# ---- block 1 ----
==> block_1/closeup.png <==
Window x 26 to 51, y 26 to 51 um. Cells in gray, sequential cells in the stronger gray; small squares are vias.
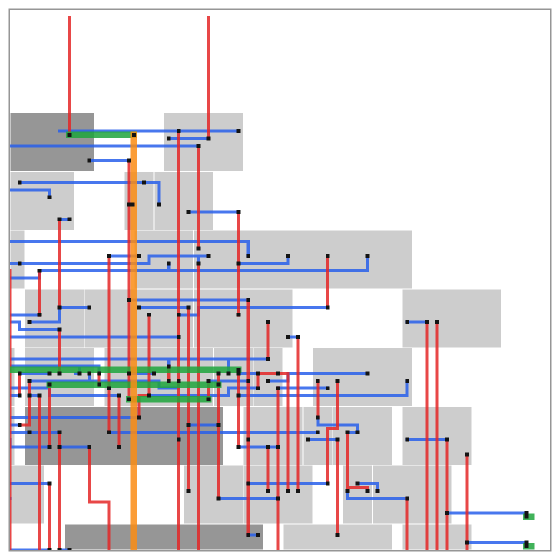
==> block_1/ff_map.png <==
Drawn at 10 px/um.
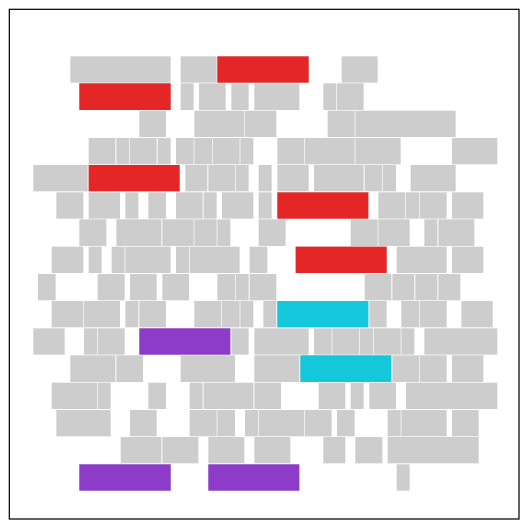
==> block_1/congestion_map.png <==
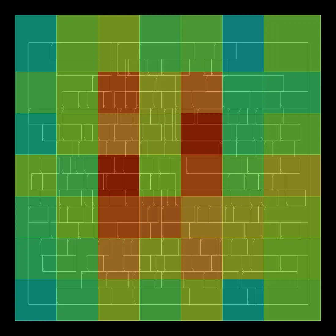
**config.mk**
```make
export PLATFORM = sky130hd
export DESIGN_NAME = fpu_issue_ctrl
export DESIGN_NICKNAME = d
export VERILOG_FILES = /design/src/rtl/fpu_ctrl_pkg.sv /design/src/rtl/lat_down_counter.sv /design/src/rtl/fpu_issue_ctrl.sv
export SDC_FILE = /design/constraint.sdc
export NUM_CORES = 1
export LEC_CHECK = 0
export CAP_MARGIN = 25
export CORE_MARGIN = 2
export CORE_UTILIZATION = 40
export CTS_BUF_LIST = sky130_fd_sc_hd__clkbuf_8
export DETAILED_ROUTE_END_ITERATION = 16
export PLACE_DENSITY = 0.66
export SYNTH_ARGS = -nofsm -noshare
export SYNTH_HDL_FRONTEND = slang
export SYNTH_HIERARCHICAL = 1
export SYNTH_SLANG_ARGS = --single-unit
```
**constraint.sdc**
```tcl
create_clock -name clk50M -period 1.8 [get_ports clk50M]
set_input_delay 0.36 -clock clk50M [delete_from_list [all_inputs] [get_ports clk50M]]
set_output_delay 0.36 -clock clk50M [all_outputs]
set_load 0.005 [all_outputs]
```
**src/rtl/fpu_ctrl_pkg.sv**
```systemverilog
// fpu_ctrl_pkg
// Shared types and helpers for the FP issue controller:
//   fp_op_e      - 3-bit op class presented at issue and to the FPU
//   ctrl_state_e - issue controller FSM states
//   op_latency() - maps an op class to its fixed FPU latency in cycles
package fpu_ctrl_pkg;

  localparam logic [2:0] OP_RESERVED = 3'd7;

  typedef enum logic [2:0] {
    OP_ADD  = 3'd0,
    OP_SUB  = 3'd1,
    OP_MUL  = 3'd2,
    OP_DIV  = 3'd3,
    OP_SQRT = 3'd4,
    OP_CVT  = 3'd5,
    OP_CMP  = 3'd6,
    OP_RSVD = 3'd7
  } fp_op_e;

  typedef enum logic [1:0] {
    ST_IDLE = 2'd0,
    ST_BUSY = 2'd1,
    ST_DONE = 2'd2
  } ctrl_state_e;

  // The reserved op still occupies the FPU slot for one cycle so the
  // pipeline sees a normal single-cycle handshake alongside illegal_op.
  // The caller narrows the result to its counter width.
  function automatic int unsigned op_latency(
    input fp_op_e      op,
    input int unsigned lat_add,
    input int unsigned lat_mul,
    input int unsigned lat_div,
    input int unsigned lat_sqrt,
    input int unsigned lat_cvt,
    input int unsigned lat_cmp
  );
    case (op)
      OP_ADD, OP_SUB: return lat_add;
      OP_MUL:         return lat_mul;
      OP_DIV:         return lat_div;
      OP_SQRT:        return lat_sqrt;
      OP_CVT:         return lat_cvt;
      OP_CMP:         return lat_cmp;
      default:        return 1;
    endcase
  endfunction

endpackage

```
**src/rtl/lat_down_counter.sv**
```systemverilog
// lat_down_counter
// Loadable down-counter that tracks the remaining FPU latency.
// Ports:
//   clk50M   - clock, rising edge
//   rst      - asynchronous active-low reset
//   load     - load load_val (clr has priority)
//   load_val - value loaded on load
//   dec      - decrement by one; saturates at zero, never wraps
//   clr      - synchronous clear to zero
//   cnt      - current count
//   is_one   - cnt == 1, i.e. the last held cycle
module lat_down_counter #(
  parameter int CNT_W = 5
) (
  input  logic             clk50M,
  input  logic             rst,
  input  logic             load,
  input  logic [CNT_W-1:0] load_val,
  input  logic             dec,
  input  logic             clr,
  output logic [CNT_W-1:0] cnt,
  output logic             is_one
);

  always_ff @(posedge clk50M or negedge rst) begin
    if (!rst) begin
      cnt <= '0;
    end else if (clr) begin
      cnt <= '0;
    end else if (load) begin
      cnt <= load_val;
    end else if (dec && (cnt != '0)) begin
      cnt <= cnt - CNT_W'(1);
    end
  end

  assign is_one = (cnt == CNT_W'(1));

endmodule

```
**src/rtl/fpu_issue_ctrl.sv**
```systemverilog
// fpu_issue_ctrl
// Sequences the multi-cycle FPU: starts an op, holds the upstream pipeline
// registers for the op's fixed latency, then pulses the writeback enable.
// One op in flight at a time.
// Ports:
//   clk50M      - clock, rising edge
//   rst         - asynchronous active-low reset
//   issue_valid - FP instruction present at issue
//   issue_op    - op class (fp_op_e)
//   flush       - pipeline flush, kills an in-flight op
//   fpu_start   - one-cycle start pulse to the FPU
//   fpu_op      - registered op class, stable while busy
//   fpu_abort   - one-cycle pulse when an in-flight op is killed
//   pipe_en_n   - active-low upstream load enable (1 = hold)
//   wb_en_n     - active-low result register enable, one cycle per op
//   busy        - op in flight
//   illegal_op  - one-cycle pulse when the reserved op is accepted
//
// state | meaning
// IDLE  | no op in flight; accepts issue_valid when not flushing
// BUSY  | FPU working; upstream held, counter running down
// DONE  | result cycle; writeback pulse, upstream released
module fpu_issue_ctrl
  import fpu_ctrl_pkg::*;
#(
  parameter int LAT_ADD  = 3,
  parameter int LAT_MUL  = 4,
  parameter int LAT_DIV  = 12,
  parameter int LAT_SQRT = 16,
  parameter int LAT_CVT  = 2,
  parameter int LAT_CMP  = 1,
  parameter int CNT_W    = 5
) (
  input  logic       clk50M,
  input  logic       rst,
  input  logic       issue_valid,
  input  logic [2:0] issue_op,
  input  logic       flush,
  output logic       fpu_start,
  output logic [2:0] fpu_op,
  output logic       fpu_abort,
  output logic       pipe_en_n,
  output logic       wb_en_n,
  output logic       busy,
  output logic       illegal_op
);

  localparam int LAT_MAX = (1 << CNT_W) - 1;

  if (LAT_ADD  < 1 || LAT_ADD  > LAT_MAX ||
      LAT_MUL  < 1 || LAT_MUL  > LAT_MAX ||
      LAT_DIV  < 1 || LAT_DIV  > LAT_MAX ||
      LAT_SQRT < 1 || LAT_SQRT > LAT_MAX ||
      LAT_CVT  < 1 || LAT_CVT  > LAT_MAX ||
      LAT_CMP  < 1 || LAT_CMP  > LAT_MAX) begin : g_bad_latency
    $error("fpu_issue_ctrl: every LAT_* must be in 1..2^CNT_W-1");
  end

  ctrl_state_e      state, state_nx;
  logic             accept;
  logic [CNT_W-1:0] lat;
  logic [CNT_W-1:0] cnt;
  logic             cnt_is_one;
  logic             cnt_load, cnt_dec, cnt_clr;

  assign lat = CNT_W'(op_latency(fp_op_e'(issue_op),
                                 LAT_ADD, LAT_MUL, LAT_DIV,
                                 LAT_SQRT, LAT_CVT, LAT_CMP));

  assign accept = (state == ST_IDLE) && issue_valid && !flush;

  lat_down_counter #(.CNT_W(CNT_W)) u_lat_cnt (
    .clk50M   (clk50M),
    .rst      (rst),
    .load     (cnt_load),
    .load_val (lat - CNT_W'(1)),
    .dec      (cnt_dec),
    .clr      (cnt_clr),
    .cnt      (cnt),
    .is_one   (cnt_is_one)
  );

  always_ff @(posedge clk50M or negedge rst) begin
    if (!rst) begin
      state  <= ST_IDLE;
      fpu_op <= 3'd0;
    end else begin
      state <= state_nx;
      if (accept) begin
        fpu_op <= issue_op;
      end
    end
  end

  always_comb begin
    state_nx   = state;
    fpu_start  = 1'b0;
    fpu_abort  = 1'b0;
    busy       = 1'b0;
    illegal_op = 1'b0;
    pipe_en_n  = 1'b0;
    wb_en_n    = 1'b1;
    cnt_load   = 1'b0;
    cnt_dec    = 1'b0;
    cnt_clr    = 1'b0;
    case (state)
      ST_IDLE: begin
        if (accept) begin
          fpu_start  = 1'b1;
          pipe_en_n  = 1'b1;
          cnt_load   = 1'b1;
          illegal_op = (issue_op == OP_RESERVED);
          state_nx   = (lat > CNT_W'(1)) ? ST_BUSY : ST_DONE;
        end
      end
      ST_BUSY: begin
        busy = 1'b1;
        if (flush) begin
          fpu_abort = 1'b1;
          cnt_clr   = 1'b1;
          state_nx  = ST_IDLE;
        end else begin
          pipe_en_n = 1'b1;
          cnt_dec   = 1'b1;
          // A zero count here cannot arise from a legal load; leaving
          // anyway keeps the FSM from sticking in BUSY.
          if (cnt_is_one || (cnt == '0)) begin
            state_nx = ST_DONE;
          end
        end
      end
      ST_DONE: begin
        busy     = 1'b1;
        cnt_clr  = 1'b1;
        state_nx = ST_IDLE;
        if (flush) begin
          fpu_abort = 1'b1;
        end else begin
          wb_en_n = 1'b0;
        end
      end
      default: begin
        state_nx = ST_IDLE;
      end
    endcase
  end

endmodule

```
==> Slide: Implementation Results <==
Key Metrics from the Run

Status
  • Run status: completed

Logic synthesis
  • Syn Nets: ~120
  • Post-synth EDFFs: 0

Floorplanning
  • DIE HEIGHT: slightly above 50 um
  • Io pins: 16

Finish
  • Top cell excl fill/tap: buf_4

Timing
  • Final period util: a little over nine tenths
  • Skew final: ~0.0028 ns

Setup path
  • CP max FO: 2
  • CP startpoint: state[1]

Detailed routing
  • DR vias: ~880
  • Routed WL: around 2.3 mm
  • DR pass1 iterations: 4

Clock network
  • Clock tree buffer depth: 2

Place
  • DP HPWL: 1.67 mm
Notes on block_1/closeup.png above:
Key: orange = M4; blue = M1; red = M2; green = M3
Netlist names of flops here include `u_lat_cnt/cnt` (1). 25 logic cells have their middle in the window. Sequential cells in the window: 1. Most frequent: buf_4 (7), or4b_4 (2), ha_1 (2).

Notes on block_1/ff_map.png above:
Key: cyan = `state` [placed flops 2]; red = `u_lat_cnt/cnt` [placed flops 5]; purple = `fpu_op` [placed flops 3]
Seq group: 399 uW
Seq area share: 17.9%
Finished Core Util: 69.2%
Seq. cell area: 250 sq um

Notes on block_1/congestion_map.png above:
Tot GR Track Use: 19.4%
GRT met1 Usage: 25.2%
grt met2 use: 31.4%

==> synth_stat cells (2+ instances only) <==
cell type  instances  area, sq um
nand2_1            9         33.8
nor3b_1            2         15.0
a21oi_1            6         30.0
o21ai_0            5         25.0
nand3b_1           2         15.0
dfrtp_1           10          250
inv_1             15         56.3
nor2_1             6         22.5
ha_1              12          150
nor3_1             5         25.0
==> per-layer routing <==
metal | wire length, um | GRT usage, % | vias up
li1 | - | - | 445
met1 | 1080 | 25.2 | 409
met2 | 1100 | 31.4 | 25
met3 | 78 | 2.63 | 5
met4 | 46 | 10.4 | 0
met5 | 0 | 0 | -

# ---- block 2 ----
==> src/rtl/mul_add_sched_pkg.sv <==
// Shared types and the round-robin pick helper for the multiply-add scheduler.
package mul_add_sched_pkg;

   localparam int DEF_WIDTH      = 32;
   localparam int DEF_FIFO_DEPTH = 4;
   localparam int N_REQ_MAX      = 8;

   typedef logic [$clog2(N_REQ_MAX)-1:0]        req_id_t;
   typedef logic [$clog2(DEF_FIFO_DEPTH+1)-1:0] occ_t;

   // One-hot pick of the first valid requester after 'last', wrapping modulo n.
   function automatic logic [N_REQ_MAX-1:0] rr_next(
      input logic [N_REQ_MAX-1:0] valid,
      input req_id_t              last,
      input int                   n
   );
      logic [N_REQ_MAX-1:0] pick;
      req_id_t              idx;
      pick = '0;
      for (int k = 1; k <= N_REQ_MAX; k++) begin
         idx = req_id_t'((int'(last) + k) % n);
         if (k <= n && pick == '0 && valid[idx]) begin
            pick[idx] = 1'b1;
         end
      end
      return pick;
   endfunction

endpackage

==> src/rtl/mul_add_sched_core.sv <==
// Fixed-latency two-stage x*y+z pipeline with a valid bit and tag riding alongside.
module mul_add_core #(
   parameter int WIDTH = 32,
   parameter int TAG_W = 2
) (
   input  logic             clk,
   input  logic             rst_n,
   input  logic             vld_i,
   input  logic [WIDTH-1:0] x_i,
   input  logic [WIDTH-1:0] y_i,
   input  logic [WIDTH-1:0] z_i,
   input  logic [TAG_W-1:0] tag_i,
   output logic             vld_o,
   output logic [WIDTH-1:0] data_o,
   output logic [TAG_W-1:0] tag_o
);

   logic             vld_p0_q, vld_p1_q;
   logic [WIDTH-1:0] x_p0_q, y_p0_q, z_p0_q, sum_p1_q;
   logic [TAG_W-1:0] tag_p0_q, tag_p1_q;

   function automatic logic [WIDTH-1:0] mul_add_lo(
      input logic [WIDTH-1:0] x,
      input logic [WIDTH-1:0] y,
      input logic [WIDTH-1:0] z
   );
      logic [WIDTH-1:0] prod;
      prod = x * y;
      return prod + z;
   endfunction

   always_ff @(posedge clk or negedge rst_n) begin
      if (!rst_n) begin
         vld_p0_q <= 1'b0;
         vld_p1_q <= 1'b0;
      end else begin
         vld_p0_q <= vld_i;
         vld_p1_q <= vld_p0_q;
      end
   end

   always_ff @(posedge clk) begin
      // stage 0: operand capture
      x_p0_q   <= x_i;
      y_p0_q   <= y_i;
      z_p0_q   <= z_i;
      tag_p0_q <= tag_i;
      // stage 1: low-half product plus addend
      sum_p1_q <= mul_add_lo(x_p0_q, y_p0_q, z_p0_q);
      tag_p1_q <= tag_p0_q;
   end

   assign vld_o  = vld_p1_q;
   assign data_o = sum_p1_q;
   assign tag_o  = tag_p1_q;

endmodule

==> src/rtl/mul_add_sched.sv <==
// Round-robin scheduler feeding one shared x*y+z pipeline; credits bound in-flight work to FIFO space.
module mul_add_sched
   import mul_add_sched_pkg::*;
#(
   parameter int N_REQ      = 4,
   parameter int WIDTH      = DEF_WIDTH,
   parameter int FIFO_DEPTH = DEF_FIFO_DEPTH
) (
   input  logic                     clk,
   input  logic                     rst_n,
   input  logic [N_REQ-1:0]         req_valid,
   output logic [N_REQ-1:0]         req_ready,
   input  logic [N_REQ*WIDTH-1:0]   req_x,
   input  logic [N_REQ*WIDTH-1:0]   req_y,
   input  logic [N_REQ*WIDTH-1:0]   req_z,
   output logic                     rsp_valid,
   input  logic                     rsp_ready,
   output logic [WIDTH-1:0]         rsp_data,
   output logic [$clog2(N_REQ)-1:0] rsp_id,
   output logic                     busy
);

   localparam int ID_W  = $clog2(N_REQ);
   localparam int OCC_W = $clog2(FIFO_DEPTH + 1);
   localparam int PTR_W = (FIFO_DEPTH > 1) ? $clog2(FIFO_DEPTH) : 1;

   typedef struct packed {
      logic [ID_W-1:0]  id;
      logic [WIDTH-1:0] data;
   } rsp_t;

   logic [OCC_W-1:0] occ_q, occ_d, cnt_q, cnt_d;
   logic [ID_W-1:0]  last_q, last_d, gnt_id;
   logic [PTR_W-1:0] wr_ptr_q, wr_ptr_d, rd_ptr_q, rd_ptr_d;
   rsp_t             hold_q, hold_d, head;
   rsp_t             mem_q [FIFO_DEPTH];
   logic [N_REQ-1:0] gnt;
   logic [WIDTH-1:0] x_sel, y_sel, z_sel, core_data;
   logic [ID_W-1:0]  core_tag;
   logic             accept, pop, core_vld;

   function automatic logic [PTR_W-1:0] ptr_inc(input logic [PTR_W-1:0] p);
      return (p == PTR_W'(FIFO_DEPTH - 1)) ? '0 : p + 1'b1;
   endfunction

   // Grant is held off while reset is low and whenever every credit is taken.
   always_comb begin
      gnt = '0;
      if (rst_n && occ_q < OCC_W'(FIFO_DEPTH)) begin
         gnt = N_REQ'(rr_next(N_REQ_MAX'(req_valid), req_id_t'(last_q), N_REQ));
      end
   end

   always_comb begin
      gnt_id = '0;
      x_sel  = '0;
      y_sel  = '0;
      z_sel  = '0;
      for (int i = 0; i < N_REQ; i++) begin
         if (gnt[i]) begin
            gnt_id = ID_W'(i);
            x_sel  = req_x[i*WIDTH +: WIDTH];
            y_sel  = req_y[i*WIDTH +: WIDTH];
            z_sel  = req_z[i*WIDTH +: WIDTH];
         end
      end
   end

   assign req_ready = gnt;
   assign accept    = |(gnt & req_valid);
   assign pop       = (cnt_q != '0) && rsp_ready;

   mul_add_core #(
      .WIDTH (WIDTH),
      .TAG_W (ID_W)
   ) u_core (
      .clk    (clk),
      .rst_n  (rst_n),
      .vld_i  (accept),
      .x_i    (x_sel),
      .y_i    (y_sel),
      .z_i    (z_sel),
      .tag_i  (gnt_id),
      .vld_o  (core_vld),
      .data_o (core_data),
      .tag_o  (core_tag)
   );

   always_comb begin
      occ_d = occ_q;
      case ({accept, pop})
         2'b10:   occ_d = occ_q + 1'b1;
         2'b01:   occ_d = occ_q - 1'b1;
         default: occ_d = occ_q;
      endcase
      cnt_d = cnt_q;
      case ({core_vld, pop})
         2'b10:   cnt_d = cnt_q + 1'b1;
         2'b01:   cnt_d = cnt_q - 1'b1;
         default: cnt_d = cnt_q;
      endcase
      last_d   = accept ? gnt_id : last_q;
      wr_ptr_d = core_vld ? ptr_inc(wr_ptr_q) : wr_ptr_q;
      rd_ptr_d = pop ? ptr_inc(rd_ptr_q) : rd_ptr_q;
      hold_d   = pop ? head : hold_q;
   end

   always_ff @(posedge clk or negedge rst_n) begin
      if (!rst_n) begin
         occ_q    <= '0;
         cnt_q    <= '0;
         last_q   <= ID_W'(N_REQ - 1);
         wr_ptr_q <= '0;
         rd_ptr_q <= '0;
         hold_q   <= '0;
      end else begin
         occ_q    <= occ_d;
         cnt_q    <= cnt_d;
         last_q   <= last_d;
         wr_ptr_q <= wr_ptr_d;
         rd_ptr_q <= rd_ptr_d;
         hold_q   <= hold_d;
      end
   end

   // Storage needs no reset: the count alone decides what is visible.
   always_ff @(posedge clk) begin
      if (core_vld) begin
         mem_q[wr_ptr_q] <= '{id: core_tag, data: core_data};
      end
   end

   assign head      = mem_q[rd_ptr_q];
   assign rsp_valid = (cnt_q != '0);
   assign rsp_data  = rsp_valid ? head.data : hold_q.data;
   assign rsp_id    = rsp_valid ? head.id : hold_q.id;
   assign busy      = (occ_q != '0);

endmodule

==> config.mk <==
export PLATFORM = sky130hd
export DESIGN_NAME = mul_add_sched
export DESIGN_NICKNAME = d
export VERILOG_FILES = /design/src/rtl/mul_add_sched_pkg.sv /design/src/rtl/mul_add_sched_core.sv /design/src/rtl/mul_add_sched.sv
export SDC_FILE = /design/constraint.sdc
export NUM_CORES = 2
export LEC_CHECK = 0
export ABC_CLOCK_PERIOD_IN_PS = 11750
export CORE_MARGIN = 4
export CORE_UTILIZATION = 45
export DETAILED_ROUTE_END_ITERATION = 12
export PLACE_DENSITY_LB_ADDON = 0.1
export SLEW_MARGIN = 20
export SYNTH_ARGS = -nofsm -noshare
export SYNTH_HDL_FRONTEND = slang
export SYNTH_SLANG_ARGS = --single-unit
==> constraint.sdc <==
create_clock -name clk -period 11.75 [get_ports clk]
set_clock_uncertainty 0.1 [all_clocks]
set_input_delay 1.7625 -clock clk [delete_from_list [all_inputs] [get_ports clk]]
set_output_delay 1.7625 -clock clk [all_outputs]
set_load 0.005 [all_outputs]
==> block_2/congestion_map.png <==
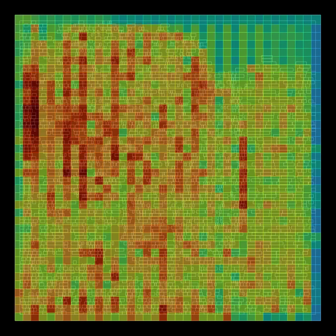
Tot GR Track Use: 25.0%
post-DR wirelength/cell: 21.5 um
GRT met1 Usage: 31.5%
grt met2 use: 43.9%
Finished Core Util: 55.3%

==> block_2/m1.png <==
Drawn at 1 px/um.
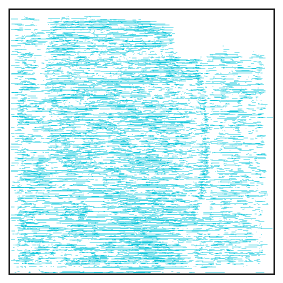
The layer carries 34.6 mm of wire. The layer holds 40% of the routed length. 3698 nets have wire on it. The wires run mostly horizontal.
Routed WL: 86.0 mm
DR vias: 20800

==> Slide: Implementation Results <==
Key Metrics from the Run

Logic synthesis
  • Max-area cell share: between 30% and 40%
  • Adder-Cell Fraction of Synth Area: between 30 and 40%
  • Post-synthesis sequential area ratio: about 27%
  • #FFs+latches synth: between 300 and 400
  • Yosys stat area: between 20000 and 30000 sq um
  • Complex Gates by Area: 7.91%
  • Async set-reset flop share out of synthesis: roughly 15%
  • Yosys xor share: around 2.8%
  • Most common reg cell: edfxtp_1
  • Most numerous cell in the Yosys netlist: inv_1
  • Synth Instances: 2769

Timing
  • Tmin final: between 7 and 8 ns
  • Maximum clock rate: between 0.1 and 0.15 GHz
  • Setup TNS: 0 ns

Setup path
  • CP max FO: 29
  • CP dominant cell by count: fa_1
  • Worst stage delay on the critical path: around 1.0 ns
  • CP max-delay cell: dfxtp_1

Power
  • Comb pwr: ~3.9 mW
  • Fraction of power consumed by sequential logic: between 20% and 30%
  • Power share of the clock group: between 10% and 20%
  • Pwr dens: roughly 190 nW/um^2
  • Pwr top: combinational cells
  • Internal power: roughly 3.9 mW

Floorplanning
  • Rows: roughly 93

Detailed routing
  • Drt drc: 0
  • Final ANT Viol Nets: 0
  • Met3 WL: approximately 4.4 mm

Global route
  • First-pass GRT wire length: 135 mm
  • Initial antenna violation count: 3

Clock network
  • Clock tree buffer depth: 3
  • Hold Buf Count CTS: 0
  • H-tree depth: 2

Hold path
  • Worst Hold Class: reg -> reg
  • Hold EP: u_core.tag_o[1]

Finish
  • Design Area, Final: ~36000 sq um
  • Final net count: 4089
  • Seq area share: between 20% and 30%
  • N_diodes: 2
  • Flops: roughly 320

Run
  • Max-Cap Viols: 0

Status
  • Run status: completed

Place
  • Placed cell area: around 34000 sq um
-- how the worst max path moves through the flow --
stage	startpoint	to	slack [ns]	cells after the start
after CTS	u_core.y_p0_q[5]	u_core.data_o[31]	4.09	24
after global routing	u_core.y_p0_q[5]	u_core.data_o[31]	3.77	24
final	u_core.y_p0_q[3]	u_core.data_o[31]	4.13	23
after global placement	u_core.y_p0_q[5]	u_core.data_o[31]	4.28	24
after floorplan	u_core.x_p0_q[13]	u_core.data_o[31]	4.90	26
after detailed placement	u_core.y_p0_q[5]	u_core.data_o[31]	4.07	24

# ---- block 3 ----
==> block_3/gates.png <==
Drawn at 2 px/um.
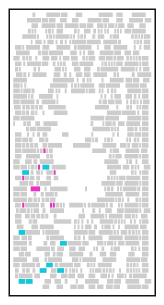
<file path="config.mk">
export PLATFORM = sky130hd
export DESIGN_NAME = pipe_stage_reg
export DESIGN_NICKNAME = d
export VERILOG_FILES = /design/src/rtl/pipe_pkg.sv /design/src/rtl/pipe_stage_reg_sat_counter.sv /design/src/rtl/pipe_stage_reg.sv
export SDC_FILE = /design/constraint.sdc
export NUM_CORES = 1
export LEC_CHECK = 0
export CORE_ASPECT_RATIO = 2
export CORE_UTILIZATION = 40
export CTS_CLUSTER_DIAMETER = 80
export DETAILED_ROUTE_END_ITERATION = 8
export GPL_TIMING_DRIVEN = 0
export PLACE_DENSITY = 0.8
export SETUP_SLACK_MARGIN = 0.15
export SLEW_MARGIN = 25
export SYNTH_ARGS = -nofsm -noshare
export SYNTH_HDL_FRONTEND = slang
export SYNTH_SLANG_ARGS = --single-unit
</file>
<file path="constraint.sdc">
create_clock -name clk -period 2.5 [get_ports clk]
set_clock_uncertainty 0.05 [all_clocks]
set_input_delay 0.375 -clock clk [delete_from_list [all_inputs] [get_ports clk]]
set_output_delay 0.375 -clock clk [all_outputs]
set_load 0.05 [all_outputs]
</file>
<file path="src/rtl/pipe_pkg.sv">
// -----------------------------------------------------------------------------
// pipe_pkg
// Shared definitions for the inter-stage pipeline registers.
//   - control field widths (RAM enable/op, WB data select, reg-write op)
//   - data field widths (IH, PC, ALU result, store data, WB address)
//   - named NOP control constants, one per stage boundary
//   - pack_ctrl helper that concatenates the control fields in bus order
// Every NOP constant deasserts all write/enable fields, so a bubble can never
// write memory or the register file.
// -----------------------------------------------------------------------------
package pipe_pkg;

    // Control field widths
    localparam int RAM_EN_W     = 1;
    localparam int RAM_OP_W     = 2;
    localparam int WB_DATA_OP_W = 2;
    localparam int REG_OP_W     = 3;
    localparam int CTRL_BUS_W   = RAM_EN_W + RAM_OP_W + WB_DATA_OP_W + REG_OP_W;

    // Data field widths
    localparam int IH_W       = 24;
    localparam int PC_W       = 16;
    localparam int ALU_W      = 16;
    localparam int STORE_W    = 16;
    localparam int WB_ADDR_W  = 8;
    localparam int DATA_BUS_W = IH_W + PC_W + ALU_W + STORE_W + WB_ADDR_W;

    // Field order on the bus, MSB first: ram_en, ram_op, wb_data_op, reg_op
    typedef struct packed {
        logic [RAM_EN_W-1:0]     ram_en;
        logic [RAM_OP_W-1:0]     ram_op;
        logic [WB_DATA_OP_W-1:0] wb_data_op;
        logic [REG_OP_W-1:0]     reg_op;
    } ctrl_t;

    function automatic logic [CTRL_BUS_W-1:0] pack_ctrl(
        input logic [RAM_EN_W-1:0]     ram_en,
        input logic [RAM_OP_W-1:0]     ram_op,
        input logic [WB_DATA_OP_W-1:0] wb_data_op,
        input logic [REG_OP_W-1:0]     reg_op
    );
        return {ram_en, ram_op, wb_data_op, reg_op};
    endfunction

    // NOP control per boundary: no RAM access, no register write
    localparam ctrl_t CTRL_NOP_IF_ID   = '{ram_en: '0, ram_op: '0, wb_data_op: '0, reg_op: '0};
    localparam ctrl_t CTRL_NOP_ID_EXE  = '{ram_en: '0, ram_op: '0, wb_data_op: '0, reg_op: '0};
    localparam ctrl_t CTRL_NOP_EXE_MEM = '{ram_en: '0, ram_op: '0, wb_data_op: '0, reg_op: '0};
    localparam ctrl_t CTRL_NOP_MEM_WB  = '{ram_en: '0, ram_op: '0, wb_data_op: '0, reg_op: '0};

endpackage

</file>
<file path="src/rtl/pipe_stage_reg_sat_counter.sv">
// -----------------------------------------------------------------------------
// sat_counter
// Saturating up-counter used for the stall-cycle statistic.
// Ports:
//   clk  - clock, rising edge
//   clr  - synchronous clear, highest priority
//   inc  - count one this cycle
//   cnt  - current count; sticks at all-ones, never wraps
// -----------------------------------------------------------------------------
module sat_counter #(
    parameter int W = 16
) (
    input  logic         clk,
    input  logic         clr,
    input  logic         inc,
    output logic [W-1:0] cnt
);

    always_ff @(posedge clk) begin
        if (clr) begin
            cnt <= '0;
        end else if (inc && (cnt != '1)) begin
            cnt <= cnt + 1'b1;
        end
    end

endmodule

</file>
<file path="src/rtl/pipe_stage_reg.sv">
// -----------------------------------------------------------------------------
// pipe_stage_reg
// Parametrised inter-stage pipeline register with valid/ready handshake,
// back-pressure, synchronous flush to a NOP bubble and a saturating
// stall-cycle counter.
//
// Optional feature macro: PIPE_STAGE_SKID_EN
//   defined   - a second (skid) entry is added; in_ready is a registered
//               "skid empty" flag with no path from out_ready.
//   undefined - single entry; in_ready = out_ready || !out_valid.
//
// Ports:
//   clk, rst            - clock and synchronous active-high reset
//   flush               - synchronous kill of all held contents
//   in_valid/in_ready   - upstream handshake, in_ctrl/in_data payload
//   out_valid/out_ready - downstream handshake, out_ctrl/out_data payload
//   stall_cnt           - saturating count of cycles out_valid && !out_ready
//
// Handshake: a transfer happens on a rising edge where valid && ready are
// both high. The sender keeps valid and payload stable until that edge;
// valid never depends on ready. Priority per cycle: rst > flush > transfer.
// -----------------------------------------------------------------------------
module pipe_stage_reg
    import pipe_pkg::*;
#(
    parameter int                 CTRL_W      = CTRL_BUS_W,
    parameter int                 DATA_W      = DATA_BUS_W,
    parameter logic [CTRL_W-1:0]  NOP_CTRL    = CTRL_W'(CTRL_NOP_EXE_MEM),
    parameter int                 STALL_CNT_W = 16
) (
    input  logic                   clk,
    input  logic                   rst,
    input  logic                   flush,
    input  logic                   in_valid,
    output logic                   in_ready,
    input  logic [CTRL_W-1:0]      in_ctrl,
    input  logic [DATA_W-1:0]      in_data,
    output logic                   out_valid,
    input  logic                   out_ready,
    output logic [CTRL_W-1:0]      out_ctrl,
    output logic [DATA_W-1:0]      out_data,
    output logic [STALL_CNT_W-1:0] stall_cnt
);

    logic              main_valid;
    logic [CTRL_W-1:0] main_ctrl;
    logic [DATA_W-1:0] main_data;
    logic              accept;
    logic              emit;

    assign accept    = in_valid && in_ready;
    assign emit      = main_valid && out_ready;
    assign out_valid = main_valid;
    assign out_ctrl  = main_ctrl;
    assign out_data  = main_data;

`ifdef PIPE_STAGE_SKID_EN
    logic              skid_valid;
    logic [CTRL_W-1:0] skid_ctrl;
    logic [DATA_W-1:0] skid_data;

    // Registered ready: only the skid occupancy decides acceptance.
    assign in_ready = !skid_valid;

    always_ff @(posedge clk) begin
        // rst and flush empty both entries identically; only the stall
        // counter distinguishes them.
        if (rst || flush) begin
            main_valid <= 1'b0;
            main_ctrl  <= NOP_CTRL;
            main_data  <= '0;
            skid_valid <= 1'b0;
            skid_ctrl  <= NOP_CTRL;
            skid_data  <= '0;
        end else if (accept && main_valid && !out_ready) begin
            // Main is blocked: park the new entry behind it.
            skid_valid <= 1'b1;
            skid_ctrl  <= in_ctrl;
            skid_data  <= in_data;
        end else if (accept) begin
            // Accept implies the skid is empty, so main is the next entry.
            main_valid <= 1'b1;
            main_ctrl  <= in_ctrl;
            main_data  <= in_data;
        end else if (emit) begin
            if (skid_valid) begin
                main_ctrl  <= skid_ctrl;
                main_data  <= skid_data;
                skid_valid <= 1'b0;
            end else begin
                // Drain to a bubble; data is left as-is.
                main_valid <= 1'b0;
                main_ctrl  <= NOP_CTRL;
            end
        end
    end
`else
    assign in_ready = out_ready || !main_valid;

    always_ff @(posedge clk) begin
        if (rst || flush) begin
            main_valid <= 1'b0;
            main_ctrl  <= NOP_CTRL;
            main_data  <= '0;
        end else if (accept) begin
            // Covers both "empty" and "emit with replacement".
            main_valid <= 1'b1;
            main_ctrl  <= in_ctrl;
            main_data  <= in_data;
        end else if (emit) begin
            main_valid <= 1'b0;
            main_ctrl  <= NOP_CTRL;
        end
    end
`endif

    sat_counter #(
        .W (STALL_CNT_W)
    ) u_stall_cnt (
        .clk (clk),
        .clr (rst),
        .inc (main_valid && !out_ready),
        .cnt (stall_cnt)
    );

endmodule

</file>
==> Slide: Implementation Results <==
Key Metrics from the Run

Finish
  • Signal buf overhead: roughly 33%
  • Share of cells above drive strength 1: ~4.4%
  • Largest cell class by area: flip-flops and latches
  • # clk buffers: 10
  • Gate Area: roughly 1700 sq um
  • Non-Filler Instances: approximately 830
  • Nonclk inv count: 2
  • N_diodes: 0
  • Multi-input gates: ~350
  • Final net count: between 700 and 800

Hold path
  • Worst Hold Depth: 2
  • Worst Hold Class: in -> reg

Logic synthesis
  • Yosys cell count: between 400 and 500
  • Top cells by count: nand2_1, dfxtp_1, a21oi_1, clkbuf_1
  • Synth Instances: 491
  • Post-synthesis sequential area ratio: a little over half
  • Main area contributors: dfxtp_1, nand2_1, a21oi_1
  • #FFs+latches synth: about 110
  • Post-synthesis cell type with the largest combined area: dfxtp_1
  • Syn avg cell area: 8.04 sq um

Detailed routing
  • DR pass1 iterations: 4
  • Post-DR vias/cell: between 5 and 6
  • Final ANT Viol Nets: 0
  • DR WL met2: a little over 7 mm

Timing
  • RSZ-0062 raised after global routing: false
  • Final worst-path setup slack: 0.280 ns
  • Slew Viols, Final: 0
  • Tmin final: about 2.2 ns
  • Setup TNS: 0 ns
  • Final hold vios: 0

Setup path
  • Req. time, crit path: between 2 and 3 ns
  • Worst stage delay on the critical path: between 0.4 and 0.5 ns
  • Data arrival, critical path: 2.38 ns
  • CP startpoint: u_stall_cnt.cnt[0]
  • Crit path buffers/inverters: 2
  • Worst setup endpoint: u_stall_cnt.cnt[1]
  • FF-to-FF path depth: 7
  • Setup crit start kind: flip-flop
  • Flop2flop setup slack: 0.28 ns

Power
  • Power consumption: ~3.7 mW
  • Sw power: 983 uW
  • Comb power frac: 16.3%
  • Power share of the clock group: 37.1%
  • Pwr dens: ~590 nW/um^2

Global route
  • Initial antenna violation count: 0
  • Number of global-route vias before repair: roughly 4000
  • Largest net degree at the start of global routing: 18
  • GRT met1 Usage: a little under a quarter
  • Grt met2 use: between 40% and 50%

Place
  • Placed cell area: between 6000 and 7000 sq um
  • PortBufs: between 150 and 200
  • Routability cong.: 0.813
  • DP HPWL: 9.71 mm

Clock network
  • Root buffer cell: clkbuf_16
  • H-tree depth: 3
  • Total CTS buffers: 9

Floorplanning
  • Die Wd: between 70 and 80 um
  • Die ar.: 10300 sq um

Run
  • Max-Cap Viols: 0
  • OpenROAD warning count: 26

Status
  • Run status: completed
Notes on block_3/gates.png above:
Key: magenta = nor cells [cells 8, most used nor2_1, where middle left]; cyan = mux cells [cells 9, most used mux2i_1]
Top cell excl fill/tap: clkdlybuf4s50_1
logic share of the area: 26.7%

## logic make-up after synthesis
kind of cell             after synthesis  synth area share (%)
AND-OR/OR-AND                        123                  16.8
flip-flops                           105                  53.3
buffers and inverters                 37                  3.84
AND/OR/NAND/NOR                      215                  23.3
XOR/XNOR                               1                 0.222
multiplexers                           9                  2.28
adder cells (fa/ha/maj)                1                 0.317
## power by group through the flow
stage	clock [mW]	sequential, mW	combinational, mW
after floorplan	0	1.95	0.155
after global placement	0	1.78	0.601
after detailed placement	0	1.79	0.610
after CTS	1.42	1.75	0.612
after global routing	1.50	1.75	0.649
final	1.39	1.75	0.609

# ---- block 4 ----
### config.mk
export PLATFORM = sky130hd
export DESIGN_NAME = calc_seq
export DESIGN_NICKNAME = d
export VERILOG_FILES = /design/src/rtl/calc_pkg.sv /design/src/rtl/calc_rf.sv /design/src/rtl/calc_seq.sv
export SDC_FILE = /design/constraint.sdc
export NUM_CORES = 1
export LEC_CHECK = 0
export ABC_AREA = 1
export CORE_ASPECT_RATIO = 2
export CORE_MARGIN = 3
export CORE_UTILIZATION = 35
export CTS_CLUSTER_DIAMETER = 30
export DETAILED_ROUTE_END_ITERATION = 6
export MAX_ROUTING_LAYER = met4
export SLEW_MARGIN = 10
export SYNTH_ARGS = -nofsm -noshare
export SYNTH_HDL_FRONTEND = slang
export SYNTH_SLANG_ARGS = --single-unit
### constraint.sdc
create_clock -name clk -period 1.4 [get_ports clk]
set_input_delay 0.21 -clock clk [delete_from_list [all_inputs] [get_ports clk]]
set_output_delay 0.21 -clock clk [all_outputs]
set_load 0.01 [all_outputs]
### src/rtl/calc_pkg.sv
// calc_pkg: shared widths, opcodes, instruction fields and FSM states for smallCALC
package calc_pkg;
  localparam int W = 3;
  localparam int NREG = 4;
  localparam logic [1:0] OP_ADD = 2'b00;
  localparam logic [1:0] OP_SUB = 2'b01;
  localparam logic [1:0] OP_AND = 2'b10;
  localparam logic [1:0] OP_XOR = 2'b11;
  localparam int OP_HI = 7;
  localparam int OP_LO = 6;
  localparam int RD_HI = 5;
  localparam int RD_LO = 4;
  localparam int RS1_HI = 3;
  localparam int RS1_LO = 2;
  localparam int RS2_HI = 1;
  localparam int RS2_LO = 0;
  typedef enum logic [1:0] {IDLE, ISSUE, WB} state_e;
endpackage

### src/rtl/calc_rf.sv
// calc_rf: NREG x W register file, one sync write port, two operand reads and a debug read
module calc_rf #(
  parameter int W = calc_pkg::W,
  parameter int NREG = calc_pkg::NREG
) (
  input  logic         clk,
  input  logic         rst,
  input  logic         we,
  input  logic [1:0]   waddr,
  input  logic [W-1:0] wdata,
  input  logic [1:0]   ra1,
  output logic [W-1:0] rd1,
  input  logic [1:0]   ra2,
  output logic [W-1:0] rd2,
  input  logic [1:0]   dbg_addr,
  output logic [W-1:0] dbg_data
);
  logic [W-1:0] rf_q [NREG];
  logic [W-1:0] rf_d [NREG];
  always_comb begin
    rf_d = rf_q;
    if (we) rf_d[waddr] = wdata;
  end
  always_ff @(posedge clk or posedge rst) begin
    if (rst) rf_q <= '{default: '0};
    else rf_q <= rf_d;
  end
  assign rd1 = rf_q[ra1];
  assign rd2 = rf_q[ra2];
  assign dbg_data = rf_q[dbg_addr];
endmodule

### src/rtl/calc_seq.sv
// calc_seq: smallCALC instruction sequencer driving an external ALU (IDLE -> ISSUE -> WB)
module calc_seq #(
  parameter int W = calc_pkg::W,
  parameter int NREG = calc_pkg::NREG
) (
  input  logic         clk,
  input  logic         rst,
  input  logic         instr_valid,
  output logic         instr_ready,
  input  logic [7:0]   instr,
  input  logic         ld_en,
  input  logic [1:0]   ld_addr,
  input  logic [W-1:0] ld_data,
  output logic [W-1:0] alu_in1,
  output logic [W-1:0] alu_in2,
  output logic [1:0]   alu_c,
  input  logic [W-1:0] alu_out,
  output logic         done,
  output logic [W-1:0] result,
  output logic         zero,
  input  logic [1:0]   dbg_addr,
  output logic [W-1:0] dbg_data
);
  import calc_pkg::*;
  state_e state_q, state_d;
  logic [1:0] rd_q, rd_d, c_q, c_d;
  logic [W-1:0] in1_q, in1_d, in2_q, in2_d, result_q, result_d;
  logic zero_q, zero_d;
  logic accept, ld_take, we, in_issue;
  logic [1:0] rs1, rs2, waddr;
  logic [W-1:0] rd1, rd2, op1, op2, wdata;
  assign rs1 = instr[RS1_HI:RS1_LO];
  assign rs2 = instr[RS2_HI:RS2_LO];
  assign in_issue = state_q == ISSUE;
  assign instr_ready = state_q == IDLE;
  assign accept = instr_valid & instr_ready;
  assign ld_take = ld_en & instr_ready;
  // a load landing in the accept cycle must be seen by the captured operands
  assign op1 = (ld_take && ld_addr == rs1) ? ld_data : rd1;
  assign op2 = (ld_take && ld_addr == rs2) ? ld_data : rd2;
  assign we = in_issue | ld_take;
  assign waddr = in_issue ? rd_q : ld_addr;
  assign wdata = in_issue ? alu_out : ld_data;
  calc_rf #(.W(W), .NREG(NREG)) u_rf (
    .clk(clk), .rst(rst), .we(we), .waddr(waddr), .wdata(wdata),
    .ra1(rs1), .rd1(rd1), .ra2(rs2), .rd2(rd2),
    .dbg_addr(dbg_addr), .dbg_data(dbg_data)
  );
  always_comb begin
    state_d = state_q == IDLE ? (accept ? ISSUE : IDLE) : state_q == ISSUE ? WB : IDLE;
    rd_d = accept ? instr[RD_HI:RD_LO] : rd_q;
    in1_d = accept ? op1 : in1_q;
    in2_d = accept ? op2 : in2_q;
    c_d = accept ? instr[OP_HI:OP_LO] : c_q;
    result_d = in_issue ? alu_out : result_q;
    zero_d = in_issue ? (alu_out == '0) : zero_q;
  end
  always_ff @(posedge clk or posedge rst) begin
    if (rst) begin
      state_q <= IDLE;
      rd_q <= '0;
      in1_q <= '0;
      in2_q <= '0;
      c_q <= '0;
      result_q <= '0;
      zero_q <= 1'b1;
    end else begin
      state_q <= state_d;
      rd_q <= rd_d;
      in1_q <= in1_d;
      in2_q <= in2_d;
      c_q <= c_d;
      result_q <= result_d;
      zero_q <= zero_d;
    end
  end
  assign alu_in1 = in1_q;
  assign alu_in2 = in2_q;
  assign alu_c = c_q;
  assign result = result_q;
  assign zero = zero_q;
  assign done = state_q == WB;
endmodule

==> block_4/ff_map.png <==
Drawn at 6 px/um.
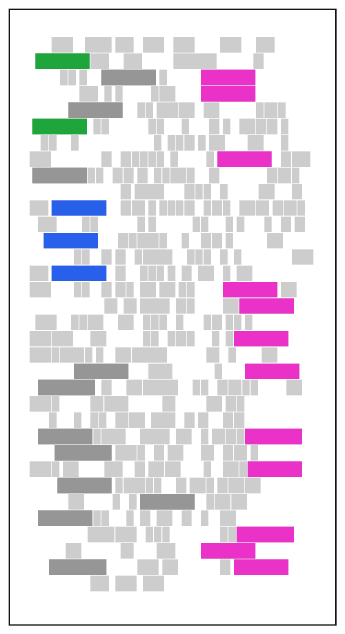
Key: green = `alu_c` [placed flops 2]; blue = `alu_in1` [placed flops 3]; magenta = `u_rf.rf_q` [placed flops 12]
Another 11 sequential cells are not colored.
Seq group: 1.34 mW
Finished Core Util: 55.2%
Seq. cell area: 707 sq um
Seq area share: 28.9%

final cells by class:
cell class / count / area, sq um
clock buffer: 4 / 55.1
fill: 471 / 1980
inverter: 17 / 63.8
multi-input combinational: 189 / 873
sequential: 28 / 707
tap: 54 / 67.6
timing repair buffer: 79 / 677
cell families (layout without fill, tap and decap cells):
group | count (synthesis) | after routing
buffers and inverters | 21 | 100
AND-OR/OR-AND | 16 | 16
flip-flops | 28 | 28
AND/OR/NAND/NOR | 173 | 173
tightest hold or removal path, cell delays in order:
cell,delay (ns)
clkdlybuf4s50_1,0.39
inv_1,0.07
buf_4,0.20
==> Slide: Implementation Results <==
Key Metrics from the Run

Status
  • Run status: completed

Finish
  • Most instantiated logic cells after routing: nand2_1, buf_4, nand3_1, dfrtp_1, clkdlybuf4s50_1
  • Top cell excl fill/tap: nand2_1
  • Non-Filler Instances: 371
  • Design Area, Final: approximately 2400 sq um
  • Largest register FFs: 12

Detailed routing
  • Routed WL: between 5 and 6 mm
  • Drt drc: 0

Logic synthesis
  • Yosys simple share: 45.0%
  • Yosys xor share: 0%
  • Post-synthesis sequential area ratio: a little over two fifths
  • Yosys cell count: between 200 and 250
  • Yosys stat area: approximately 1600 sq um
  • Mapped cell area: 1630 sq um
  • Top logic family: simple AND/OR/NAND/NOR gates
  • Max-area cell share: between 40% and 50%
  • Synth Instances: around 240
  • Post-synth EDFFs: 0
  • Adder-Cell Fraction of Synth Area: 0%

Clock network
  • Total CTS buffers: 3
  • Late-Pin Clk Latency: approximately 0.28 ns
  • Clock tree buffer depth: 2
  • H-tree depth: 1
  • Root buffer cell: clkbuf_8
  • CTS tree: built
  • Hold Buf Count CTS: 0

Floorplanning
  • DIE HEIGHT: 102 um
  • Die ar.: between 5000 and 6000 sq um
  • Die Wd: 54.2 um
  • Rows: 34

Setup path
  • FF-to-FF path depth: 8
  • Data arrival, critical path: between 1.5 and 2 ns
  • Worst setup endpoint: u_rf.rf_q[3]
  • CP max-delay cell: dfrtp_2
  • Critical Path End Type: flip-flop
  • CP Depth: 8
  • Reg2reg end: u_rf.rf_q[3]
  • Worst reg2reg startpoint: state_q[0]
  • Setup CP Type: reg -> reg
  • Critical Path, Cell by Cell: inv_2 -> nor2_4 -> buf_4 -> nand2_1 -> o21ai_0 -> buf_4 -> nand3_1 -> nand2_1

Timing
  • Final hold vios: 0
  • Final setup fails: 0
  • Tmin final: 1.35 ns
  • Final period util: between 90% and 100%
  • Worst Hold Slack: around 0.22 ns

Power
  • Sw power: between 1 and 1.5 mW
  • Sw Ratio: 38.6%
  • Power consumption: approximately 3.6 mW
  • Comb power frac: 47.3%
  • Internal power: 2.18 mW
  • Static Leakage: 1.34 nW
  • Pwr top: combinational cells

Global route
  • Largest net degree at the start of global routing: 18
  • First-pass GRT wire length: around 8.1 mm
  • GR peak layer: met2
  • Tot GR Track Use: between 20% and 30%

Run
  • Max-Cap Viols: 0

Place
  • PortBufs: 38

# ---- block 5 ----
[src/rtl/frame_ram_pkg.sv]
// Shared types and defaults for the frame RAM controller.
// FRAME_RAM_CTRL_FIXED_PRIO_EN (optional) selects fixed read priority in rd_arbiter2.
package frame_ram_pkg;

  localparam int unsigned ROWS_DEF   = 480;
  localparam int unsigned ADDR_W_DEF = 9;

  typedef enum logic [1:0] {
    ST_IDLE  = 2'd0,
    ST_CLEAR = 2'd1,
    ST_LOAD  = 2'd2,
    ST_SERVE = 2'd3
  } state_t;

  localparam logic REQ_SAD = 1'b0;
  localparam logic REQ_REF = 1'b1;

endpackage

[src/rtl/rd_arbiter2.sv]
// Two-way read-port arbiter: round-robin by default, requester 0 always
// favoured when FRAME_RAM_CTRL_FIXED_PRIO_EN is defined.
module rd_arbiter2
  import frame_ram_pkg::*;
#(
  parameter int unsigned ADDR_W = ADDR_W_DEF
) (
  input  logic              clk,
  input  logic              rst,
  input  logic              en,
  input  logic              req0,
  input  logic              req1,
  input  logic [ADDR_W-1:0] addr0,
  input  logic [ADDR_W-1:0] addr1,
  output logic              gnt0,
  output logic              gnt1,
  output logic [ADDR_W-1:0] addr_sel
);

`ifdef FRAME_RAM_CTRL_FIXED_PRIO_EN
  logic unused_clk_rst;
  assign unused_clk_rst = clk ^ rst;

  always_comb begin
    gnt0 = en && req0;
    gnt1 = en && req1 && !req0;
  end
`else
  logic rr_ptr;

  always_comb begin
    gnt0 = 1'b0;
    gnt1 = 1'b0;
    if (en) begin
      if (req0 && req1) begin
        gnt0 = (rr_ptr == REQ_SAD);
        gnt1 = (rr_ptr == REQ_REF);
      end else begin
        gnt0 = req0;
        gnt1 = req1;
      end
    end
  end

  // Favour the other requester after every grant.
  always_ff @(posedge clk) begin
    if (rst) begin
      rr_ptr <= REQ_SAD;
    end else if (gnt0) begin
      rr_ptr <= REQ_REF;
    end else if (gnt1) begin
      rr_ptr <= REQ_SAD;
    end
  end
`endif

  assign addr_sel = gnt1 ? addr1 : addr0;

endmodule

[src/rtl/frame_ram_ctrl.sv]
// Frame RAM sequencer: clear, load ROWS lines, then share the read port.
// Build option FRAME_RAM_CTRL_FIXED_PRIO_EN switches the read arbiter to fixed priority.
module frame_ram_ctrl
  import frame_ram_pkg::*;
#(
  parameter int unsigned ROWS   = ROWS_DEF,
  parameter int unsigned ADDR_W = ADDR_W_DEF
) (
  input  logic              clk,
  input  logic              rst,
  input  logic              frame_start,
  input  logic              frame_done,
  input  logic              line_valid,
  output logic              line_ready,
  output logic              ram_rst,
  output logic              ram_wr_en,
  output logic [ADDR_W-1:0] ram_read_addr,
  input  logic              ram_full,
  input  logic              req0,
  input  logic              req1,
  input  logic [ADDR_W-1:0] addr0,
  input  logic [ADDR_W-1:0] addr1,
  output logic              gnt0,
  output logic              gnt1,
  output logic              rvalid0,
  output logic              rvalid1,
  output logic              frame_ready,
  output logic              addr_err
);

  localparam int unsigned      CNT_W    = ADDR_W + 1;
  localparam logic [CNT_W-1:0] ROWS_CNT = CNT_W'(ROWS);

  state_t            state;
  logic [CNT_W-1:0]  line_cnt;
  logic [ADDR_W-1:0] addr_sel;
  logic [ADDR_W-1:0] addr_hold;
  logic              serve;
  logic              accept;
  logic              any_gnt;

  assign serve       = (state == ST_SERVE);
  assign frame_ready = serve;
  assign ram_rst     = (state == ST_CLEAR);
  assign line_ready  = (state == ST_LOAD) && (line_cnt < ROWS_CNT);
  assign accept      = line_valid && line_ready;
  assign ram_wr_en   = accept;
  assign any_gnt     = gnt0 || gnt1;

  // Address follows the grant; without a grant the RAM keeps seeing the last row.
  assign ram_read_addr = any_gnt ? addr_sel : addr_hold;

  rd_arbiter2 #(.ADDR_W(ADDR_W)) u_arb (
    .clk      (clk),
    .rst      (rst),
    .en       (serve),
    .req0     (req0),
    .req1     (req1),
    .addr0    (addr0),
    .addr1    (addr1),
    .gnt0     (gnt0),
    .gnt1     (gnt1),
    .addr_sel (addr_sel)
  );

  always_ff @(posedge clk) begin
    if (rst) begin
      state     <= ST_IDLE;
      line_cnt  <= '0;
      addr_hold <= '0;
      addr_err  <= 1'b0;
      rvalid0   <= 1'b0;
      rvalid1   <= 1'b0;
    end else begin
      rvalid0 <= gnt0;
      rvalid1 <= gnt1;
      if (any_gnt) begin
        addr_hold <= addr_sel;
      end
      if (any_gnt && ({1'b0, addr_sel} >= ROWS_CNT)) begin
        addr_err <= 1'b1;
      end
      case (state)
        ST_IDLE: begin
          if (frame_start) begin
            state    <= ST_CLEAR;
            addr_err <= 1'b0;
          end
        end
        ST_CLEAR: begin
          line_cnt <= '0;
          addr_err <= 1'b0;
          state    <= ST_LOAD;
        end
        // ram_full lags the last write by a cycle; it only gates the exit.
        ST_LOAD: begin
          if (accept) begin
            line_cnt <= line_cnt + CNT_W'(1);
          end
          if ((line_cnt == ROWS_CNT) && ram_full) begin
            state <= ST_SERVE;
          end
        end
        ST_SERVE: begin
          if (frame_start) begin
            state    <= ST_CLEAR;
            addr_err <= 1'b0;
          end else if (frame_done) begin
            state <= ST_IDLE;
          end
        end
        default: state <= ST_IDLE;
      endcase
    end
  end

endmodule
[config.mk]
export PLATFORM = sky130hd
export DESIGN_NAME = frame_ram_ctrl
export DESIGN_NICKNAME = d
export VERILOG_FILES = /design/src/rtl/frame_ram_pkg.sv /design/src/rtl/rd_arbiter2.sv /design/src/rtl/frame_ram_ctrl.sv
export SDC_FILE = /design/constraint.sdc
export NUM_CORES = 1
export LEC_CHECK = 0
export ABC_AREA = 1
export CAP_MARGIN = 40
export CORE_UTILIZATION = 35
export CTS_CLUSTER_SIZE = 8
export DETAILED_ROUTE_END_ITERATION = 6
export GPL_ROUTABILITY_DRIVEN = 0
export HOLD_SLACK_MARGIN = 0.12
export PLACE_DENSITY = 0.63
export SKIP_LAST_GASP = 1
export SLEW_MARGIN = 30
export SYNTH_ARGS = -nofsm -noshare
export SYNTH_HDL_FRONTEND = slang
export SYNTH_SLANG_ARGS = --single-unit
[constraint.sdc]
create_clock -name clk -period 2.17 [get_ports clk]
set_input_delay 0.434 -clock clk [delete_from_list [all_inputs] [get_ports clk]]
set_output_delay 0.434 -clock clk [all_outputs]
set_load 0.005 [all_outputs]
==> Slide: Implementation Results <==
Key Metrics from the Run

Status
  • Run status: complete, but fails checks
  • Failing checks: negative setup slack

Logic synthesis
  • #FFs+latches synth: 25
  • Async set-reset flop share out of synthesis: 0%
  • Syn avg cell area: between 6 and 7 sq um
  • Most numerous cell in the Yosys netlist: nand2_1
  • Synth warn: 0
  • Mapped cell area: 1460 sq um
  • Adder-Cell Fraction of Synth Area: 5.98%
  • Top logic family: simple AND/OR/NAND/NOR gates
  • Syn Nets: roughly 260

Timing
  • Final worst-path setup slack: -0.114 ns
  • Setup TNS: -0.204 ns
  • Final setup fails: 2

Detailed routing
  • Routed length on met1: approximately 1.6 mm

Finish
  • Finished Core Util: roughly 55%
  • Repair and plain buffers: around 65
  • Seq. cell area: 503 sq um
  • Register with the most flip-flops: line_cnt
  • Most instantiated logic cells after routing: nand2_1, clkdlybuf4s50_1, inv_1, nor2_1, dfxtp_1
  • Largest cell class by area: logic gates
  • Multi-input gates: around 170

Power
  • Clock group power: around 270 uW
  • Pwr dens: between 700 and 800 nW/um^2
  • Comb power frac: about half
  • Sw Ratio: a little over a third
  • Pwr top: combinational cells
  • Peak VDD IR: ~0.33 mV
  • Sw power: approximately 560 uW

Setup path
  • Setup crit start kind: flip-flop
  • CP Depth: 6
  • Data arrival, critical path: about 1.9 ns

Floorplanning
  • Floorplan Core Area: 4000 sq um
  • Die Wd: about 67 um
  • Rows: 23

Hold path
  • Worst Hold Class: reg -> reg

Global route
  • First-pass GRT wire length: 5.92 mm
  • Total gr overflow: 0

Place
  • PortBufs: about 43

Clock network
  • Root buffer cell: clkbuf_8
  • Clock tree buffer depth: 2
what timing repair did:
action,in CTS,in global routing
gates resized,18,24
buffers inserted,6,5
cloned,0,0
setup endpoints to repair,13,13
pin swaps,6,6
worst register-to-register path: stages, from the launching register on:
cell	delay (ns)
dfxtp_2	0.34
buf_4	0.14
inv_2	0.05
ha_2	0.17
inv_2	0.05
nor2_4	0.10
buf_4	0.12
nand3_4	0.08
buf_4	0.18
nand2_4	0.12
nand2_1	0.07
nand2_1	0.06
nor2_1	0.04
==> block_5/m1.png <==
Drawn at 4 px/um.
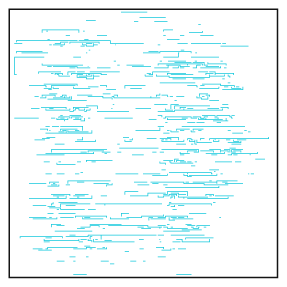
The layer holds 46% of the routed length. The wires run mostly horizontal.

==> block_5/closeup.png <==
Window x 38 to 63, y 38 to 63 um. Cells in gray, sequential cells in the stronger gray; small squares are vias.
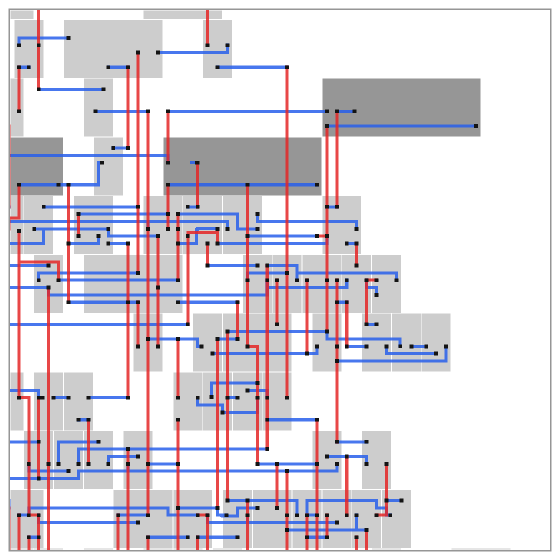
Key: red = M2; blue = M1
48 logic cells have their middle in the window. Sequential cells in the window: 2. Most frequent: nand2_1 (17), inv_1 (8), nor2_1 (8). Netlist names of flops here include `line_cnt` (2).


# ---- block 6 ----
File: src/rtl/sound_event_sequencer.sv
// Speaker arbiter for game audio: latches hit/wall/goal/win requests and plays
// one square-wave tone per event (or a three-note melody for a win) by fixed priority.
module sound_event_sequencer #(
   parameter logic [19:0] DIV_WALL  = 20'd100000,
   parameter logic [19:0] DIV_HIT   = 20'd50000,
   parameter logic [19:0] DIV_GOAL  = 20'd25000,
   parameter logic [23:0] DUR_SHORT = 24'd5000000,
   parameter logic [23:0] DUR_LONG  = 24'd12500000,
   parameter logic [23:0] GAP_CYC   = 24'd2500000
) (
   input  logic       clk,
   input  logic       rst,
   input  logic       hit,
   input  logic       wall,
   input  logic       goal,
   input  logic       p1_win,
   input  logic       p2_win,
   input  logic       mute,
   output logic       speaker,
   output logic       busy,
   output logic [2:0] cur_evt
);

   typedef enum logic [1:0] {S_IDLE, S_PLAY, S_GAP} state_t;

   localparam logic [2:0] EV_NONE = 3'd0;
   localparam logic [2:0] EV_WALL = 3'd1;
   localparam logic [2:0] EV_HIT  = 3'd2;
   localparam logic [2:0] EV_GOAL = 3'd3;
   localparam logic [2:0] EV_WIN  = 3'd4;

   state_t      r_state, w_stateNext;
   logic [2:0]  r_evt, w_evtNext;
   logic [1:0]  r_idx, w_idxNext;
   logic [19:0] r_tone, w_toneNext;
   logic [23:0] r_dur, w_durNext;
   logic        r_spk, w_spkNext;
   logic [3:0]  r_pend, w_pendNext;
   logic        r_winPrev;

   logic        w_winLvl;
   logic [3:0]  w_req;
   logic [3:0]  w_playMask;
   logic [3:0]  w_set;
   logic [3:0]  w_grant;
   logic [2:0]  w_topEvt;
   logic [3:0]  w_topMask;
   logic        w_preempt;
   logic [19:0] w_div;
   logic [23:0] w_noteLen;

   // Pending bits are ordered {win, goal, hit, wall}; the win request is the rising edge of either win level.
   assign w_winLvl = p1_win | p2_win;
   assign w_req    = {w_winLvl & ~r_winPrev, goal, hit, wall};
   assign w_set    = mute ? 4'b0000 : (w_req & ~w_playMask);

   // Decode the highest pending request and the mask of the event now sounding.
   always_comb begin
      w_topEvt   = EV_NONE;
      w_topMask  = 4'b0000;
      w_playMask = 4'b0000;
      if (r_pend[3]) begin
         w_topEvt  = EV_WIN;
         w_topMask = 4'b1000;
      end else if (r_pend[2]) begin
         w_topEvt  = EV_GOAL;
         w_topMask = 4'b0100;
      end else if (r_pend[1]) begin
         w_topEvt  = EV_HIT;
         w_topMask = 4'b0010;
      end else if (r_pend[0]) begin
         w_topEvt  = EV_WALL;
         w_topMask = 4'b0001;
      end
      if (r_state == S_PLAY) begin
         case (r_evt)
            EV_WALL: w_playMask = 4'b0001;
            EV_HIT:  w_playMask = 4'b0010;
            EV_GOAL: w_playMask = 4'b0100;
            EV_WIN:  w_playMask = 4'b1000;
            default: w_playMask = 4'b0000;
         endcase
      end
   end

   // Tone half-period and note length for the note currently playing; the win melody's middle note is the hit pitch.
   always_comb begin
      w_div     = DIV_GOAL;
      w_noteLen = DUR_LONG;
      case (r_evt)
         EV_WALL: begin
            w_div     = DIV_WALL;
            w_noteLen = DUR_SHORT;
         end
         EV_HIT: begin
            w_div     = DIV_HIT;
            w_noteLen = DUR_SHORT;
         end
         EV_WIN:  w_div = (r_idx == 2'd1) ? DIV_HIT : DIV_GOAL;
         default: w_div = DIV_GOAL;
      endcase
   end

   assign w_preempt = (((r_evt == EV_WALL) || (r_evt == EV_HIT)) && (r_pend[3] || r_pend[2]))
                    || ((r_evt == EV_GOAL) && r_pend[3]);

   // Next-state logic; preemption outranks the end of a note, and mute overrides everything.
   always_comb begin
      w_stateNext = r_state;
      w_evtNext   = r_evt;
      w_idxNext   = r_idx;
      w_toneNext  = r_tone;
      w_durNext   = r_dur;
      w_spkNext   = r_spk;
      w_grant     = 4'b0000;
      case (r_state)
         S_IDLE: begin
            if (w_topEvt != EV_NONE) begin
               w_stateNext = S_PLAY;
               w_evtNext   = w_topEvt;
               w_idxNext   = 2'd0;
               w_toneNext  = 20'd0;
               w_durNext   = 24'd0;
               w_spkNext   = 1'b0;
               w_grant     = w_topMask;
            end
         end
         S_PLAY: begin
            if (w_preempt) begin
               w_evtNext  = w_topEvt;
               w_idxNext  = 2'd0;
               w_toneNext = 20'd0;
               w_durNext  = 24'd0;
               w_spkNext  = 1'b0;
               w_grant    = w_topMask;
            end else begin
               if (r_tone == w_div - 20'd1) begin
                  w_toneNext = 20'd0;
                  w_spkNext  = ~r_spk;
               end else begin
                  w_toneNext = r_tone + 20'd1;
               end
               if (r_dur == w_noteLen - 24'd1) begin
                  w_toneNext = 20'd0;
                  w_durNext  = 24'd0;
                  w_spkNext  = 1'b0;
                  if ((r_evt == EV_WIN) && (r_idx != 2'd2)) begin
                     w_idxNext = r_idx + 2'd1;
                  end else begin
                     w_stateNext = S_GAP;
                     w_evtNext   = EV_NONE;
                     w_idxNext   = 2'd0;
                  end
               end else begin
                  w_durNext = r_dur + 24'd1;
               end
            end
         end
         S_GAP: begin
            if (r_dur == GAP_CYC - 24'd1) begin
               w_stateNext = S_IDLE;
               w_durNext   = 24'd0;
            end else begin
               w_durNext = r_dur + 24'd1;
            end
         end
         default: w_stateNext = S_IDLE;
      endcase
      w_pendNext = (r_pend | w_set) & ~w_grant;
      if (mute) begin
         w_stateNext = S_IDLE;
         w_evtNext   = EV_NONE;
         w_idxNext   = 2'd0;
         w_toneNext  = 20'd0;
         w_durNext   = 24'd0;
         w_spkNext   = 1'b0;
         w_pendNext  = 4'b0000;
      end
   end

   always_ff @(posedge clk) begin
      if (rst) begin
         r_state   <= S_IDLE;
         r_evt     <= EV_NONE;
         r_idx     <= 2'd0;
         r_tone    <= 20'd0;
         r_dur     <= 24'd0;
         r_spk     <= 1'b0;
         r_pend    <= 4'b0000;
         r_winPrev <= 1'b0;
      end else begin
         r_state   <= w_stateNext;
         r_evt     <= w_evtNext;
         r_idx     <= w_idxNext;
         r_tone    <= w_toneNext;
         r_dur     <= w_durNext;
         r_spk     <= w_spkNext;
         r_pend    <= w_pendNext;
         r_winPrev <= w_winLvl;
      end
   end

   assign speaker = r_spk;
   assign busy    = (r_state != S_IDLE);
   assign cur_evt = (r_state == S_PLAY) ? r_evt : EV_NONE;

endmodule

File: config.mk
export PLATFORM = sky130hd
export DESIGN_NAME = sound_event_sequencer
export DESIGN_NICKNAME = d
export VERILOG_FILES = /design/src/rtl/sound_event_sequencer.sv
export SDC_FILE = /design/constraint.sdc
export NUM_CORES = 1
export LEC_CHECK = 0
export CAP_MARGIN = 20
export CORE_ASPECT_RATIO = 0.5
export CORE_UTILIZATION = 50
export CTS_BUF_LIST = sky130_fd_sc_hd__clkbuf_4 sky130_fd_sc_hd__clkbuf_8
export DETAILED_ROUTE_END_ITERATION = 10
export GPL_TIMING_DRIVEN = 0
export PLACE_DENSITY = 0.71
export SLEW_MARGIN = 30
export SYNTH_ARGS = -nofsm -noshare
export SYNTH_HDL_FRONTEND = slang
export SYNTH_SLANG_ARGS = --single-unit
File: constraint.sdc
create_clock -name clk -period 6.8 [get_ports clk]
set_input_delay 0.68 -clock clk [delete_from_list [all_inputs] [get_ports clk]]
set_output_delay 0.68 -clock clk [all_outputs]
set_load 0.03 [all_outputs]
==> block_6/ff_map.png <==
Drawn at 6 px/um.
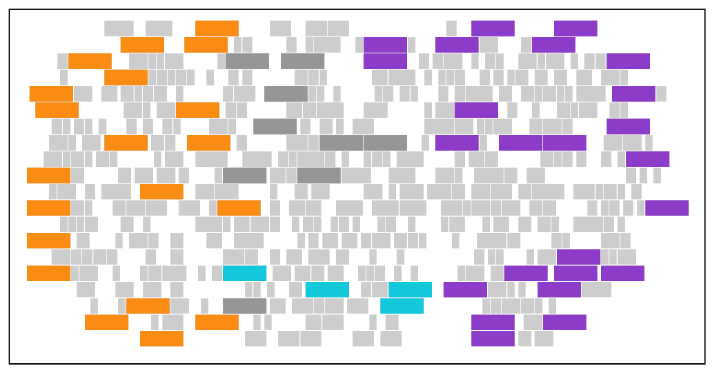
Key: orange = `r_tone` [placed flops 20]; purple = `r_dur` [placed flops 24]; cyan = `r_pend` [placed flops 4, where bottom center]
Seq group: 339 uW
Seq area share: 31.4%
Seq. cell area: 1140 sq um
Finished Core Util: 59.1%

==> Slide: Implementation Results <==
Key Metrics from the Run

Detailed routing
  • Post-DR wirelength/cell: approximately 15 um
  • Post-DR vias/cell: about 6
  • DR WL met2: roughly 3.7 mm
  • DR pass1 iterations: 5

Logic synthesis
  • Syn Nets: roughly 420
  • Max-area cell share: 35.3%
  • Cell Type Count: between 60 and 70
  • Most common reg cell: dfxtp_1
  • Top logic family: simple AND/OR/NAND/NOR gates
  • Most numerous cell in the Yosys netlist: nand2_1

Finish
  • Design Area, Final: 3640 sq um
  • N_diodes: 0
  • Area grow syn2layout: 12.5%

Hold path
  • Worst Hold Class: reg -> reg
  • Hold EP: r_idx[1]
  • HP Start: r_idx[1]
  • Worst Hold Depth: 2

Global route
  • Largest net degree at the start of global routing: 11
  • First-pass GRT wire length: 13.1 mm

Clock network
  • Late-Pin Clk Latency: 0.34 ns
  • H-tree depth: 3
  • # clock sinks: 57

Floorplanning
  • Floorplan core density: 52.5%

Setup path
  • Data arrival, critical path: between 3 and 4 ns
  • Worst setup endpoint: r_tone[12]
  • Flop2flop setup slack: 3.80 ns
  • Worst stage delay on the critical path: 0.48 ns

Power
  • Comb power frac: between 10% and 20%
  • Static Leakage: roughly 1.1 nW

Status
  • Run status: completed

Timing
  • Worst Hold Slack: between 0.4 and 0.5 ns

Place
  • DP HPWL: 5.60 mm
==> block_6/gates.png <==
Drawn at 3 px/um.
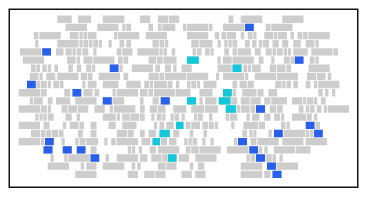
Key: cyan = non-inverting ao/oa cells [cells 10, most used a211o_1]; blue = xor and xnor cells [cells 22]

area by class of cell:
| cell class | count | area [sq um] |
|---|---|---|
| inverters | 14 | 52.6 |
| multi-input cells | 318 | 1960 |
| plain buffers | 18 | 78.8 |
| well taps | 88 | 110 |
| flip-flops and latches | 57 | 1140 |
| fillers | 592 | 2520 |
| repair buffers | 12 | 120 |
| clock buffers | 14 | 174 |
metrics by stage:
step | setup slack (ns) | util [%]
2_1_floorplan | 4.21 | -
3_3_place_gp | 3.82 | 56.2
3_5_place_dp | 3.77 | 56.2
4_1_cts | 3.76 | 59.1
5_1_grt | 3.49 | 59.1
6_report | 3.80 | 59.1

# ---- block 7 ----
==> block_7/ff_map.png <==
Drawn at 2 px/um.
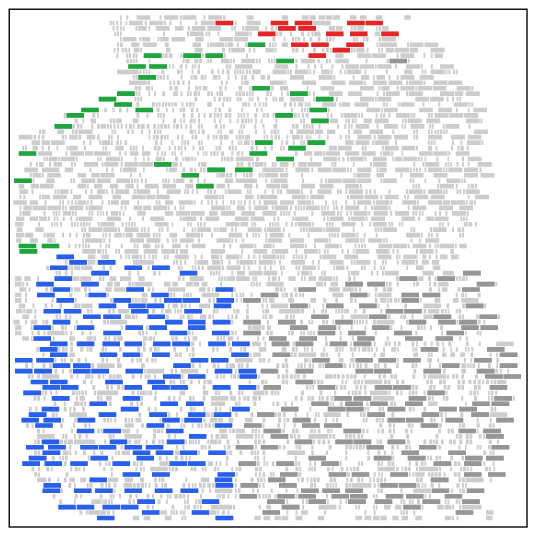
File: src/rtl/fir_mac_lane.sv
// fir_mac_lane: one multiply-accumulate lane of the FIR datapath, producing one saturated partial sum per sample strobe.
module fir_mac_lane #(
    parameter int TAPS = 10,
    parameter int DW = 16,
    parameter int AW = 4
) (
    input  logic                 iClk12M,
    input  logic                 iRst,
    input  logic                 iEnSample600k,
    input  logic signed [DW-1:0] iSampleIn,
    input  logic                 iCoeffWrEn,
    input  logic [AW-1:0]        iCoeffAddr,
    input  logic signed [DW-1:0] iCoeffData,
    output logic signed [DW-1:0] oMac,
    output logic                 oMacValid,
    output logic                 oOverrun
);
    localparam int AccW = 2*DW + $clog2(TAPS);
    typedef enum logic [1:0] {Idle, Mac, Done} state_t;
    state_t state;
    logic signed [DW-1:0] rDelay [TAPS];
    logic signed [DW-1:0] rCoeff [TAPS];
    logic signed [AccW-1:0] acc, shifted;
    logic signed [2*DW-1:0] prod;
    logic [AW-1:0] idx;
    logic inRange;
    logic signed [DW-1:0] satVal;
    assign prod = (2*DW)'(rDelay[idx]) * (2*DW)'(rCoeff[idx]);
    assign shifted = acc >>> (DW-1);
    // In range when every bit above the result's sign bit matches it
    assign inRange = &shifted[AccW-1:DW-1] | ~|shifted[AccW-1:DW-1];
    assign satVal = inRange ? shifted[DW-1:0] : {shifted[AccW-1], {(DW-1){~shifted[AccW-1]}}};
    always_ff @(posedge iClk12M or posedge iRst) begin
        if (iRst) begin
            state <= Idle;
            acc <= '0;
            idx <= '0;
            oMac <= '0;
            oMacValid <= 1'b0;
            oOverrun <= 1'b0;
            for (int i = 0; i < TAPS; i++) begin
                rDelay[i] <= '0;
                rCoeff[i] <= '0;
            end
        end else begin
            oMacValid <= 1'b0;
            if (iEnSample600k) begin
                rDelay[0] <= iSampleIn;
                for (int i = 1; i < TAPS; i++) rDelay[i] <= rDelay[i-1];
            end
            if (state == Idle && iCoeffWrEn && {1'b0, iCoeffAddr} < (AW+1)'(TAPS))
                rCoeff[iCoeffAddr] <= iCoeffData;
            // A strobe always restarts the MAC; outside Idle it abandons the running sum
            if (iEnSample600k) begin
                state <= Mac;
                idx <= '0;
                acc <= '0;
                if (state != Idle) oOverrun <= 1'b1;
            end else if (state == Mac) begin
                acc <= acc + AccW'(prod);
                idx <= idx + 1'b1;
                if (idx == AW'(TAPS-1)) state <= Done;
            end else if (state == Done) begin
                oMac <= satVal;
                oMacValid <= 1'b1;
                state <= Idle;
            end
        end
    end
endmodule

File: config.mk
export PLATFORM = sky130hd
export DESIGN_NAME = fir_mac_lane
export DESIGN_NICKNAME = d
export VERILOG_FILES = /design/src/rtl/fir_mac_lane.sv
export SDC_FILE = /design/constraint.sdc
export NUM_CORES = 2
export LEC_CHECK = 0
export ABC_AREA = 1
export CAP_MARGIN = 10
export CORE_UTILIZATION = 45
export DETAILED_ROUTE_END_ITERATION = 10
export GPL_TIMING_DRIVEN = 0
export PLACE_DENSITY = 0.58
export SLEW_MARGIN = 20
export SYNTH_ARGS = -nofsm -noshare
export SYNTH_HDL_FRONTEND = slang
export SYNTH_SLANG_ARGS = --single-unit
File: constraint.sdc
create_clock -name iClk12M -period 16.4 [get_ports iClk12M]
set_input_delay 3.28 -clock iClk12M [delete_from_list [all_inputs] [get_ports iClk12M]]
set_output_delay 3.28 -clock iClk12M [all_outputs]
set_load 0.01 [all_outputs]
==> Slide: Implementation Results <==
Key Metrics from the Run

Global route
  • Initial antenna violation count: 0
  • Number of global-route vias before repair: roughly 24000
  • Total gr overflow: 0
  • First-pass GRT wire length: about 140 mm

Hold path
  • Hold EP: rCoeff[130]
  • HP Start: rCoeff[130]
  • Worst Hold Depth: 2

Floorplanning
  • Die ar.: 66600 sq um
  • Rows: 93
  • Die Wd: 258 um
  • Floorplan Core Area: around 65000 sq um
  • Io pins: slightly below 60

Logic synthesis
  • #FFs+latches synth: 380
  • Yosys xor share: less than 1%
  • Top cells by count: nand2_1, inv_1, o21ai_0, dfrtp_1, fa_1
  • Yosys simple share: 15.7%
  • Yosys cell count: between 3000 and 4000
  • Most numerous cell in the Yosys netlist: nand2_1
  • Most common reg cell: dfrtp_1
  • Adder-Cell Fraction of Synth Area: between 20% and 30%
  • Post-synthesis sequential area ratio: 32.2%
  • Synth warn: 0

Status
  • Run status: completed

Timing
  • Maximum clock rate: between 0.1 and 0.15 GHz
  • Final worst-path setup slack: between 8 and 9 ns
  • Final period util: roughly 47%
  • Slew Viols, Final: 0
  • RSZ-0062 raised after global routing: false
  • Skew final: roughly 0.034 ns
  • Setup TNS: 0 ns

Setup path
  • CP Depth: 25
  • CP max FO: 10
  • CP dominant cell by count: fa_1
  • Setup CP Type: reg -> reg
  • CP startpoint: idx[0]

Run
  • OpenROAD warning count: 31

Detailed routing
  • Final ANT Viol Nets: 0
  • Drt drc: 0
  • Post-DR vias/cell: about 5.3
  • Met3 WL: between 6 and 7 mm
  • DR WL met2: roughly 38 mm

Clock network
  • Total CTS buffers: about 45

Place
  • Pre-CTS setup slack: around 9 ns
  • Placed Instances: ~4500

Finish
  • Final net count: just over 4000
Notes on block_7/ff_map.png above:
Key: blue = `rCoeff` [placed flops 160]; red = `oMac` [placed flops 16, where top center]; green = `acc` [placed flops 36]
Another 168 sequential cells are not colored.
Finished Core Util: 50.9%

[layout make-up]
| type | instances | area (sq um) |
|---|---|---|
| Fill cell | 6309 | 31700 |
| Multi-Input combinational cell | 2288 | 16300 |
| Sequential cell | 380 | 9510 |
| Inverter | 718 | 2710 |
| Clock buffer | 62 | 1280 |
| Tap cell | 855 | 1070 |
| Buffer | 167 | 981 |
| Timing Repair Buffer | 61 | 681 |
| Clock inverter | 18 | 349 |
| Antenna cell | 2 | 5.00 |
[registers in the layout, indices dropped and copies added, names as in the netlist]
register and count:
rCoeff 160, rDelay 160, idx 4, acc 36, oMacValid 1, oMac 16, state 2, oOverrun 1

# ---- block 8 ----
File: config.mk
export PLATFORM = sky130hd
export DESIGN_NAME = skid_buffer
export DESIGN_NICKNAME = d
export VERILOG_FILES = /design/src/rtl/skid_pkg.sv /design/src/rtl/skid_buffer.sv
export SDC_FILE = /design/constraint.sdc
export NUM_CORES = 1
export LEC_CHECK = 0
export CAP_MARGIN = 20
export CORE_MARGIN = 4
export CORE_UTILIZATION = 44
export DETAILED_ROUTE_END_ITERATION = 6
export GPL_TIMING_DRIVEN = 0
export PLACE_DENSITY = 0.72
export SLEW_MARGIN = 20
export SYNTH_ARGS = -nofsm -noshare
export SYNTH_HDL_FRONTEND = slang
export SYNTH_SLANG_ARGS = --single-unit
File: constraint.sdc
create_clock -name clk -period 2 [get_ports clk]
set_input_delay 0.6 -clock clk [delete_from_list [all_inputs] [get_ports clk]]
set_output_delay 0.6 -clock clk [all_outputs]
set_load 0.02 [all_outputs]
File: src/rtl/skid_pkg.sv
// rtl/skid_pkg.sv - shared state encoding for the skid buffer
package skid_pkg;

   // Number of words the buffer can hold (main + skid).
   localparam int unsigned SKID_DEPTH = 2;

   typedef enum logic [1:0] {
      EMPTY = 2'b00,
      ONE   = 2'b01,
      FULL  = 2'b10
   } skid_state_e;

endpackage

File: src/rtl/skid_buffer.sv
// rtl/skid_buffer.sv - two-entry registered skid buffer
// Handshake flags decode straight from the state flops so neither side sees a combinational path.
module skid_buffer
   import skid_pkg::*;
#(
   parameter int unsigned N = 8
) (
   input  logic         clk,
   input  logic         reset,
   input  logic         in_valid,
   output logic         in_ready,
   input  logic [N-1:0] in_data,
   output logic         out_valid,
   input  logic         out_ready,
   output logic [N-1:0] out_data
);

   skid_state_e  state_q, state_d;
   logic [N-1:0] main_q, main_d;
   logic [N-1:0] skid_q, skid_d;
   logic         in_fire;
   logic         out_fire;

   assign out_valid = (state_q != EMPTY);
   assign in_ready  = (state_q != FULL);
   assign out_data  = main_q;
   assign in_fire   = in_valid & in_ready;
   assign out_fire  = out_valid & out_ready;

   always_comb begin
      state_d = state_q;
      main_d  = main_q;
      skid_d  = skid_q;
      unique case (state_q)
         EMPTY: begin
            if (in_fire) begin
               main_d  = in_data;
               state_d = ONE;
            end
         end
         ONE: begin
            if (in_fire && out_fire) begin
               main_d = in_data;
            end else if (in_fire) begin
               skid_d  = in_data;
               state_d = FULL;
            end else if (out_fire) begin
               state_d = EMPTY;
            end
         end
         FULL: begin
            if (out_fire) begin
               main_d  = skid_q;
               state_d = ONE;
            end
         end
         default: state_d = EMPTY;
      endcase
   end

   // Data words carry no reset; they are only meaningful while the state marks them valid.
   always_ff @(posedge clk or negedge reset) begin
      if (!reset) begin
         state_q <= EMPTY;
      end else begin
         state_q <= state_d;
         main_q  <= main_d;
         skid_q  <= skid_d;
      end
   end

endmodule

==> block_8/ff_map.png <==
Drawn at 10 px/um.
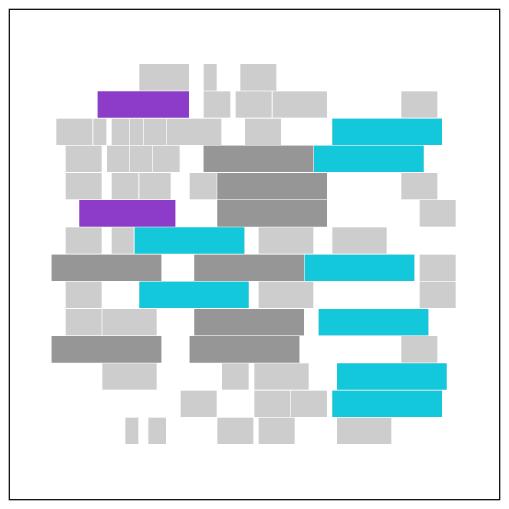
Key: cyan = `out_data` [placed flops 8]; purple = `state_q` [placed flops 2]
Seq area share: 53.3%
Seq group: 446 uW
Seq. cell area: 532 sq um
Finished Core Util: 64.7%

==> block_8/closeup.png <==
Window x 24 to 49, y 24 to 49 um. Cells in gray, sequential cells in the stronger gray; small squares are vias.
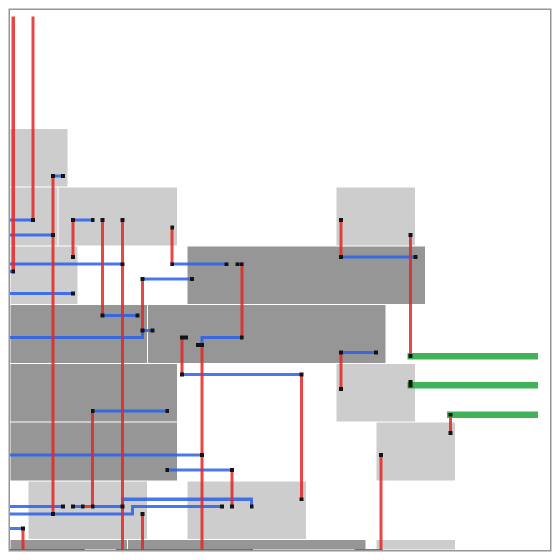
Key: blue = M1; green = M3; red = M2
Sequential cells in the window: 5. Netlist names of flops here include `skid_q` (3), `out_data` (2). 14 logic cells have their middle in the window. Most frequent: clkdlybuf4s50_1 (6), edfxtp_1 (5), mux2_4 (3).

==> block_8/m1.png <==
Drawn at 6 px/um.
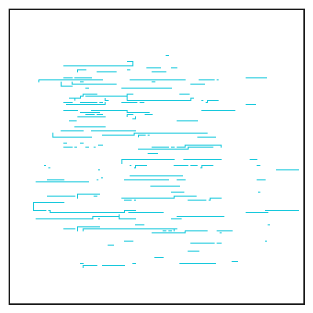
The wires run mostly horizontal. 61 nets have wire on it. The layer holds 41% of the routed length. The longest straight run is 15.6 um.
Routed WL: 1.11 mm
GRT met1 Usage: 10.8%
DR vias: 420

-- routing by layer --
layer  track usage [%]  part of all wire, %  up-vias
li1                  -                    -      199
met1              10.8                   41      204
met2              18.0                   50       15
met3              3.06                  6.7        2
met4              5.38                  1.5        0
met5                 0                    0        -
-- layout make-up --
cell class	count	area [sq um]	area share, %
Sequential cell	18	532	53.3
Buffer	1	15.0	1.51
Tap cell	16	20.0	2.01
Inverter	1	3.75	0.376
Clock inverter	1	3.75	0.376
Multi-Input combinational cell	19	195	19.6
Clock buffer	3	22.5	2.26
Timing Repair Buffer	21	205	20.6
==> Slide: Implementation Results <==
Key Metrics from the Run

Setup path
  • CP max FO: 4
  • Worst stage delay on the critical path: 0.45 ns
  • CP max-delay cell: dfrtp_2
  • FF-to-FF path depth: 3
  • Crit path buffers/inverters: 1
  • Critical Path End Type: primary output
  • Flop2flop setup slack: approximately 0.59 ns
  • Setup crit start kind: flip-flop
  • Setup CP Type: reg -> out
  • Critical Path, Cell by Cell: or2_2 -> clkdlybuf4s15_1
  • Worst setup endpoint: out_valid

Power
  • Pwr dens: roughly 770 nW/um^2
  • Static Leakage: 0.359 nW
  • Comb pwr: 139 uW
  • Power consumption: roughly 770 uW
  • Internal power: between 500 and 600 uW
  • Peak VDD IR: between 0.4 and 0.5 mV
  • Power share of the clock group: roughly a quarter
  • Clock group power: ~180 uW

Timing
  • Setup TNS: 0 ns
  • Worst Hold Slack: slightly below 0.5 ns
  • Worst Tran Pin Value: 0.391 ns
  • RSZ-0062 raised after global routing: false
  • Maximum clock rate: around 0.52 GHz
  • Skew final: about 0.0056 ns

Logic synthesis
  • Synth Instances: 39
  • Yosys cell count: 39
  • Synth warn: 0
  • Most numerous cell in the Yosys netlist: edfxtp_1
  • #FFs+latches synth: 18
  • Post-synthesis cell type with the largest combined area: edfxtp_1
  • Top logic family: multiplexers
  • Yosys stat area: ~740 sq um
  • Adder-Cell Fraction of Synth Area: 0%
  • Yosys xor share: 0%
  • Most common reg cell: edfxtp_1
  • Main area contributors: edfxtp_1, mux2_4, dfrtp_1
  • Post-synth mux share: around 16%

Place
  • PortBufs: 21
  • Routability cong.: 0.617
  • Pre-CTS setup slack: -0.316 ns

Finish
  • FILL cells: ~130
  • Design Area, Final: 997 sq um
  • Non-Filler Instances: 80
  • Top cell excl fill/tap: clkdlybuf4s50_1
  • Area grow syn2layout: 35.5%
  • Final net count: just under 80
  • Share of cells above drive strength 1: approximately 30%

Detailed routing
  • Post-DR wirelength/cell: around 14 um
  • Drt drc: 0
  • DR pass1 iterations: 4
  • Iter 0 DRT Violations: 9

Floorplanning
  • Die ar.: around 2400 sq um
  • DIE HEIGHT: between 40 and 50 um
  • Die Wd: roughly 49 um

Run
  • Max-Cap Viols: 0
  • OpenROAD warning count: 26

Global route
  • Initial antenna violation count: 0
  • Number of global-route vias before repair: between 400 and 500
  • Tot GR Track Use: between 10 and 15%
  • First-pass GRT wire length: ~1.9 mm
  • Total gr overflow: 0

Clock network
  • Clock tree buffer depth: 2
  • CTS resizes: 4
  • CTS clk-pin slew, worst paths: 0.09 ns
  • Root buffer cell: clkbuf_4
  • Total CTS buffers: 3
  • CTS tree: built
  • Post-CTS setup buffer count: 0

Status
  • Run status: completed

# ---- block 9 ----
==> config.mk <==
export PLATFORM = sky130hd
export DESIGN_NAME = display_mux_driver_flat
export DESIGN_NICKNAME = d
export VERILOG_FILES = /design/src/rtl/display_mux_driver_pkg.sv /design/src/rtl/display_mux_driver_if.sv /design/src/rtl/display_mux_driver_hex_to_seg7.sv /design/src/rtl/display_mux_driver.sv /design/src/flat_wrapper.sv
export SDC_FILE = /design/constraint.sdc
export NUM_CORES = 1
export LEC_CHECK = 0
export CAP_MARGIN = 30
export CORE_MARGIN = 2
export CORE_UTILIZATION = 40
export DETAILED_ROUTE_END_ITERATION = 8
export PLACE_DENSITY = 0.77
export SYNTH_ARGS = -nofsm -noshare
export SYNTH_HDL_FRONTEND = slang
export SYNTH_SLANG_ARGS = --single-unit
export TNS_END_PERCENT = 30
==> constraint.sdc <==
create_clock -name clock -period 2.35 [get_ports clock]
set_input_delay 0.3525 -clock clock [delete_from_list [all_inputs] [get_ports clock]]
set_output_delay 0.3525 -clock clock [all_outputs]
set_load 0.03 [all_outputs]
==> src/rtl/display_mux_driver_pkg.sv <==
// Shared definitions for the clock display: digit-word field positions,
// scan state encoding and the all-off segment/anode pattern.
package clock_display_pkg;

    localparam int DW_EN     = 5;
    localparam int DW_VAL_HI = 4;
    localparam int DW_VAL_LO = 1;
    localparam int DW_DP     = 0;

    localparam int DIGITS = 8;

    localparam logic [7:0] SEG_OFF = 8'hFF;

    typedef logic [5:0] digit_word_t;

    typedef enum logic {
        BLANK,
        DRIVE
    } scan_state_t;

endpackage

==> src/rtl/display_mux_driver_if.sv <==
// Bundle between the clock core (master) and the display scanner (slave):
// eight digit words plus blink controls in, multiplexed display lines out.
interface display_mux_driver_if;
    import clock_display_pkg::*;

    digit_word_t d1;
    digit_word_t d2;
    digit_word_t d3;
    digit_word_t d4;
    digit_word_t d5;
    digit_word_t d6;
    digit_word_t d7;
    digit_word_t d8;
    logic [7:0]  blink_mask;
    logic        blink_hide;
    logic [7:0]  an;
    logic [7:0]  cat;
    logic        frame_start;

    modport master (
        output d1, d2, d3, d4, d5, d6, d7, d8, blink_mask, blink_hide,
        input  an, cat, frame_start
    );

    modport slave (
        input  d1, d2, d3, d4, d5, d6, d7, d8, blink_mask, blink_hide,
        output an, cat, frame_start
    );

endinterface

==> src/rtl/display_mux_driver_hex_to_seg7.sv <==
// Active-low seven-segment decoder, output ordered {g,f,e,d,c,b,a}.
module hex_to_seg7 (
    input  logic [3:0] i_value,
    output logic [6:0] o_seg
);

    always_comb begin
        o_seg = 7'h7F;
        case (i_value)
            4'h0: o_seg = 7'h40;
            4'h1: o_seg = 7'h79;
            4'h2: o_seg = 7'h24;
            4'h3: o_seg = 7'h30;
            4'h4: o_seg = 7'h19;
            4'h5: o_seg = 7'h12;
            4'h6: o_seg = 7'h02;
            4'h7: o_seg = 7'h78;
            4'h8: o_seg = 7'h00;
            4'h9: o_seg = 7'h10;
            4'hA: o_seg = 7'h08;
            4'hB: o_seg = 7'h03;
            4'hC: o_seg = 7'h46;
            4'hD: o_seg = 7'h21;
            4'hE: o_seg = 7'h06;
            4'hF: o_seg = 7'h0E;
            default: o_seg = 7'h7F;
        endcase
    end

endmodule

==> src/rtl/display_mux_driver.sv <==
// Time-multiplexed common-anode 8-digit display scanner with per-slot
// blanking gap, frame-coherent digit snapshot and per-digit blinking.
module display_mux_driver
    import clock_display_pkg::*;
#(
    parameter int REFRESH_CYCLES = 100000,
    parameter int BLANK_CYCLES   = 1000
) (
    input logic clock,
    input logic reset,
    display_mux_driver_if.slave io_disp
);

    localparam int CW = (REFRESH_CYCLES > 2) ? $clog2(REFRESH_CYCLES) : 1;
    localparam logic [CW-1:0] LAST_COUNT = CW'(REFRESH_CYCLES - 1);
    localparam logic [CW-1:0] BLANK_END  = CW'(BLANK_CYCLES - 1);

    scan_state_t   r_state;
    scan_state_t   w_nextState;
    logic [CW-1:0] r_slotCount;
    logic [2:0]    r_digitIdx;
    digit_word_t   r_snap [DIGITS];
    logic [7:0]    r_an;
    logic [7:0]    r_cat;
    logic          r_frameStart;
    logic [7:0]    w_anNext;
    logic [7:0]    w_catNext;
    logic          w_slotEnd;
    logic          w_frameEnd;
    logic          w_hide;
    digit_word_t   w_selWord;
    logic [6:0]    w_seg;

    assign w_slotEnd  = (r_slotCount == LAST_COUNT);
    assign w_frameEnd = w_slotEnd && (r_digitIdx == 3'd7);
    assign w_selWord  = r_snap[r_digitIdx];
    assign w_hide     = !w_selWord[DW_EN] ||
                        (io_disp.blink_mask[r_digitIdx] && io_disp.blink_hide);

    hex_to_seg7 u_hexToSeg7 (
        .i_value (w_selWord[DW_VAL_HI:DW_VAL_LO]),
        .o_seg   (w_seg)
    );

    always_ff @(posedge clock or negedge reset) begin
        if (!reset) begin
            r_slotCount <= '0;
            r_digitIdx  <= '0;
        end else if (w_slotEnd) begin
            r_slotCount <= '0;
            r_digitIdx  <= r_digitIdx + 3'd1;
        end else begin
            r_slotCount <= r_slotCount + 1'b1;
        end
    end

    always_ff @(posedge clock or negedge reset) begin
        if (!reset) begin
            r_state <= BLANK;
        end else begin
            r_state <= w_nextState;
        end
    end

    // Drive values are fixed once at the BLANK->DRIVE edge, which also
    // latches the blink inputs for the rest of the slot.
    always_comb begin
        w_nextState = r_state;
        w_anNext    = r_an;
        w_catNext   = r_cat;
        unique case (r_state)
            BLANK: begin
                if (r_slotCount == BLANK_END) begin
                    w_nextState = DRIVE;
                    if (w_hide) begin
                        w_anNext  = SEG_OFF;
                        w_catNext = SEG_OFF;
                    end else begin
                        w_anNext  = ~(8'h01 << r_digitIdx);
                        w_catNext = {w_selWord[DW_DP], w_seg};
                    end
                end
            end
            DRIVE: begin
                if (w_slotEnd) begin
                    w_nextState = BLANK;
                    w_anNext    = SEG_OFF;
                    w_catNext   = SEG_OFF;
                end
            end
            default: begin
                w_nextState = BLANK;
                w_anNext    = SEG_OFF;
                w_catNext   = SEG_OFF;
            end
        endcase
    end

    always_ff @(posedge clock or negedge reset) begin
        if (!reset) begin
            r_an         <= SEG_OFF;
            r_cat        <= SEG_OFF;
            r_frameStart <= 1'b0;
        end else begin
            r_an         <= w_anNext;
            r_cat        <= w_catNext;
            r_frameStart <= w_frameEnd;
        end
    end

    // Whole-frame capture so a digit update can never tear a scan.
    always_ff @(posedge clock or negedge reset) begin
        if (!reset) begin
            for (int i = 0; i < DIGITS; i++) begin
                r_snap[i] <= '0;
            end
        end else if (w_frameEnd) begin
            r_snap[0] <= io_disp.d1;
            r_snap[1] <= io_disp.d2;
            r_snap[2] <= io_disp.d3;
            r_snap[3] <= io_disp.d4;
            r_snap[4] <= io_disp.d5;
            r_snap[5] <= io_disp.d6;
            r_snap[6] <= io_disp.d7;
            r_snap[7] <= io_disp.d8;
        end
    end

    assign io_disp.an          = r_an;
    assign io_disp.cat         = r_cat;
    assign io_disp.frame_start = r_frameStart;

endmodule

==> src/flat_wrapper.sv <==
// flat-port wrapper written by rule: the top's interface ports become plain ports
module display_mux_driver_flat import clock_display_pkg::*;
#(
    parameter int REFRESH_CYCLES = 100000,
    parameter int BLANK_CYCLES   = 1000
)
  (clock, reset, io_disp_d1, io_disp_d2, io_disp_d3, io_disp_d4, io_disp_d5, io_disp_d6, io_disp_d7, io_disp_d8, io_disp_blink_mask, io_disp_blink_hide, io_disp_an, io_disp_cat, io_disp_frame_start);
  display_mux_driver_if io_disp_i ();
  input logic clock;
  input logic reset;
  input wire logic [$bits(io_disp_i.d1)-1:0] io_disp_d1;
  input wire logic [$bits(io_disp_i.d2)-1:0] io_disp_d2;
  input wire logic [$bits(io_disp_i.d3)-1:0] io_disp_d3;
  input wire logic [$bits(io_disp_i.d4)-1:0] io_disp_d4;
  input wire logic [$bits(io_disp_i.d5)-1:0] io_disp_d5;
  input wire logic [$bits(io_disp_i.d6)-1:0] io_disp_d6;
  input wire logic [$bits(io_disp_i.d7)-1:0] io_disp_d7;
  input wire logic [$bits(io_disp_i.d8)-1:0] io_disp_d8;
  input wire logic [$bits(io_disp_i.blink_mask)-1:0] io_disp_blink_mask;
  input wire logic [$bits(io_disp_i.blink_hide)-1:0] io_disp_blink_hide;
  output wire logic [$bits(io_disp_i.an)-1:0] io_disp_an;
  output wire logic [$bits(io_disp_i.cat)-1:0] io_disp_cat;
  output wire logic [$bits(io_disp_i.frame_start)-1:0] io_disp_frame_start;
  assign io_disp_i.d1 = io_disp_d1;
  assign io_disp_i.d2 = io_disp_d2;
  assign io_disp_i.d3 = io_disp_d3;
  assign io_disp_i.d4 = io_disp_d4;
  assign io_disp_i.d5 = io_disp_d5;
  assign io_disp_i.d6 = io_disp_d6;
  assign io_disp_i.d7 = io_disp_d7;
  assign io_disp_i.d8 = io_disp_d8;
  assign io_disp_i.blink_mask = io_disp_blink_mask;
  assign io_disp_i.blink_hide = io_disp_blink_hide;
  assign io_disp_an = io_disp_i.an;
  assign io_disp_cat = io_disp_i.cat;
  assign io_disp_frame_start = io_disp_i.frame_start;
  display_mux_driver #(.REFRESH_CYCLES(REFRESH_CYCLES), .BLANK_CYCLES(BLANK_CYCLES)) u_core (.clock(clock), .reset(reset), .io_disp(io_disp_i));
endmodule
==> Slide: Implementation Results <==
Key Metrics from the Run

Finish
  • Area grow syn2layout: 31.3%
  • Gate Area: around 1900 sq um
  • Seq. cell area: ~2200 sq um
  • Seq area share: 39.7%
  • Top flop regs: u_core.r_snap (48), u_core.r_slotCount (17)

Floorplanning
  • Io pins: about 76
  • Die ar.: around 11000 sq um

Power
  • Pwr top: sequential cells
  • Peak VDD IR: slightly below 0.3 mV

Setup path
  • CP max-delay cell: mux4_2
  • Data arrival, critical path: between 2 and 3 ns
  • CP max FO: 11

Global route
  • First-pass GRT wire length: 14.4 mm
  • Total gr overflow: 0
  • GRT met1 Usage: 21.3%

Status
  • Run status: completed

Detailed routing
  • Final ANT Viol Nets: 0
  • DR vias: between 2000 and 3000
  • Met3 WL: about 350 um
  • Routed WL: just under 9 mm

Clock network
  • # clock sinks: roughly 86

Hold path
  • Worst Hold Class: reg -> reg
  • Hold EP: u_core.r_slotCount[0]

Logic synthesis
  • Post-synth EDFFs: 0
  • Post-synthesis sequential area ratio: between 50% and 60%

Timing
  • Maximum clock rate: between 0.4 and 0.5 GHz
-- worst reg2reg max path, delay by kind of cell, from the launching register on --
family / cells / cell delay (ns)
muxes: 2 / 0.74
AOI/OAI and AO/OA: 2 / 0.58
DFF: 1 / 0.39
buffers and inverters: 2 / 0.26
adders and majority gates: 1 / 0.21
-- logic make-up after synthesis --
group                    after synthesis  synth area share [%]
XOR/XNOR                              16                  3.36
AND/OR/NAND/NOR                       63                  8.38
AND-OR/OR-AND                         36                  6.49
adder cells (fa/ha/maj)               13                  3.90
buffers and inverters                 22                  3.09
flip-flops                            86                  52.1
multiplexers                          73                  22.6
==> block_9/gates.png <==
Drawn at 2 px/um.
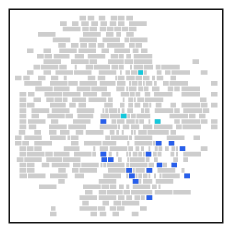
Key: blue = xor and xnor cells [cells 16, most used xnor2_1]; cyan = non-inverting ao/oa cells [cells 3, most used o22a_1]
Top cell excl fill/tap: clkdlybuf4s50_1
logic share of the area: 34.7%
Non-Filler Instances: 545

==> block_9/closeup.png <==
Window x 67 to 92, y 67 to 92 um. Cells in gray, sequential cells in the stronger gray; small squares are vias.
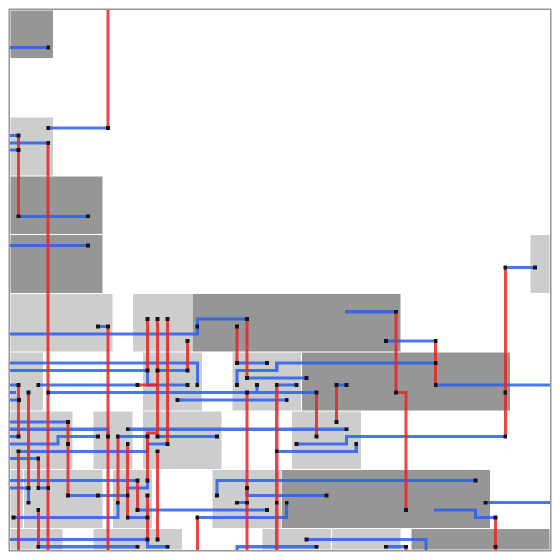
Key: blue = M1; red = M2
Netlist names of flops here include `u_core.io_disp.cat` (3). Most frequent: a2bb2oi_1 (3), mux2i_1 (3), dfstp_2 (3). 16 logic cells have their middle in the window. Sequential cells in the window: 3.


# ---- block 10 ----
==> block_10/m1.png <==
Drawn at 2 px/um.
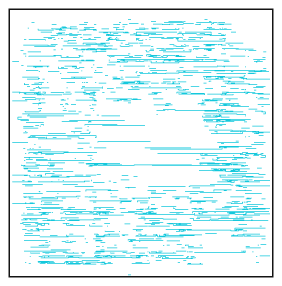
--- src/rtl/ddr3_pkg.sv ---
// Shared definitions for the DDR3 line fetcher: FSM state encoding and the
// helpers that derive the burst geometry from the line and beat widths.
package ddr3_pkg;

    localparam logic [1:0] ST_IDLE    = 2'd0;
    localparam logic [1:0] ST_ISSUE   = 2'd1;
    localparam logic [1:0] ST_COLLECT = 2'd2;
    localparam logic [1:0] ST_DONE    = 2'd3;

    // Number of controller words that make up one cache line.
    function automatic int unsigned calc_beats(input int unsigned lines_w,
                                               input int unsigned mem_data_w);
        return lines_w / mem_data_w;
    endfunction

    // Width of a beat index (log2 of the beat count, which is a power of 2).
    function automatic int unsigned calc_beat_w(input int unsigned beats);
        return $clog2(beats);
    endfunction

endpackage

--- src/rtl/line_assembler.sv ---
// Line assembler: counts incoming read beats and drops each one into its
// slot of the line register. The line register is also the fetcher's output,
// so it keeps the last completed line until new beats overwrite it.
module line_assembler
    import ddr3_pkg::*;
#(
    parameter int LINES_W    = 128,
    parameter int MEM_DATA_W = 32
) (
    input  logic                  clk,
    input  logic                  rst_n,
    input  logic                  clear,
    input  logic                  wr_en,
    input  logic [MEM_DATA_W-1:0] wr_data,
    output logic                  last_beat,
    output logic [LINES_W-1:0]    line
);

    localparam int BEATS  = calc_beats(LINES_W, MEM_DATA_W);
    localparam int BEAT_W = calc_beat_w(BEATS);

    logic [BEAT_W-1:0] beat_cnt;

    // The beat being written now is the one that completes the line.
    assign last_beat = wr_en && (beat_cnt == BEAT_W'(BEATS - 1));

    // Slot writes and beat counting; the counter wraps naturally at BEATS.
    always_ff @(posedge clk or negedge rst_n) begin
        if (!rst_n) begin
            beat_cnt <= '0;
            line     <= '0;
        end else if (clear) begin
            beat_cnt <= '0;
        end else if (wr_en) begin
            for (int i = 0; i < BEATS; i++) begin
                if (beat_cnt == BEAT_W'(i)) begin
                    line[i*MEM_DATA_W +: MEM_DATA_W] <= wr_data;
                end
            end
            beat_cnt <= beat_cnt + 1'b1;
        end
    end

endmodule

--- src/rtl/ddr3_line_fetcher.sv ---
// DDR3 line fetcher: turns one cache line-miss request into a single Avalon-MM
// burst read, assembles the returned beats into a line and signals completion
// with a one-cycle ext_rq_finished pulse. One request outstanding at a time.
// Optional build macro LINE_FETCH_TIMEOUT_EN adds a watchdog that aborts a
// stalled fetch after TIMEOUT_CYC busy cycles and flags it on ext_err.
module ddr3_line_fetcher
    import ddr3_pkg::*;
#(
    parameter int LINES_W     = 128,
    parameter int MEM_DATA_W  = 32,
    parameter int EXT_ADDR_W  = 26,
    parameter int MEM_ADDR_W  = 28,
    parameter int TIMEOUT_CYC = 1024
) (
    input  logic                                          clk,
    input  logic                                          rst_n,
    input  logic                                          ext_read_rq,
    input  logic [EXT_ADDR_W-1:0]                         ext_address,
    output logic                                          ext_rq_finished,
    output logic [LINES_W-1:0]                            ext_data,
    output logic                                          ext_err,
    output logic                                          avl_read_req,
    output logic [MEM_ADDR_W-1:0]                         avl_addr,
    output logic [calc_beat_w(calc_beats(LINES_W, MEM_DATA_W)):0] avl_burstcount,
    input  logic                                          avl_ready,
    input  logic                                          avl_rdata_valid,
    input  logic [MEM_DATA_W-1:0]                         avl_rdata,
    output logic                                          busy
);

    localparam int BEATS  = calc_beats(LINES_W, MEM_DATA_W);
    localparam int BEAT_W = calc_beat_w(BEATS);

    if ((LINES_W % MEM_DATA_W) != 0 || BEATS < 2 || (BEATS & (BEATS - 1)) != 0 ||
        MEM_ADDR_W < EXT_ADDR_W + BEAT_W || TIMEOUT_CYC < 1) begin : g_cfg_check
        $error("ddr3_line_fetcher: inconsistent parameter set");
    end

    logic [1:0]            state;
    logic [1:0]            state_nxt;
    logic [EXT_ADDR_W-1:0] addr_q;
    logic                  asm_clear;
    logic                  asm_wr_en;
    logic                  asm_last;
    logic                  tmo_hit;

    assign asm_clear = (state == ST_IDLE) && ext_read_rq;
    assign asm_wr_en = (state == ST_COLLECT) && avl_rdata_valid;

    assign busy            = (state != ST_IDLE);
    assign avl_read_req    = (state == ST_ISSUE);
    assign ext_rq_finished = (state == ST_DONE);
    assign avl_addr        = MEM_ADDR_W'({addr_q, {BEAT_W{1'b0}}});
    assign avl_burstcount  = (BEAT_W + 1)'(BEATS);

    line_assembler #(
        .LINES_W    (LINES_W),
        .MEM_DATA_W (MEM_DATA_W)
    ) u_line_assembler (
        .clk       (clk),
        .rst_n     (rst_n),
        .clear     (asm_clear),
        .wr_en     (asm_wr_en),
        .wr_data   (avl_rdata),
        .last_beat (asm_last),
        .line      (ext_data)
    );

`ifdef LINE_FETCH_TIMEOUT_EN
    localparam int TMO_W = $clog2(TIMEOUT_CYC + 1);

    logic [TMO_W-1:0] tmo_cnt;
    logic             err_q;

    assign tmo_hit = (state == ST_ISSUE || state == ST_COLLECT) &&
                     (tmo_cnt >= TMO_W'(TIMEOUT_CYC - 1));
    assign ext_err = (state == ST_DONE) && err_q;

    // Watchdog counts busy cycles of the current fetch, restarting on each new request.
    always_ff @(posedge clk or negedge rst_n) begin
        if (!rst_n) begin
            tmo_cnt <= '0;
        end else if (asm_clear) begin
            tmo_cnt <= '0;
        end else if (state == ST_ISSUE || state == ST_COLLECT) begin
            tmo_cnt <= tmo_cnt + 1'b1;
        end
    end

    // Remember whether DONE was reached by the watchdog rather than by the final beat.
    always_ff @(posedge clk or negedge rst_n) begin
        if (!rst_n) begin
            err_q <= 1'b0;
        end else begin
            err_q <= (state == ST_ISSUE || state == ST_COLLECT) &&
                     (state_nxt == ST_DONE) && !asm_last;
        end
    end
`else
    assign tmo_hit = 1'b0;
    assign ext_err = 1'b0;
`endif

    // Next-state logic; a real completion wins over a simultaneous watchdog expiry.
    always_comb begin
        state_nxt = state;
        case (state)
            ST_IDLE:    if (ext_read_rq) state_nxt = ST_ISSUE;
            ST_ISSUE:   if (avl_ready) state_nxt = ST_COLLECT;
                        else if (tmo_hit) state_nxt = ST_DONE;
            ST_COLLECT: if (asm_last || tmo_hit) state_nxt = ST_DONE;
            default:    state_nxt = ST_IDLE;
        endcase
    end

    // State register.
    always_ff @(posedge clk or negedge rst_n) begin
        if (!rst_n) begin
            state <= ST_IDLE;
        end else begin
            state <= state_nxt;
        end
    end

    // Capture the line address when a request is accepted; later changes are ignored.
    always_ff @(posedge clk or negedge rst_n) begin
        if (!rst_n) begin
            addr_q <= '0;
        end else if (asm_clear) begin
            addr_q <= ext_address;
        end
    end

endmodule

--- config.mk ---
export PLATFORM = sky130hd
export DESIGN_NAME = ddr3_line_fetcher
export DESIGN_NICKNAME = d
export VERILOG_FILES = /design/src/rtl/ddr3_pkg.sv /design/src/rtl/line_assembler.sv /design/src/rtl/ddr3_line_fetcher.sv
export SDC_FILE = /design/constraint.sdc
export NUM_CORES = 1
export LEC_CHECK = 0
export CORE_AREA = 4 4 127 129
export DETAILED_ROUTE_END_ITERATION = 6
export DIE_AREA = 0 0 131 133
export DONT_BUFFER_PORTS = 1
export GPL_TIMING_DRIVEN = 0
export SYNTH_ARGS = -nofsm -noshare
export SYNTH_HDL_FRONTEND = slang
export SYNTH_HIERARCHICAL = 1
export SYNTH_SLANG_ARGS = --single-unit
--- constraint.sdc ---
create_clock -name clk -period 1.9 [get_ports clk]
set_input_delay 0.19 -clock clk [delete_from_list [all_inputs] [get_ports clk]]
set_output_delay 0.19 -clock clk [all_outputs]
set_load 0.03 [all_outputs]
==> Slide: Implementation Results <==
Key Metrics from the Run

Detailed routing
  • DR pass1 iterations: 4
  • DR WL met2: just over 7 mm

Setup path
  • Worst reg2reg startpoint: state[0]
  • Crit path buffers/inverters: 2
  • Setup CP Type: reg -> reg
  • Setup crit start kind: flip-flop
  • Critical Path End Type: flip-flop
  • Req. time, crit path: roughly 2.2 ns

Status
  • Failing checks: negative hold slack
  • Run status: complete, but fails checks

Finish
  • Design Area, Final: 8450 sq um
  • Repair and plain buffers: about 94
  • Seq. cell area: between 3000 and 4000 sq um
  • Signal buf overhead: 12.5%
  • Largest cell class by area: flip-flops and latches
  • Seq area share: a little under half
  • Largest register FFs: between 100 and 150

Power
  • Sw Ratio: between 40% and 50%
  • Seq group: 9.35 mW
  • Power consumption: between 15 and 20 mW
  • Internal power: a little under 10 mW
  • Comb pwr: 3.79 mW

Timing
  • Worst Hold Slack: -0.535 ns
  • Final worst-path setup slack: roughly 0.050 ns
  • Final setup fails: 0
  • Maximum clock rate: 0.541 GHz
  • Final hold vios: 158

Logic synthesis
  • Top logic family: multiplexers
  • Most numerous cell in the Yosys netlist: dfrtp_1
  • Syn avg cell area: 18.1 sq um

Clock network
  • CTS resizes: 17
  • CTS clk-pin slew, worst paths: 0.06 ns

Place
  • Routability cong.: 0.745
  • DP HPWL: approximately 9.5 mm

Floorplanning
  • Rows: 45
  • DIE HEIGHT: 133 um

Run
  • OpenROAD warning count: 39
## Picture notes: block_10/m1.png
489 nets have wire on it. The longest straight run is 43.2 um.
GRT met1 Usage: 19.4%
DR vias: 3303

-- worst min path at each step --
stage | startpoint | endpoint | slack [ns] | cells past startpoint
after floorplan | rst_n | addr_q[0] | -0.11 | 0
after global placement | rst_n | u_line_assembler/line[56] | -0.10 | 0
after detailed placement | rst_n | u_line_assembler/line[56] | -0.10 | 0
after CTS | rst_n | u_line_assembler/line[56] | -0.56 | 0
after global routing | rst_n | u_line_assembler/line[56] | -0.57 | 0
final | rst_n | u_line_assembler/line[56] | -0.54 | 0

# ---- block 11 ----
==> block_11/closeup.png <==
Window x 109 to 134, y 109 to 134 um. Cells in gray, sequential cells in the stronger gray; small squares are vias.
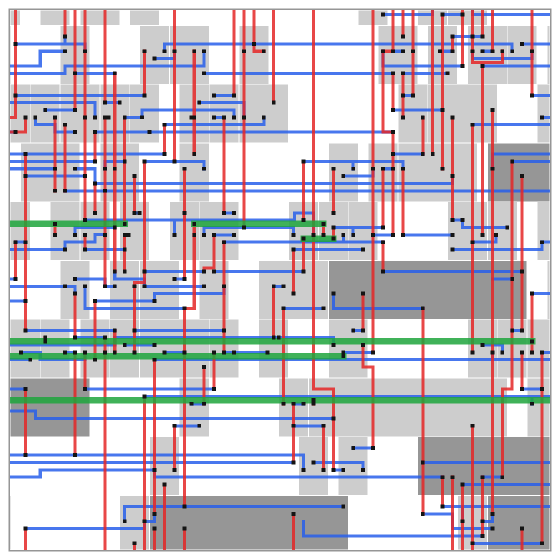
===== src/rtl/key_event_generator.sv =====
// -----------------------------------------------------------------------------
// key_event_generator
//
// Conditions the raw push-button lines for the egg-timer control logic. For
// each key it:
//   * brings the active-low, asynchronous KEY line into the clk domain through
//     a two-flop synchroniser,
//   * debounces the synchronised level so that only a level held for
//     DEBOUNCE_CYCLES consecutive cycles is accepted,
//   * emits registered one-cycle press / release pulses aligned with the
//     debounced level change,
//   * optionally emits hold-to-auto-repeat pulses: the first one REPEAT_DELAY
//     cycles after the press pulse, then one every REPEAT_PERIOD cycles.
//
// Downstream logic consumes the pulses directly; no further edge detection is
// needed. Every output comes straight from a flop, so there is no
// combinational path from any input to any output.
//
// Parameters (each of the three cycle counts must be at least 2):
//   NUM_KEYS         number of independent key channels
//   DEBOUNCE_CYCLES  cycles a new synchronised level must persist
//   REPEAT_DELAY     cycles from the press pulse to the first repeat pulse
//   REPEAT_PERIOD    cycles between successive repeat pulses
//
// Ports:
//   clk          system clock
//   reset_n      asynchronous, active-low reset; clears all progress
//   key_n        raw button lines, active-low, asynchronous to clk
//   repeat_en    per-key auto-repeat enable, synchronous to clk
//   key_level    debounced pressed state, active-high
//   key_press    one-cycle pulse when a key becomes debounced-pressed
//   key_release  one-cycle pulse when a key becomes debounced-released
//   key_repeat   one-cycle auto-repeat pulse while held with repeat_en=1
//
// Latency: a clean raw edge appears on key_level / key_press exactly
// 2 + DEBOUNCE_CYCLES cycles after the first clk edge that samples it
// (two synchroniser stages, DEBOUNCE_CYCLES of debounce, one output stage).
// -----------------------------------------------------------------------------
module key_event_generator #(
    parameter int NUM_KEYS        = 4,
    parameter int DEBOUNCE_CYCLES = 1000000,
    parameter int REPEAT_DELAY    = 25000000,
    parameter int REPEAT_PERIOD   = 5000000
) (
    input  logic                clk,
    input  logic                reset_n,
    input  logic [NUM_KEYS-1:0] key_n,
    input  logic [NUM_KEYS-1:0] repeat_en,
    output logic [NUM_KEYS-1:0] key_level,
    output logic [NUM_KEYS-1:0] key_press,
    output logic [NUM_KEYS-1:0] key_release,
    output logic [NUM_KEYS-1:0] key_repeat
);

    // Debounce counter only has to reach DEBOUNCE_CYCLES-1, so it never wraps.
    localparam int DB_W = $clog2(DEBOUNCE_CYCLES);

    // One repeat counter serves both the initial delay and the period.
    localparam int RPT_MAX = (REPEAT_DELAY > REPEAT_PERIOD) ? REPEAT_DELAY
                                                            : REPEAT_PERIOD;
    localparam int RPT_W   = $clog2(RPT_MAX);

    localparam logic [DB_W-1:0]  DB_LAST     = DB_W'(DEBOUNCE_CYCLES - 1);
    localparam logic [RPT_W-1:0] DELAY_LAST  = RPT_W'(REPEAT_DELAY - 1);
    localparam logic [RPT_W-1:0] PERIOD_LAST = RPT_W'(REPEAT_PERIOD - 1);

    // IDLE   : key released, no repeat activity
    // HOLD   : key held, counting towards the first repeat (or parked at the
    //          last count while repeat is disabled)
    // REPEAT : key held and repeating every REPEAT_PERIOD cycles
    typedef enum logic [1:0] {
        ST_IDLE   = 2'd0,
        ST_HOLD   = 2'd1,
        ST_REPEAT = 2'd2
    } rpt_state_e;

    for (genvar i = 0; i < NUM_KEYS; i++) begin : g_key

        // ---------------------------------------------------------------
        // Per-key state
        // ---------------------------------------------------------------
        logic             sync1_n;   // first synchroniser stage (raw polarity)
        logic             sync2_n;   // second synchroniser stage (raw polarity)
        logic             pressed;   // synchronised level, active-high
        logic             stable;    // accepted (debounced) level
        logic [DB_W-1:0]  db_cnt;    // cycles the synchronised level has differed

        logic             level_q;
        logic             press_q;
        logic             release_q;
        logic             repeat_q;
        rpt_state_e       state;
        logic [RPT_W-1:0] rpt_cnt;

        logic             rise;      // stable went 0->1 on the last edge
        logic             fall;      // stable went 1->0 on the last edge

        assign pressed = ~sync2_n;

        // level_q trails stable by one cycle, so a difference between the
        // two marks the cycle in which the output stage must pulse.
        assign rise = stable & ~level_q;
        assign fall = ~stable & level_q;

        // ---------------------------------------------------------------
        // Two-flop synchroniser. Reset to the released level (line high)
        // so that a key held through reset is seen as a fresh press.
        // ---------------------------------------------------------------
        // NOTE: sequential state always uses non-blocking assignments so
        // every flop samples the pre-edge value of its neighbours; blocking
        // here would collapse the two synchroniser stages into one.
        always_ff @(posedge clk or negedge reset_n) begin
            if (!reset_n) begin
                sync1_n <= 1'b1;
                sync2_n <= 1'b1;
            end else begin
                sync1_n <= key_n[i];
                sync2_n <= sync1_n;
            end
        end

        // ---------------------------------------------------------------
        // Debounce: any return to the accepted level restarts the count,
        // so only an uninterrupted run of DEBOUNCE_CYCLES differing cycles
        // toggles the accepted level.
        // ---------------------------------------------------------------
        always_ff @(posedge clk or negedge reset_n) begin
            if (!reset_n) begin
                stable <= 1'b0;
                db_cnt <= '0;
            end else if (pressed == stable) begin
                db_cnt <= '0;
            end else if (db_cnt == DB_LAST) begin
                stable <= pressed;
                db_cnt <= '0;
            end else begin
                db_cnt <= db_cnt + 1'b1;
            end
        end

        // ---------------------------------------------------------------
        // Output stage and auto-repeat FSM. The FSM reacts to the same
        // rise / fall conditions that load press_q / release_q, so its
        // transitions line up with the press / release pulses: the counter
        // is 0 in the press cycle and the first repeat lands exactly
        // REPEAT_DELAY cycles later.
        // ---------------------------------------------------------------
        always_ff @(posedge clk or negedge reset_n) begin
            if (!reset_n) begin
                level_q   <= 1'b0;
                press_q   <= 1'b0;
                release_q <= 1'b0;
                repeat_q  <= 1'b0;
                state     <= ST_IDLE;
                rpt_cnt   <= '0;
            end else begin
                level_q   <= stable;
                press_q   <= rise;
                release_q <= fall;
                repeat_q  <= 1'b0;

                unique case (state)
                    ST_IDLE: begin
                        if (rise) begin
                            state   <= ST_HOLD;
                            rpt_cnt <= '0;
                        end
                    end

                    ST_HOLD: begin
                        if (fall) begin
                            // Release wins over any repeat due this cycle.
                            state   <= ST_IDLE;
                            rpt_cnt <= '0;
                        end else if (rpt_cnt == DELAY_LAST) begin
                            // With repeat disabled the counter parks here,
                            // so enabling repeat fires on the next edge.
                            if (repeat_en[i]) begin
                                repeat_q <= 1'b1;
                                rpt_cnt  <= '0;
                                state    <= ST_REPEAT;
                            end
                        end else begin
                            rpt_cnt <= rpt_cnt + 1'b1;
                        end
                    end

                    ST_REPEAT: begin
                        if (fall) begin
                            state   <= ST_IDLE;
                            rpt_cnt <= '0;
                        end else if (!repeat_en[i]) begin
                            // Park in HOLD at the saturated count so pulses
                            // stop and resume one cycle after re-enable.
                            state   <= ST_HOLD;
                            rpt_cnt <= DELAY_LAST;
                        end else if (rpt_cnt == PERIOD_LAST) begin
                            repeat_q <= 1'b1;
                            rpt_cnt  <= '0;
                        end else begin
                            rpt_cnt <= rpt_cnt + 1'b1;
                        end
                    end

                    default: begin
                        state   <= ST_IDLE;
                        rpt_cnt <= '0;
                    end
                endcase
            end
        end

        assign key_level[i]   = level_q;
        assign key_press[i]   = press_q;
        assign key_release[i] = release_q;
        assign key_repeat[i]  = repeat_q;

    end : g_key

endmodule : key_event_generator


===== config.mk =====
export PLATFORM = sky130hd
export DESIGN_NAME = key_event_generator
export DESIGN_NICKNAME = d
export VERILOG_FILES = /design/src/rtl/key_event_generator.sv
export SDC_FILE = /design/constraint.sdc
export NUM_CORES = 1
export LEC_CHECK = 0
export ABC_AREA = 1
export CAP_MARGIN = 5
export CORE_MARGIN = 2
export CORE_UTILIZATION = 55
export DETAILED_ROUTE_END_ITERATION = 10
export GPL_TIMING_DRIVEN = 0
export HOLD_SLACK_MARGIN = 0.02
export PLACE_DENSITY = 0.72
export SYNTH_ARGS = -nofsm -noshare
export SYNTH_HDL_FRONTEND = slang
export SYNTH_SLANG_ARGS = --single-unit

===== constraint.sdc =====
create_clock -name clk -period 4.6 [get_ports clk]
set_input_delay 1.15 -clock clk [delete_from_list [all_inputs] [get_ports clk]]
set_output_delay 1.15 -clock clk [all_outputs]
set_load 0.01 [all_outputs]

==> Slide: Implementation Results <==
Key Metrics from the Run

Global route
  • Total gr overflow: 0
  • GRT met1 Usage: ~35%
  • Number of global-route vias before repair: 11600
  • Tot GR Track Use: 24.1%

Setup path
  • Critical Path End Type: primary output
  • CP max FO: 4
  • Data arrival, critical path: between 1.5 and 2 ns
  • CP startpoint: g_key[2].level_q
  • CP Depth: 2

Clock network
  • Late-Pin Clk Latency: approximately 0.55 ns
  • H-tree depth: 1
  • # clock sinks: 216
  • CTS clk-pin slew, worst paths: about 0.06 ns

Floorplanning
  • Floorplan core density: a little under three fifths

Finish
  • Most instantiated logic cells after routing: nand2_1, inv_1, nor2_1, dfrtp_1, nand3_1
  • Design Area, Final: approximately 15000 sq um
  • Area grow syn2layout: 12.2%

Logic synthesis
  • Syn Nets: between 2000 and 2500
  • Cell Type Count: 50
  • Most common reg cell: dfrtp_1
  • Max-area cell share: between 30% and 40%

Power
  • Static Leakage: a little over 8 nW
  • Clock group power: between 2 and 2.5 mW
  • Pwr top: the clock network
  • Comb pwr: between 80 and 90 uW

Detailed routing
  • Final ANT Viol Nets: 0

Status
  • Run status: completed

Place
  • PortBufs: 25

Timing
  • Worst Tran Pin Value: roughly 0.8 ns
About block_11/closeup.png:
Key: blue = M1; green = M3; red = M2
Most frequent: nand2_1 (23), nor2_1 (10), inv_1 (9). Netlist names of flops here include `g_key.rpt_cnt` (3). Sequential cells in the window: 3. 62 logic cells have their middle in the window.

-- area by class of cell --
class	count	area, sq um
timing repair buffer	26	283
multi-input combinational	1484	7080
clock buffer	27	653
buffer	43	304
inverter	267	1010
sequential	216	5420
clock inverter	18	343
tap	324	405
fill	2204	8970
-- cell families (layout without fill, tap and decap cells) --
family / after synthesis / count (layout) / synth area share (%)
buf+inv: 310 / 381 / 9.53
xor+xnor: 78 / 78 / 4.95
fa+ha+maj: 24 / 24 / 2.17
compound gates: 84 / 84 / 3.31
mux: 1 / 1 / 0.0725
simple gates: 1297 / 1297 / 40.7
flops: 216 / 216 / 39.2

# ---- block 12 ----
==> block_12/m1.png <==
Drawn at 1 px/um.
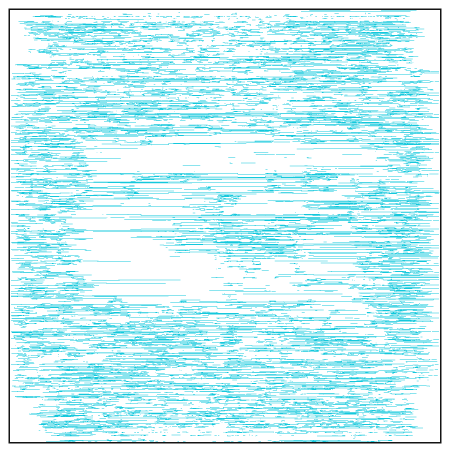
==> block_12/closeup.png <==
Window x 310 to 335, y 312 to 337 um. Cells in gray, sequential cells in the stronger gray; small squares are vias.
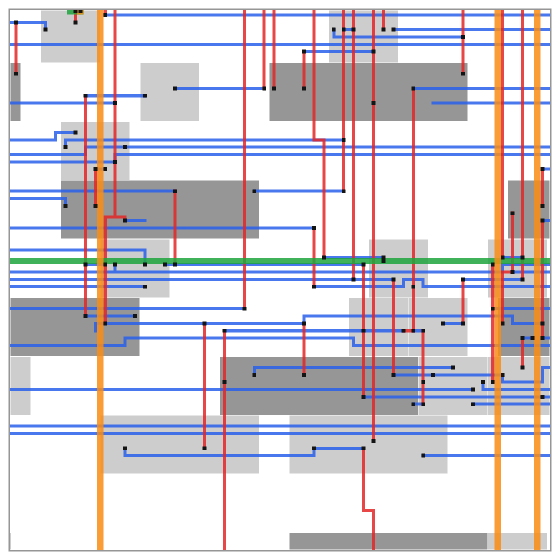
**config.mk**
```make
export PLATFORM = sky130hd
export DESIGN_NAME = blake2b_msg_packer
export DESIGN_NICKNAME = d
export VERILOG_FILES = /design/src/rtl/blake2_pkg.sv /design/src/rtl/blake2_byte_mask.sv /design/src/rtl/blake2b_msg_packer.sv
export SDC_FILE = /design/constraint.sdc
export NUM_CORES = 1
export LEC_CHECK = 0
export CAP_MARGIN = 10
export CORE_AREA = 4 4 426 428
export CTS_BUF_LIST = sky130_fd_sc_hd__clkbuf_4
export DETAILED_ROUTE_END_ITERATION = 7
export DIE_AREA = 0 0 430 432
export GPL_TIMING_DRIVEN = 1
export MAX_ROUTING_LAYER = met4
export PLACE_DENSITY_LB_ADDON = 0.08
export SYNTH_ARGS = -nofsm -noshare
export SYNTH_HDL_FRONTEND = slang
export SYNTH_SLANG_ARGS = --single-unit
```
**constraint.sdc**
```tcl
create_clock -name clk -period 3.3 [get_ports clk]
set_input_delay 0.66 -clock clk [delete_from_list [all_inputs] [get_ports clk]]
set_output_delay 0.66 -clock clk [all_outputs]
set_load 0.1 [all_outputs]
```
**src/rtl/blake2_pkg.sv**
```systemverilog
// +---------------------------------------------------------------------------+
// | blake2_pkg: shared sizes, state encoding and byte-count helper for the    |
// | BLAKE2b message packer.                      Rev 1.0                      |
// +---------------------------------------------------------------------------+
`default_nettype none

package blake2_pkg;

  localparam int W    = 64;
  localparam int BB   = 128;
  localparam int NW   = BB * 8 / W;
  localparam int WB   = W / 8;
  localparam int KW   = $clog2(NW);
  localparam int LENW = 8;
  localparam int BCW  = 4;

  typedef enum logic [1:0] {
    FILL = 2'd0,
    EMIT = 2'd1,
    WAIT = 2'd2
  } state_e;

  // Byte counts of 0 or above a full word both mean a full word.
  function automatic logic [BCW-1:0] eff_bytes(input logic [BCW-1:0] b);
    return (b == '0 || b > BCW'(WB)) ? BCW'(WB) : b;
  endfunction

endpackage

`default_nettype wire

```
**src/rtl/blake2_byte_mask.sv**
```systemverilog
// +---------------------------------------------------------------------------+
// | blake2_byte_mask: maps a valid-byte count onto a per-bit keep mask for    |
// | one stream word.                             Rev 1.0                      |
// +---------------------------------------------------------------------------+
`default_nettype none

module blake2_byte_mask
  import blake2_pkg::*;
(
  input  logic [BCW-1:0] bytes_i,
  output logic [W-1:0]   mask_o
);

  logic [BCW-1:0] eff;

  assign eff = eff_bytes(bytes_i);

  for (genvar i = 0; i < WB; i++) begin : g_byte
    assign mask_o[i*8 +: 8] = (BCW'(i) < eff) ? 8'hFF : 8'h00;
  end

endmodule

`default_nettype wire

```
**src/rtl/blake2b_msg_packer.sv**
```systemverilog
// +---------------------------------------------------------------------------+
// | blake2b_msg_packer: packs a 64-bit word stream into one zero-padded       |
// | 1024-bit BLAKE2b block and holds it until the core finishes. Rev 1.0      |
// +---------------------------------------------------------------------------+
`default_nettype none

module blake2b_msg_packer
  import blake2_pkg::*;
(
  input  logic            clk,
  input  logic            nreset,
  input  logic            s_valid_i,
  input  logic [W-1:0]    s_data_i,
  input  logic            s_last_i,
  input  logic [BCW-1:0]  s_bytes_i,
  output logic            s_ready_o,
  output logic            block_v_o,
  output logic [BB*8-1:0] block_o,
  output logic [LENW-1:0] msg_bytes_o,
  input  logic            hash_v_i,
  output logic            err_o
);

  state_e          state_q, state_d;
  logic [KW-1:0]   k_q, k_d;
  logic [BB*8-1:0] buf_q, buf_d;
  logic [LENW-1:0] msg_bytes_q, msg_bytes_d;
  logic            err_q, err_d;

  logic [W-1:0]    keep_mask;
  logic [BCW-1:0]  last_bytes;
  logic            overflow;

  blake2_byte_mask u_mask (
    .bytes_i (s_bytes_i),
    .mask_o  (keep_mask)
  );

  assign last_bytes = eff_bytes(s_bytes_i);
  assign overflow   = (k_q == KW'(NW - 1)) && !s_last_i;

  always_comb begin
    state_d     = state_q;
    k_d         = k_q;
    buf_d       = buf_q;
    msg_bytes_d = msg_bytes_q;
    err_d       = err_q;
    s_ready_o   = 1'b0;
    block_v_o   = 1'b0;

    unique case (state_q)
      FILL: begin
        s_ready_o = 1'b1;
        if (s_valid_i) begin
          buf_d[int'(k_q)*W +: W] = s_last_i ? (s_data_i & keep_mask) : s_data_i;
          k_d = k_q + KW'(1);
          // A full block without a last marker is closed as a full word.
          if (s_last_i || overflow) begin
            msg_bytes_d = {1'b0, k_q, 3'b000}
                        + {4'b0000, (s_last_i ? last_bytes : BCW'(WB))};
            err_d       = err_q | overflow;
            state_d     = EMIT;
          end
        end
      end
      EMIT: begin
        block_v_o = 1'b1;
        state_d   = WAIT;
      end
      WAIT: begin
        if (hash_v_i) begin
          buf_d   = '0;
          k_d     = '0;
          state_d = FILL;
        end
      end
      default: begin
        state_d = FILL;
      end
    endcase
  end

  always_ff @(posedge clk or negedge nreset) begin
    if (!nreset) begin
      state_q     <= FILL;
      k_q         <= '0;
      buf_q       <= '0;
      msg_bytes_q <= '0;
      err_q       <= 1'b0;
    end else begin
      state_q     <= state_d;
      k_q         <= k_d;
      buf_q       <= buf_d;
      msg_bytes_q <= msg_bytes_d;
      err_q       <= err_d;
    end
  end

  assign block_o     = buf_q;
  assign msg_bytes_o = msg_bytes_q;
  assign err_o       = err_q;

endmodule

`default_nettype wire

```
==> Slide: Implementation Results <==
Key Metrics from the Run

Logic synthesis
  • Async set-reset flop share out of synthesis: 100%
  • Yosys stat area: roughly 38000 sq um
  • Most numerous cell in the Yosys netlist: dfrtp_1
  • Most common reg cell: dfrtp_1
  • Yosys simple share: roughly 3.2%
  • Main area contributors: dfrtp_1, o2bb2ai_1, a22o_1
  • Post-synthesis sequential area ratio: between 60% and 70%
  • Synth warn: 0
  • Syn Nets: 2756
  • Post-synthesis cell type with the largest combined area: dfrtp_1
  • Top cells by count: dfrtp_1, o2bb2ai_1, a22o_1, clkbuf_1, nand2_1
  • Yosys xor share: 0.180%

Status
  • Run status: completed

Power
  • Sw Ratio: between 50 and 60%
  • Comb pwr: between 20 and 30 mW
  • Sw power: approximately 28 mW
  • Power share of the clock group: 23.8%

Detailed routing
  • Post-DR wirelength/cell: between 30 and 40 um
  • DR pass1 iterations: 5
  • Final ANT Viol Nets: 0

Finish
  • FILL cells: between 15000 and 20000
  • Finished Core Util: about 31%
  • Top cell excl fill/tap: buf_4
  • Nonclk inv count: 18
  • N_diodes: 19
  • Most instantiated logic cells after routing: buf_4, dfrtp_1, o2bb2ai_1, clkbuf_4, a22o_1

Clock network
  • H-tree depth: 5
  • # clock sinks: roughly 1000
  • Hold Buf Count CTS: 35

Hold path
  • Worst Hold Depth: 3
  • Worst Hold Class: in -> reg

Timing
  • Final period util: between 90% and 100%
  • Max_slew headroom: a little over a quarter
  • Worst Hold Slack: about 0.17 ns

Setup path
  • Reg2reg end: block_o[706]

Floorplanning
  • Floorplan core density: between 20% and 30%

Global route
  • Tot GR Track Use: a little under a quarter
  • Number of global-route vias before repair: ~33000
Notes on block_12/m1.png above:
3751 nets have wire on it. The layer holds 41% of the routed length.
GRT met1 Usage: 28.2%
DR vias: 31600
Routed WL: 218 mm

Notes on block_12/closeup.png above:
Key: red = M2; blue = M1; green = M3; orange = M4
Most frequent: o2bb2ai_1 (5), dfrtp_1 (4), buf_4 (4). 17 logic cells have their middle in the window. Netlist names of flops here include `block_o` (4). Sequential cells in the window: 4.

## critical path, cell delays in order, from the launching register on
cell	delay [ns]
dfrtp_1	0.56
inv_1	0.10
nor2_1	0.16
buf_6	0.28
## routing by layer
metal  global-route usage, %  routed length [um]  up-vias
li1                        -                   -    13400
met3                    5.35               11800      337
met1                    28.2               89500    16700
met2                    38.1              107000     1178
met4                    9.70                8950        0
met5                       -                   0        -
## state kept, by name, indices dropped and copies added (netlist names)
| name | count |
|---|---|
| state_q | 2 |
| block_o | 1024 |
| err_o | 1 |
| k_q | 4 |
| msg_bytes_o | 8 |


==> gallery <==
Gate families picked out.
panel A
Drawn at 4 px/um.
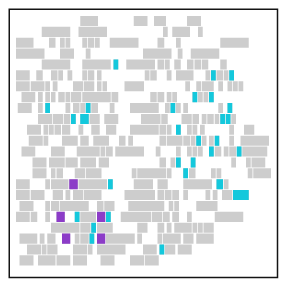
panel B
Drawn at 4 px/um.
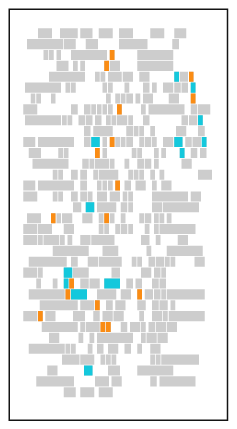
panel C
Drawn at 1.5 px/um.
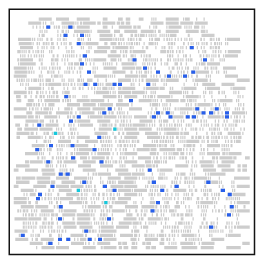
panel D
Drawn at 2 px/um.
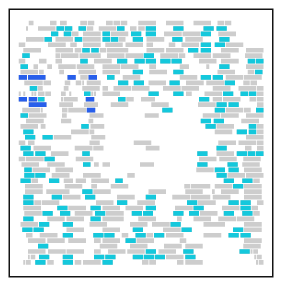
panel E
Drawn at 6 px/um.
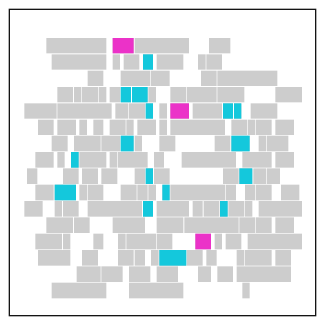
panel F
Drawn at 6 px/um.
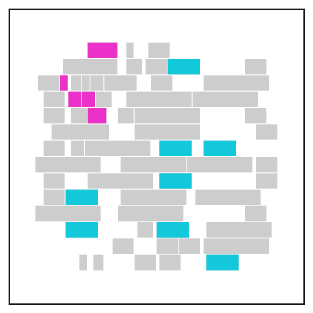
The one with the most cells is panel C.
- block 4 = panel B
- block 1 = panel E
- block 10 = panel D
- block 8 = panel F
- block 5 = panel A
- block 11 = panel C

Key to panel D:
Key: blue = fa/ha/maj cells [cells 9, most used ha_1]; cyan = mux cells [cells 157, most used mux2_4, where widely spread]


==> layout pictures side by side <==
Sequential cells colored by netlist name.
image #1
Drawn at 4 px/um.
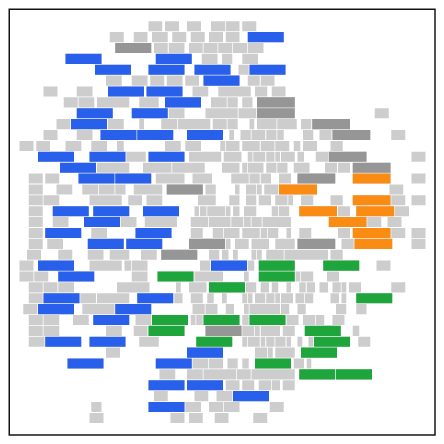
image #2
Drawn at 4 px/um.
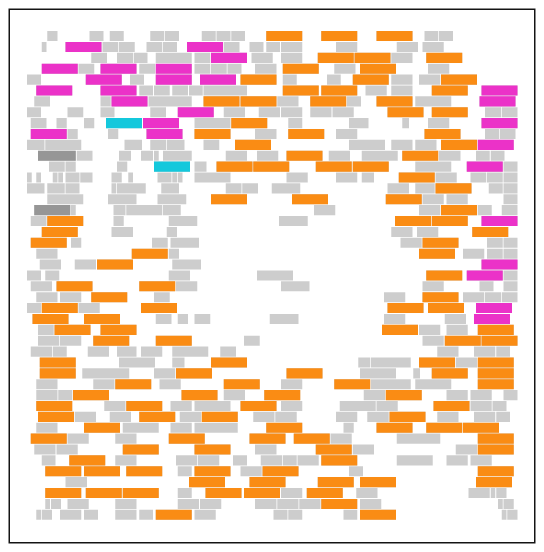
image #3
Drawn at 2 px/um.
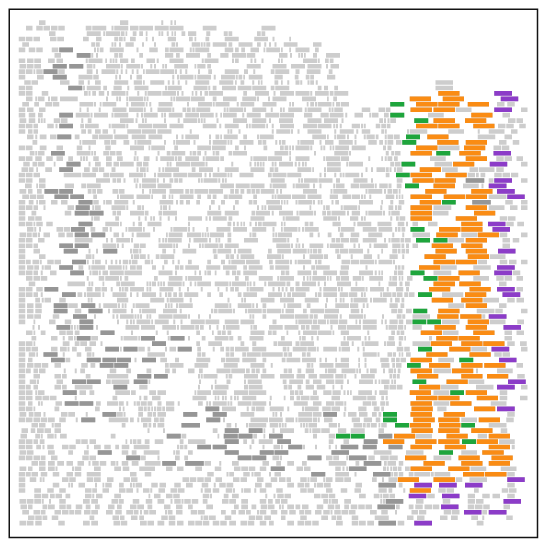
image #4
Drawn at 1 px/um.
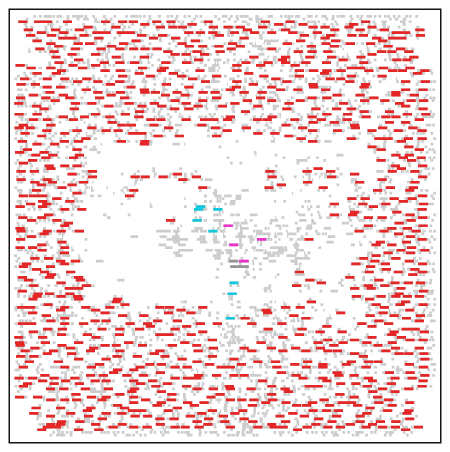
image #5
Drawn at 8 px/um.
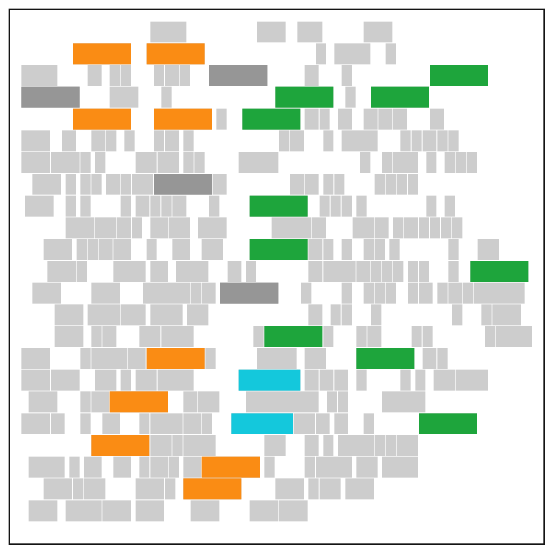
image #6
Drawn at 3 px/um.
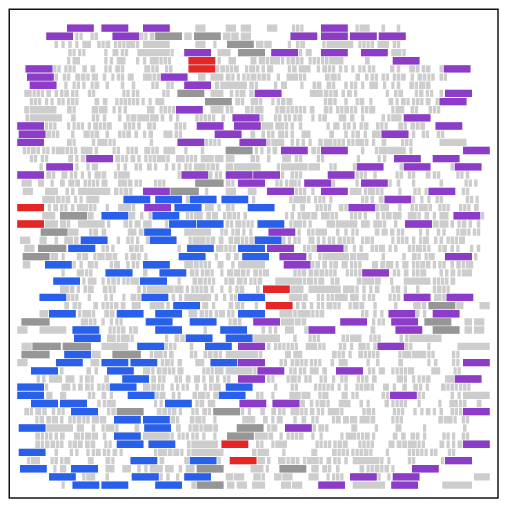
| picture | from |
|---|---|
| image #4 | block 12 |
| image #6 | block 11 |
| image #1 | block 9 |
| image #5 | block 5 |
| image #2 | block 10 |
| image #3 | block 2 |
Of these, smallest die: image #5
Of these, fewest sequential cells: image #5

Key to image #1:
Key: green = `u_core.r_slotCount` [placed flops 17]; blue = `u_core.r_snap` [placed flops 48]; orange = `u_core.io_disp.an` [placed flops 8, where middle right]

Power is estimated from default activity; no workload was simulated.
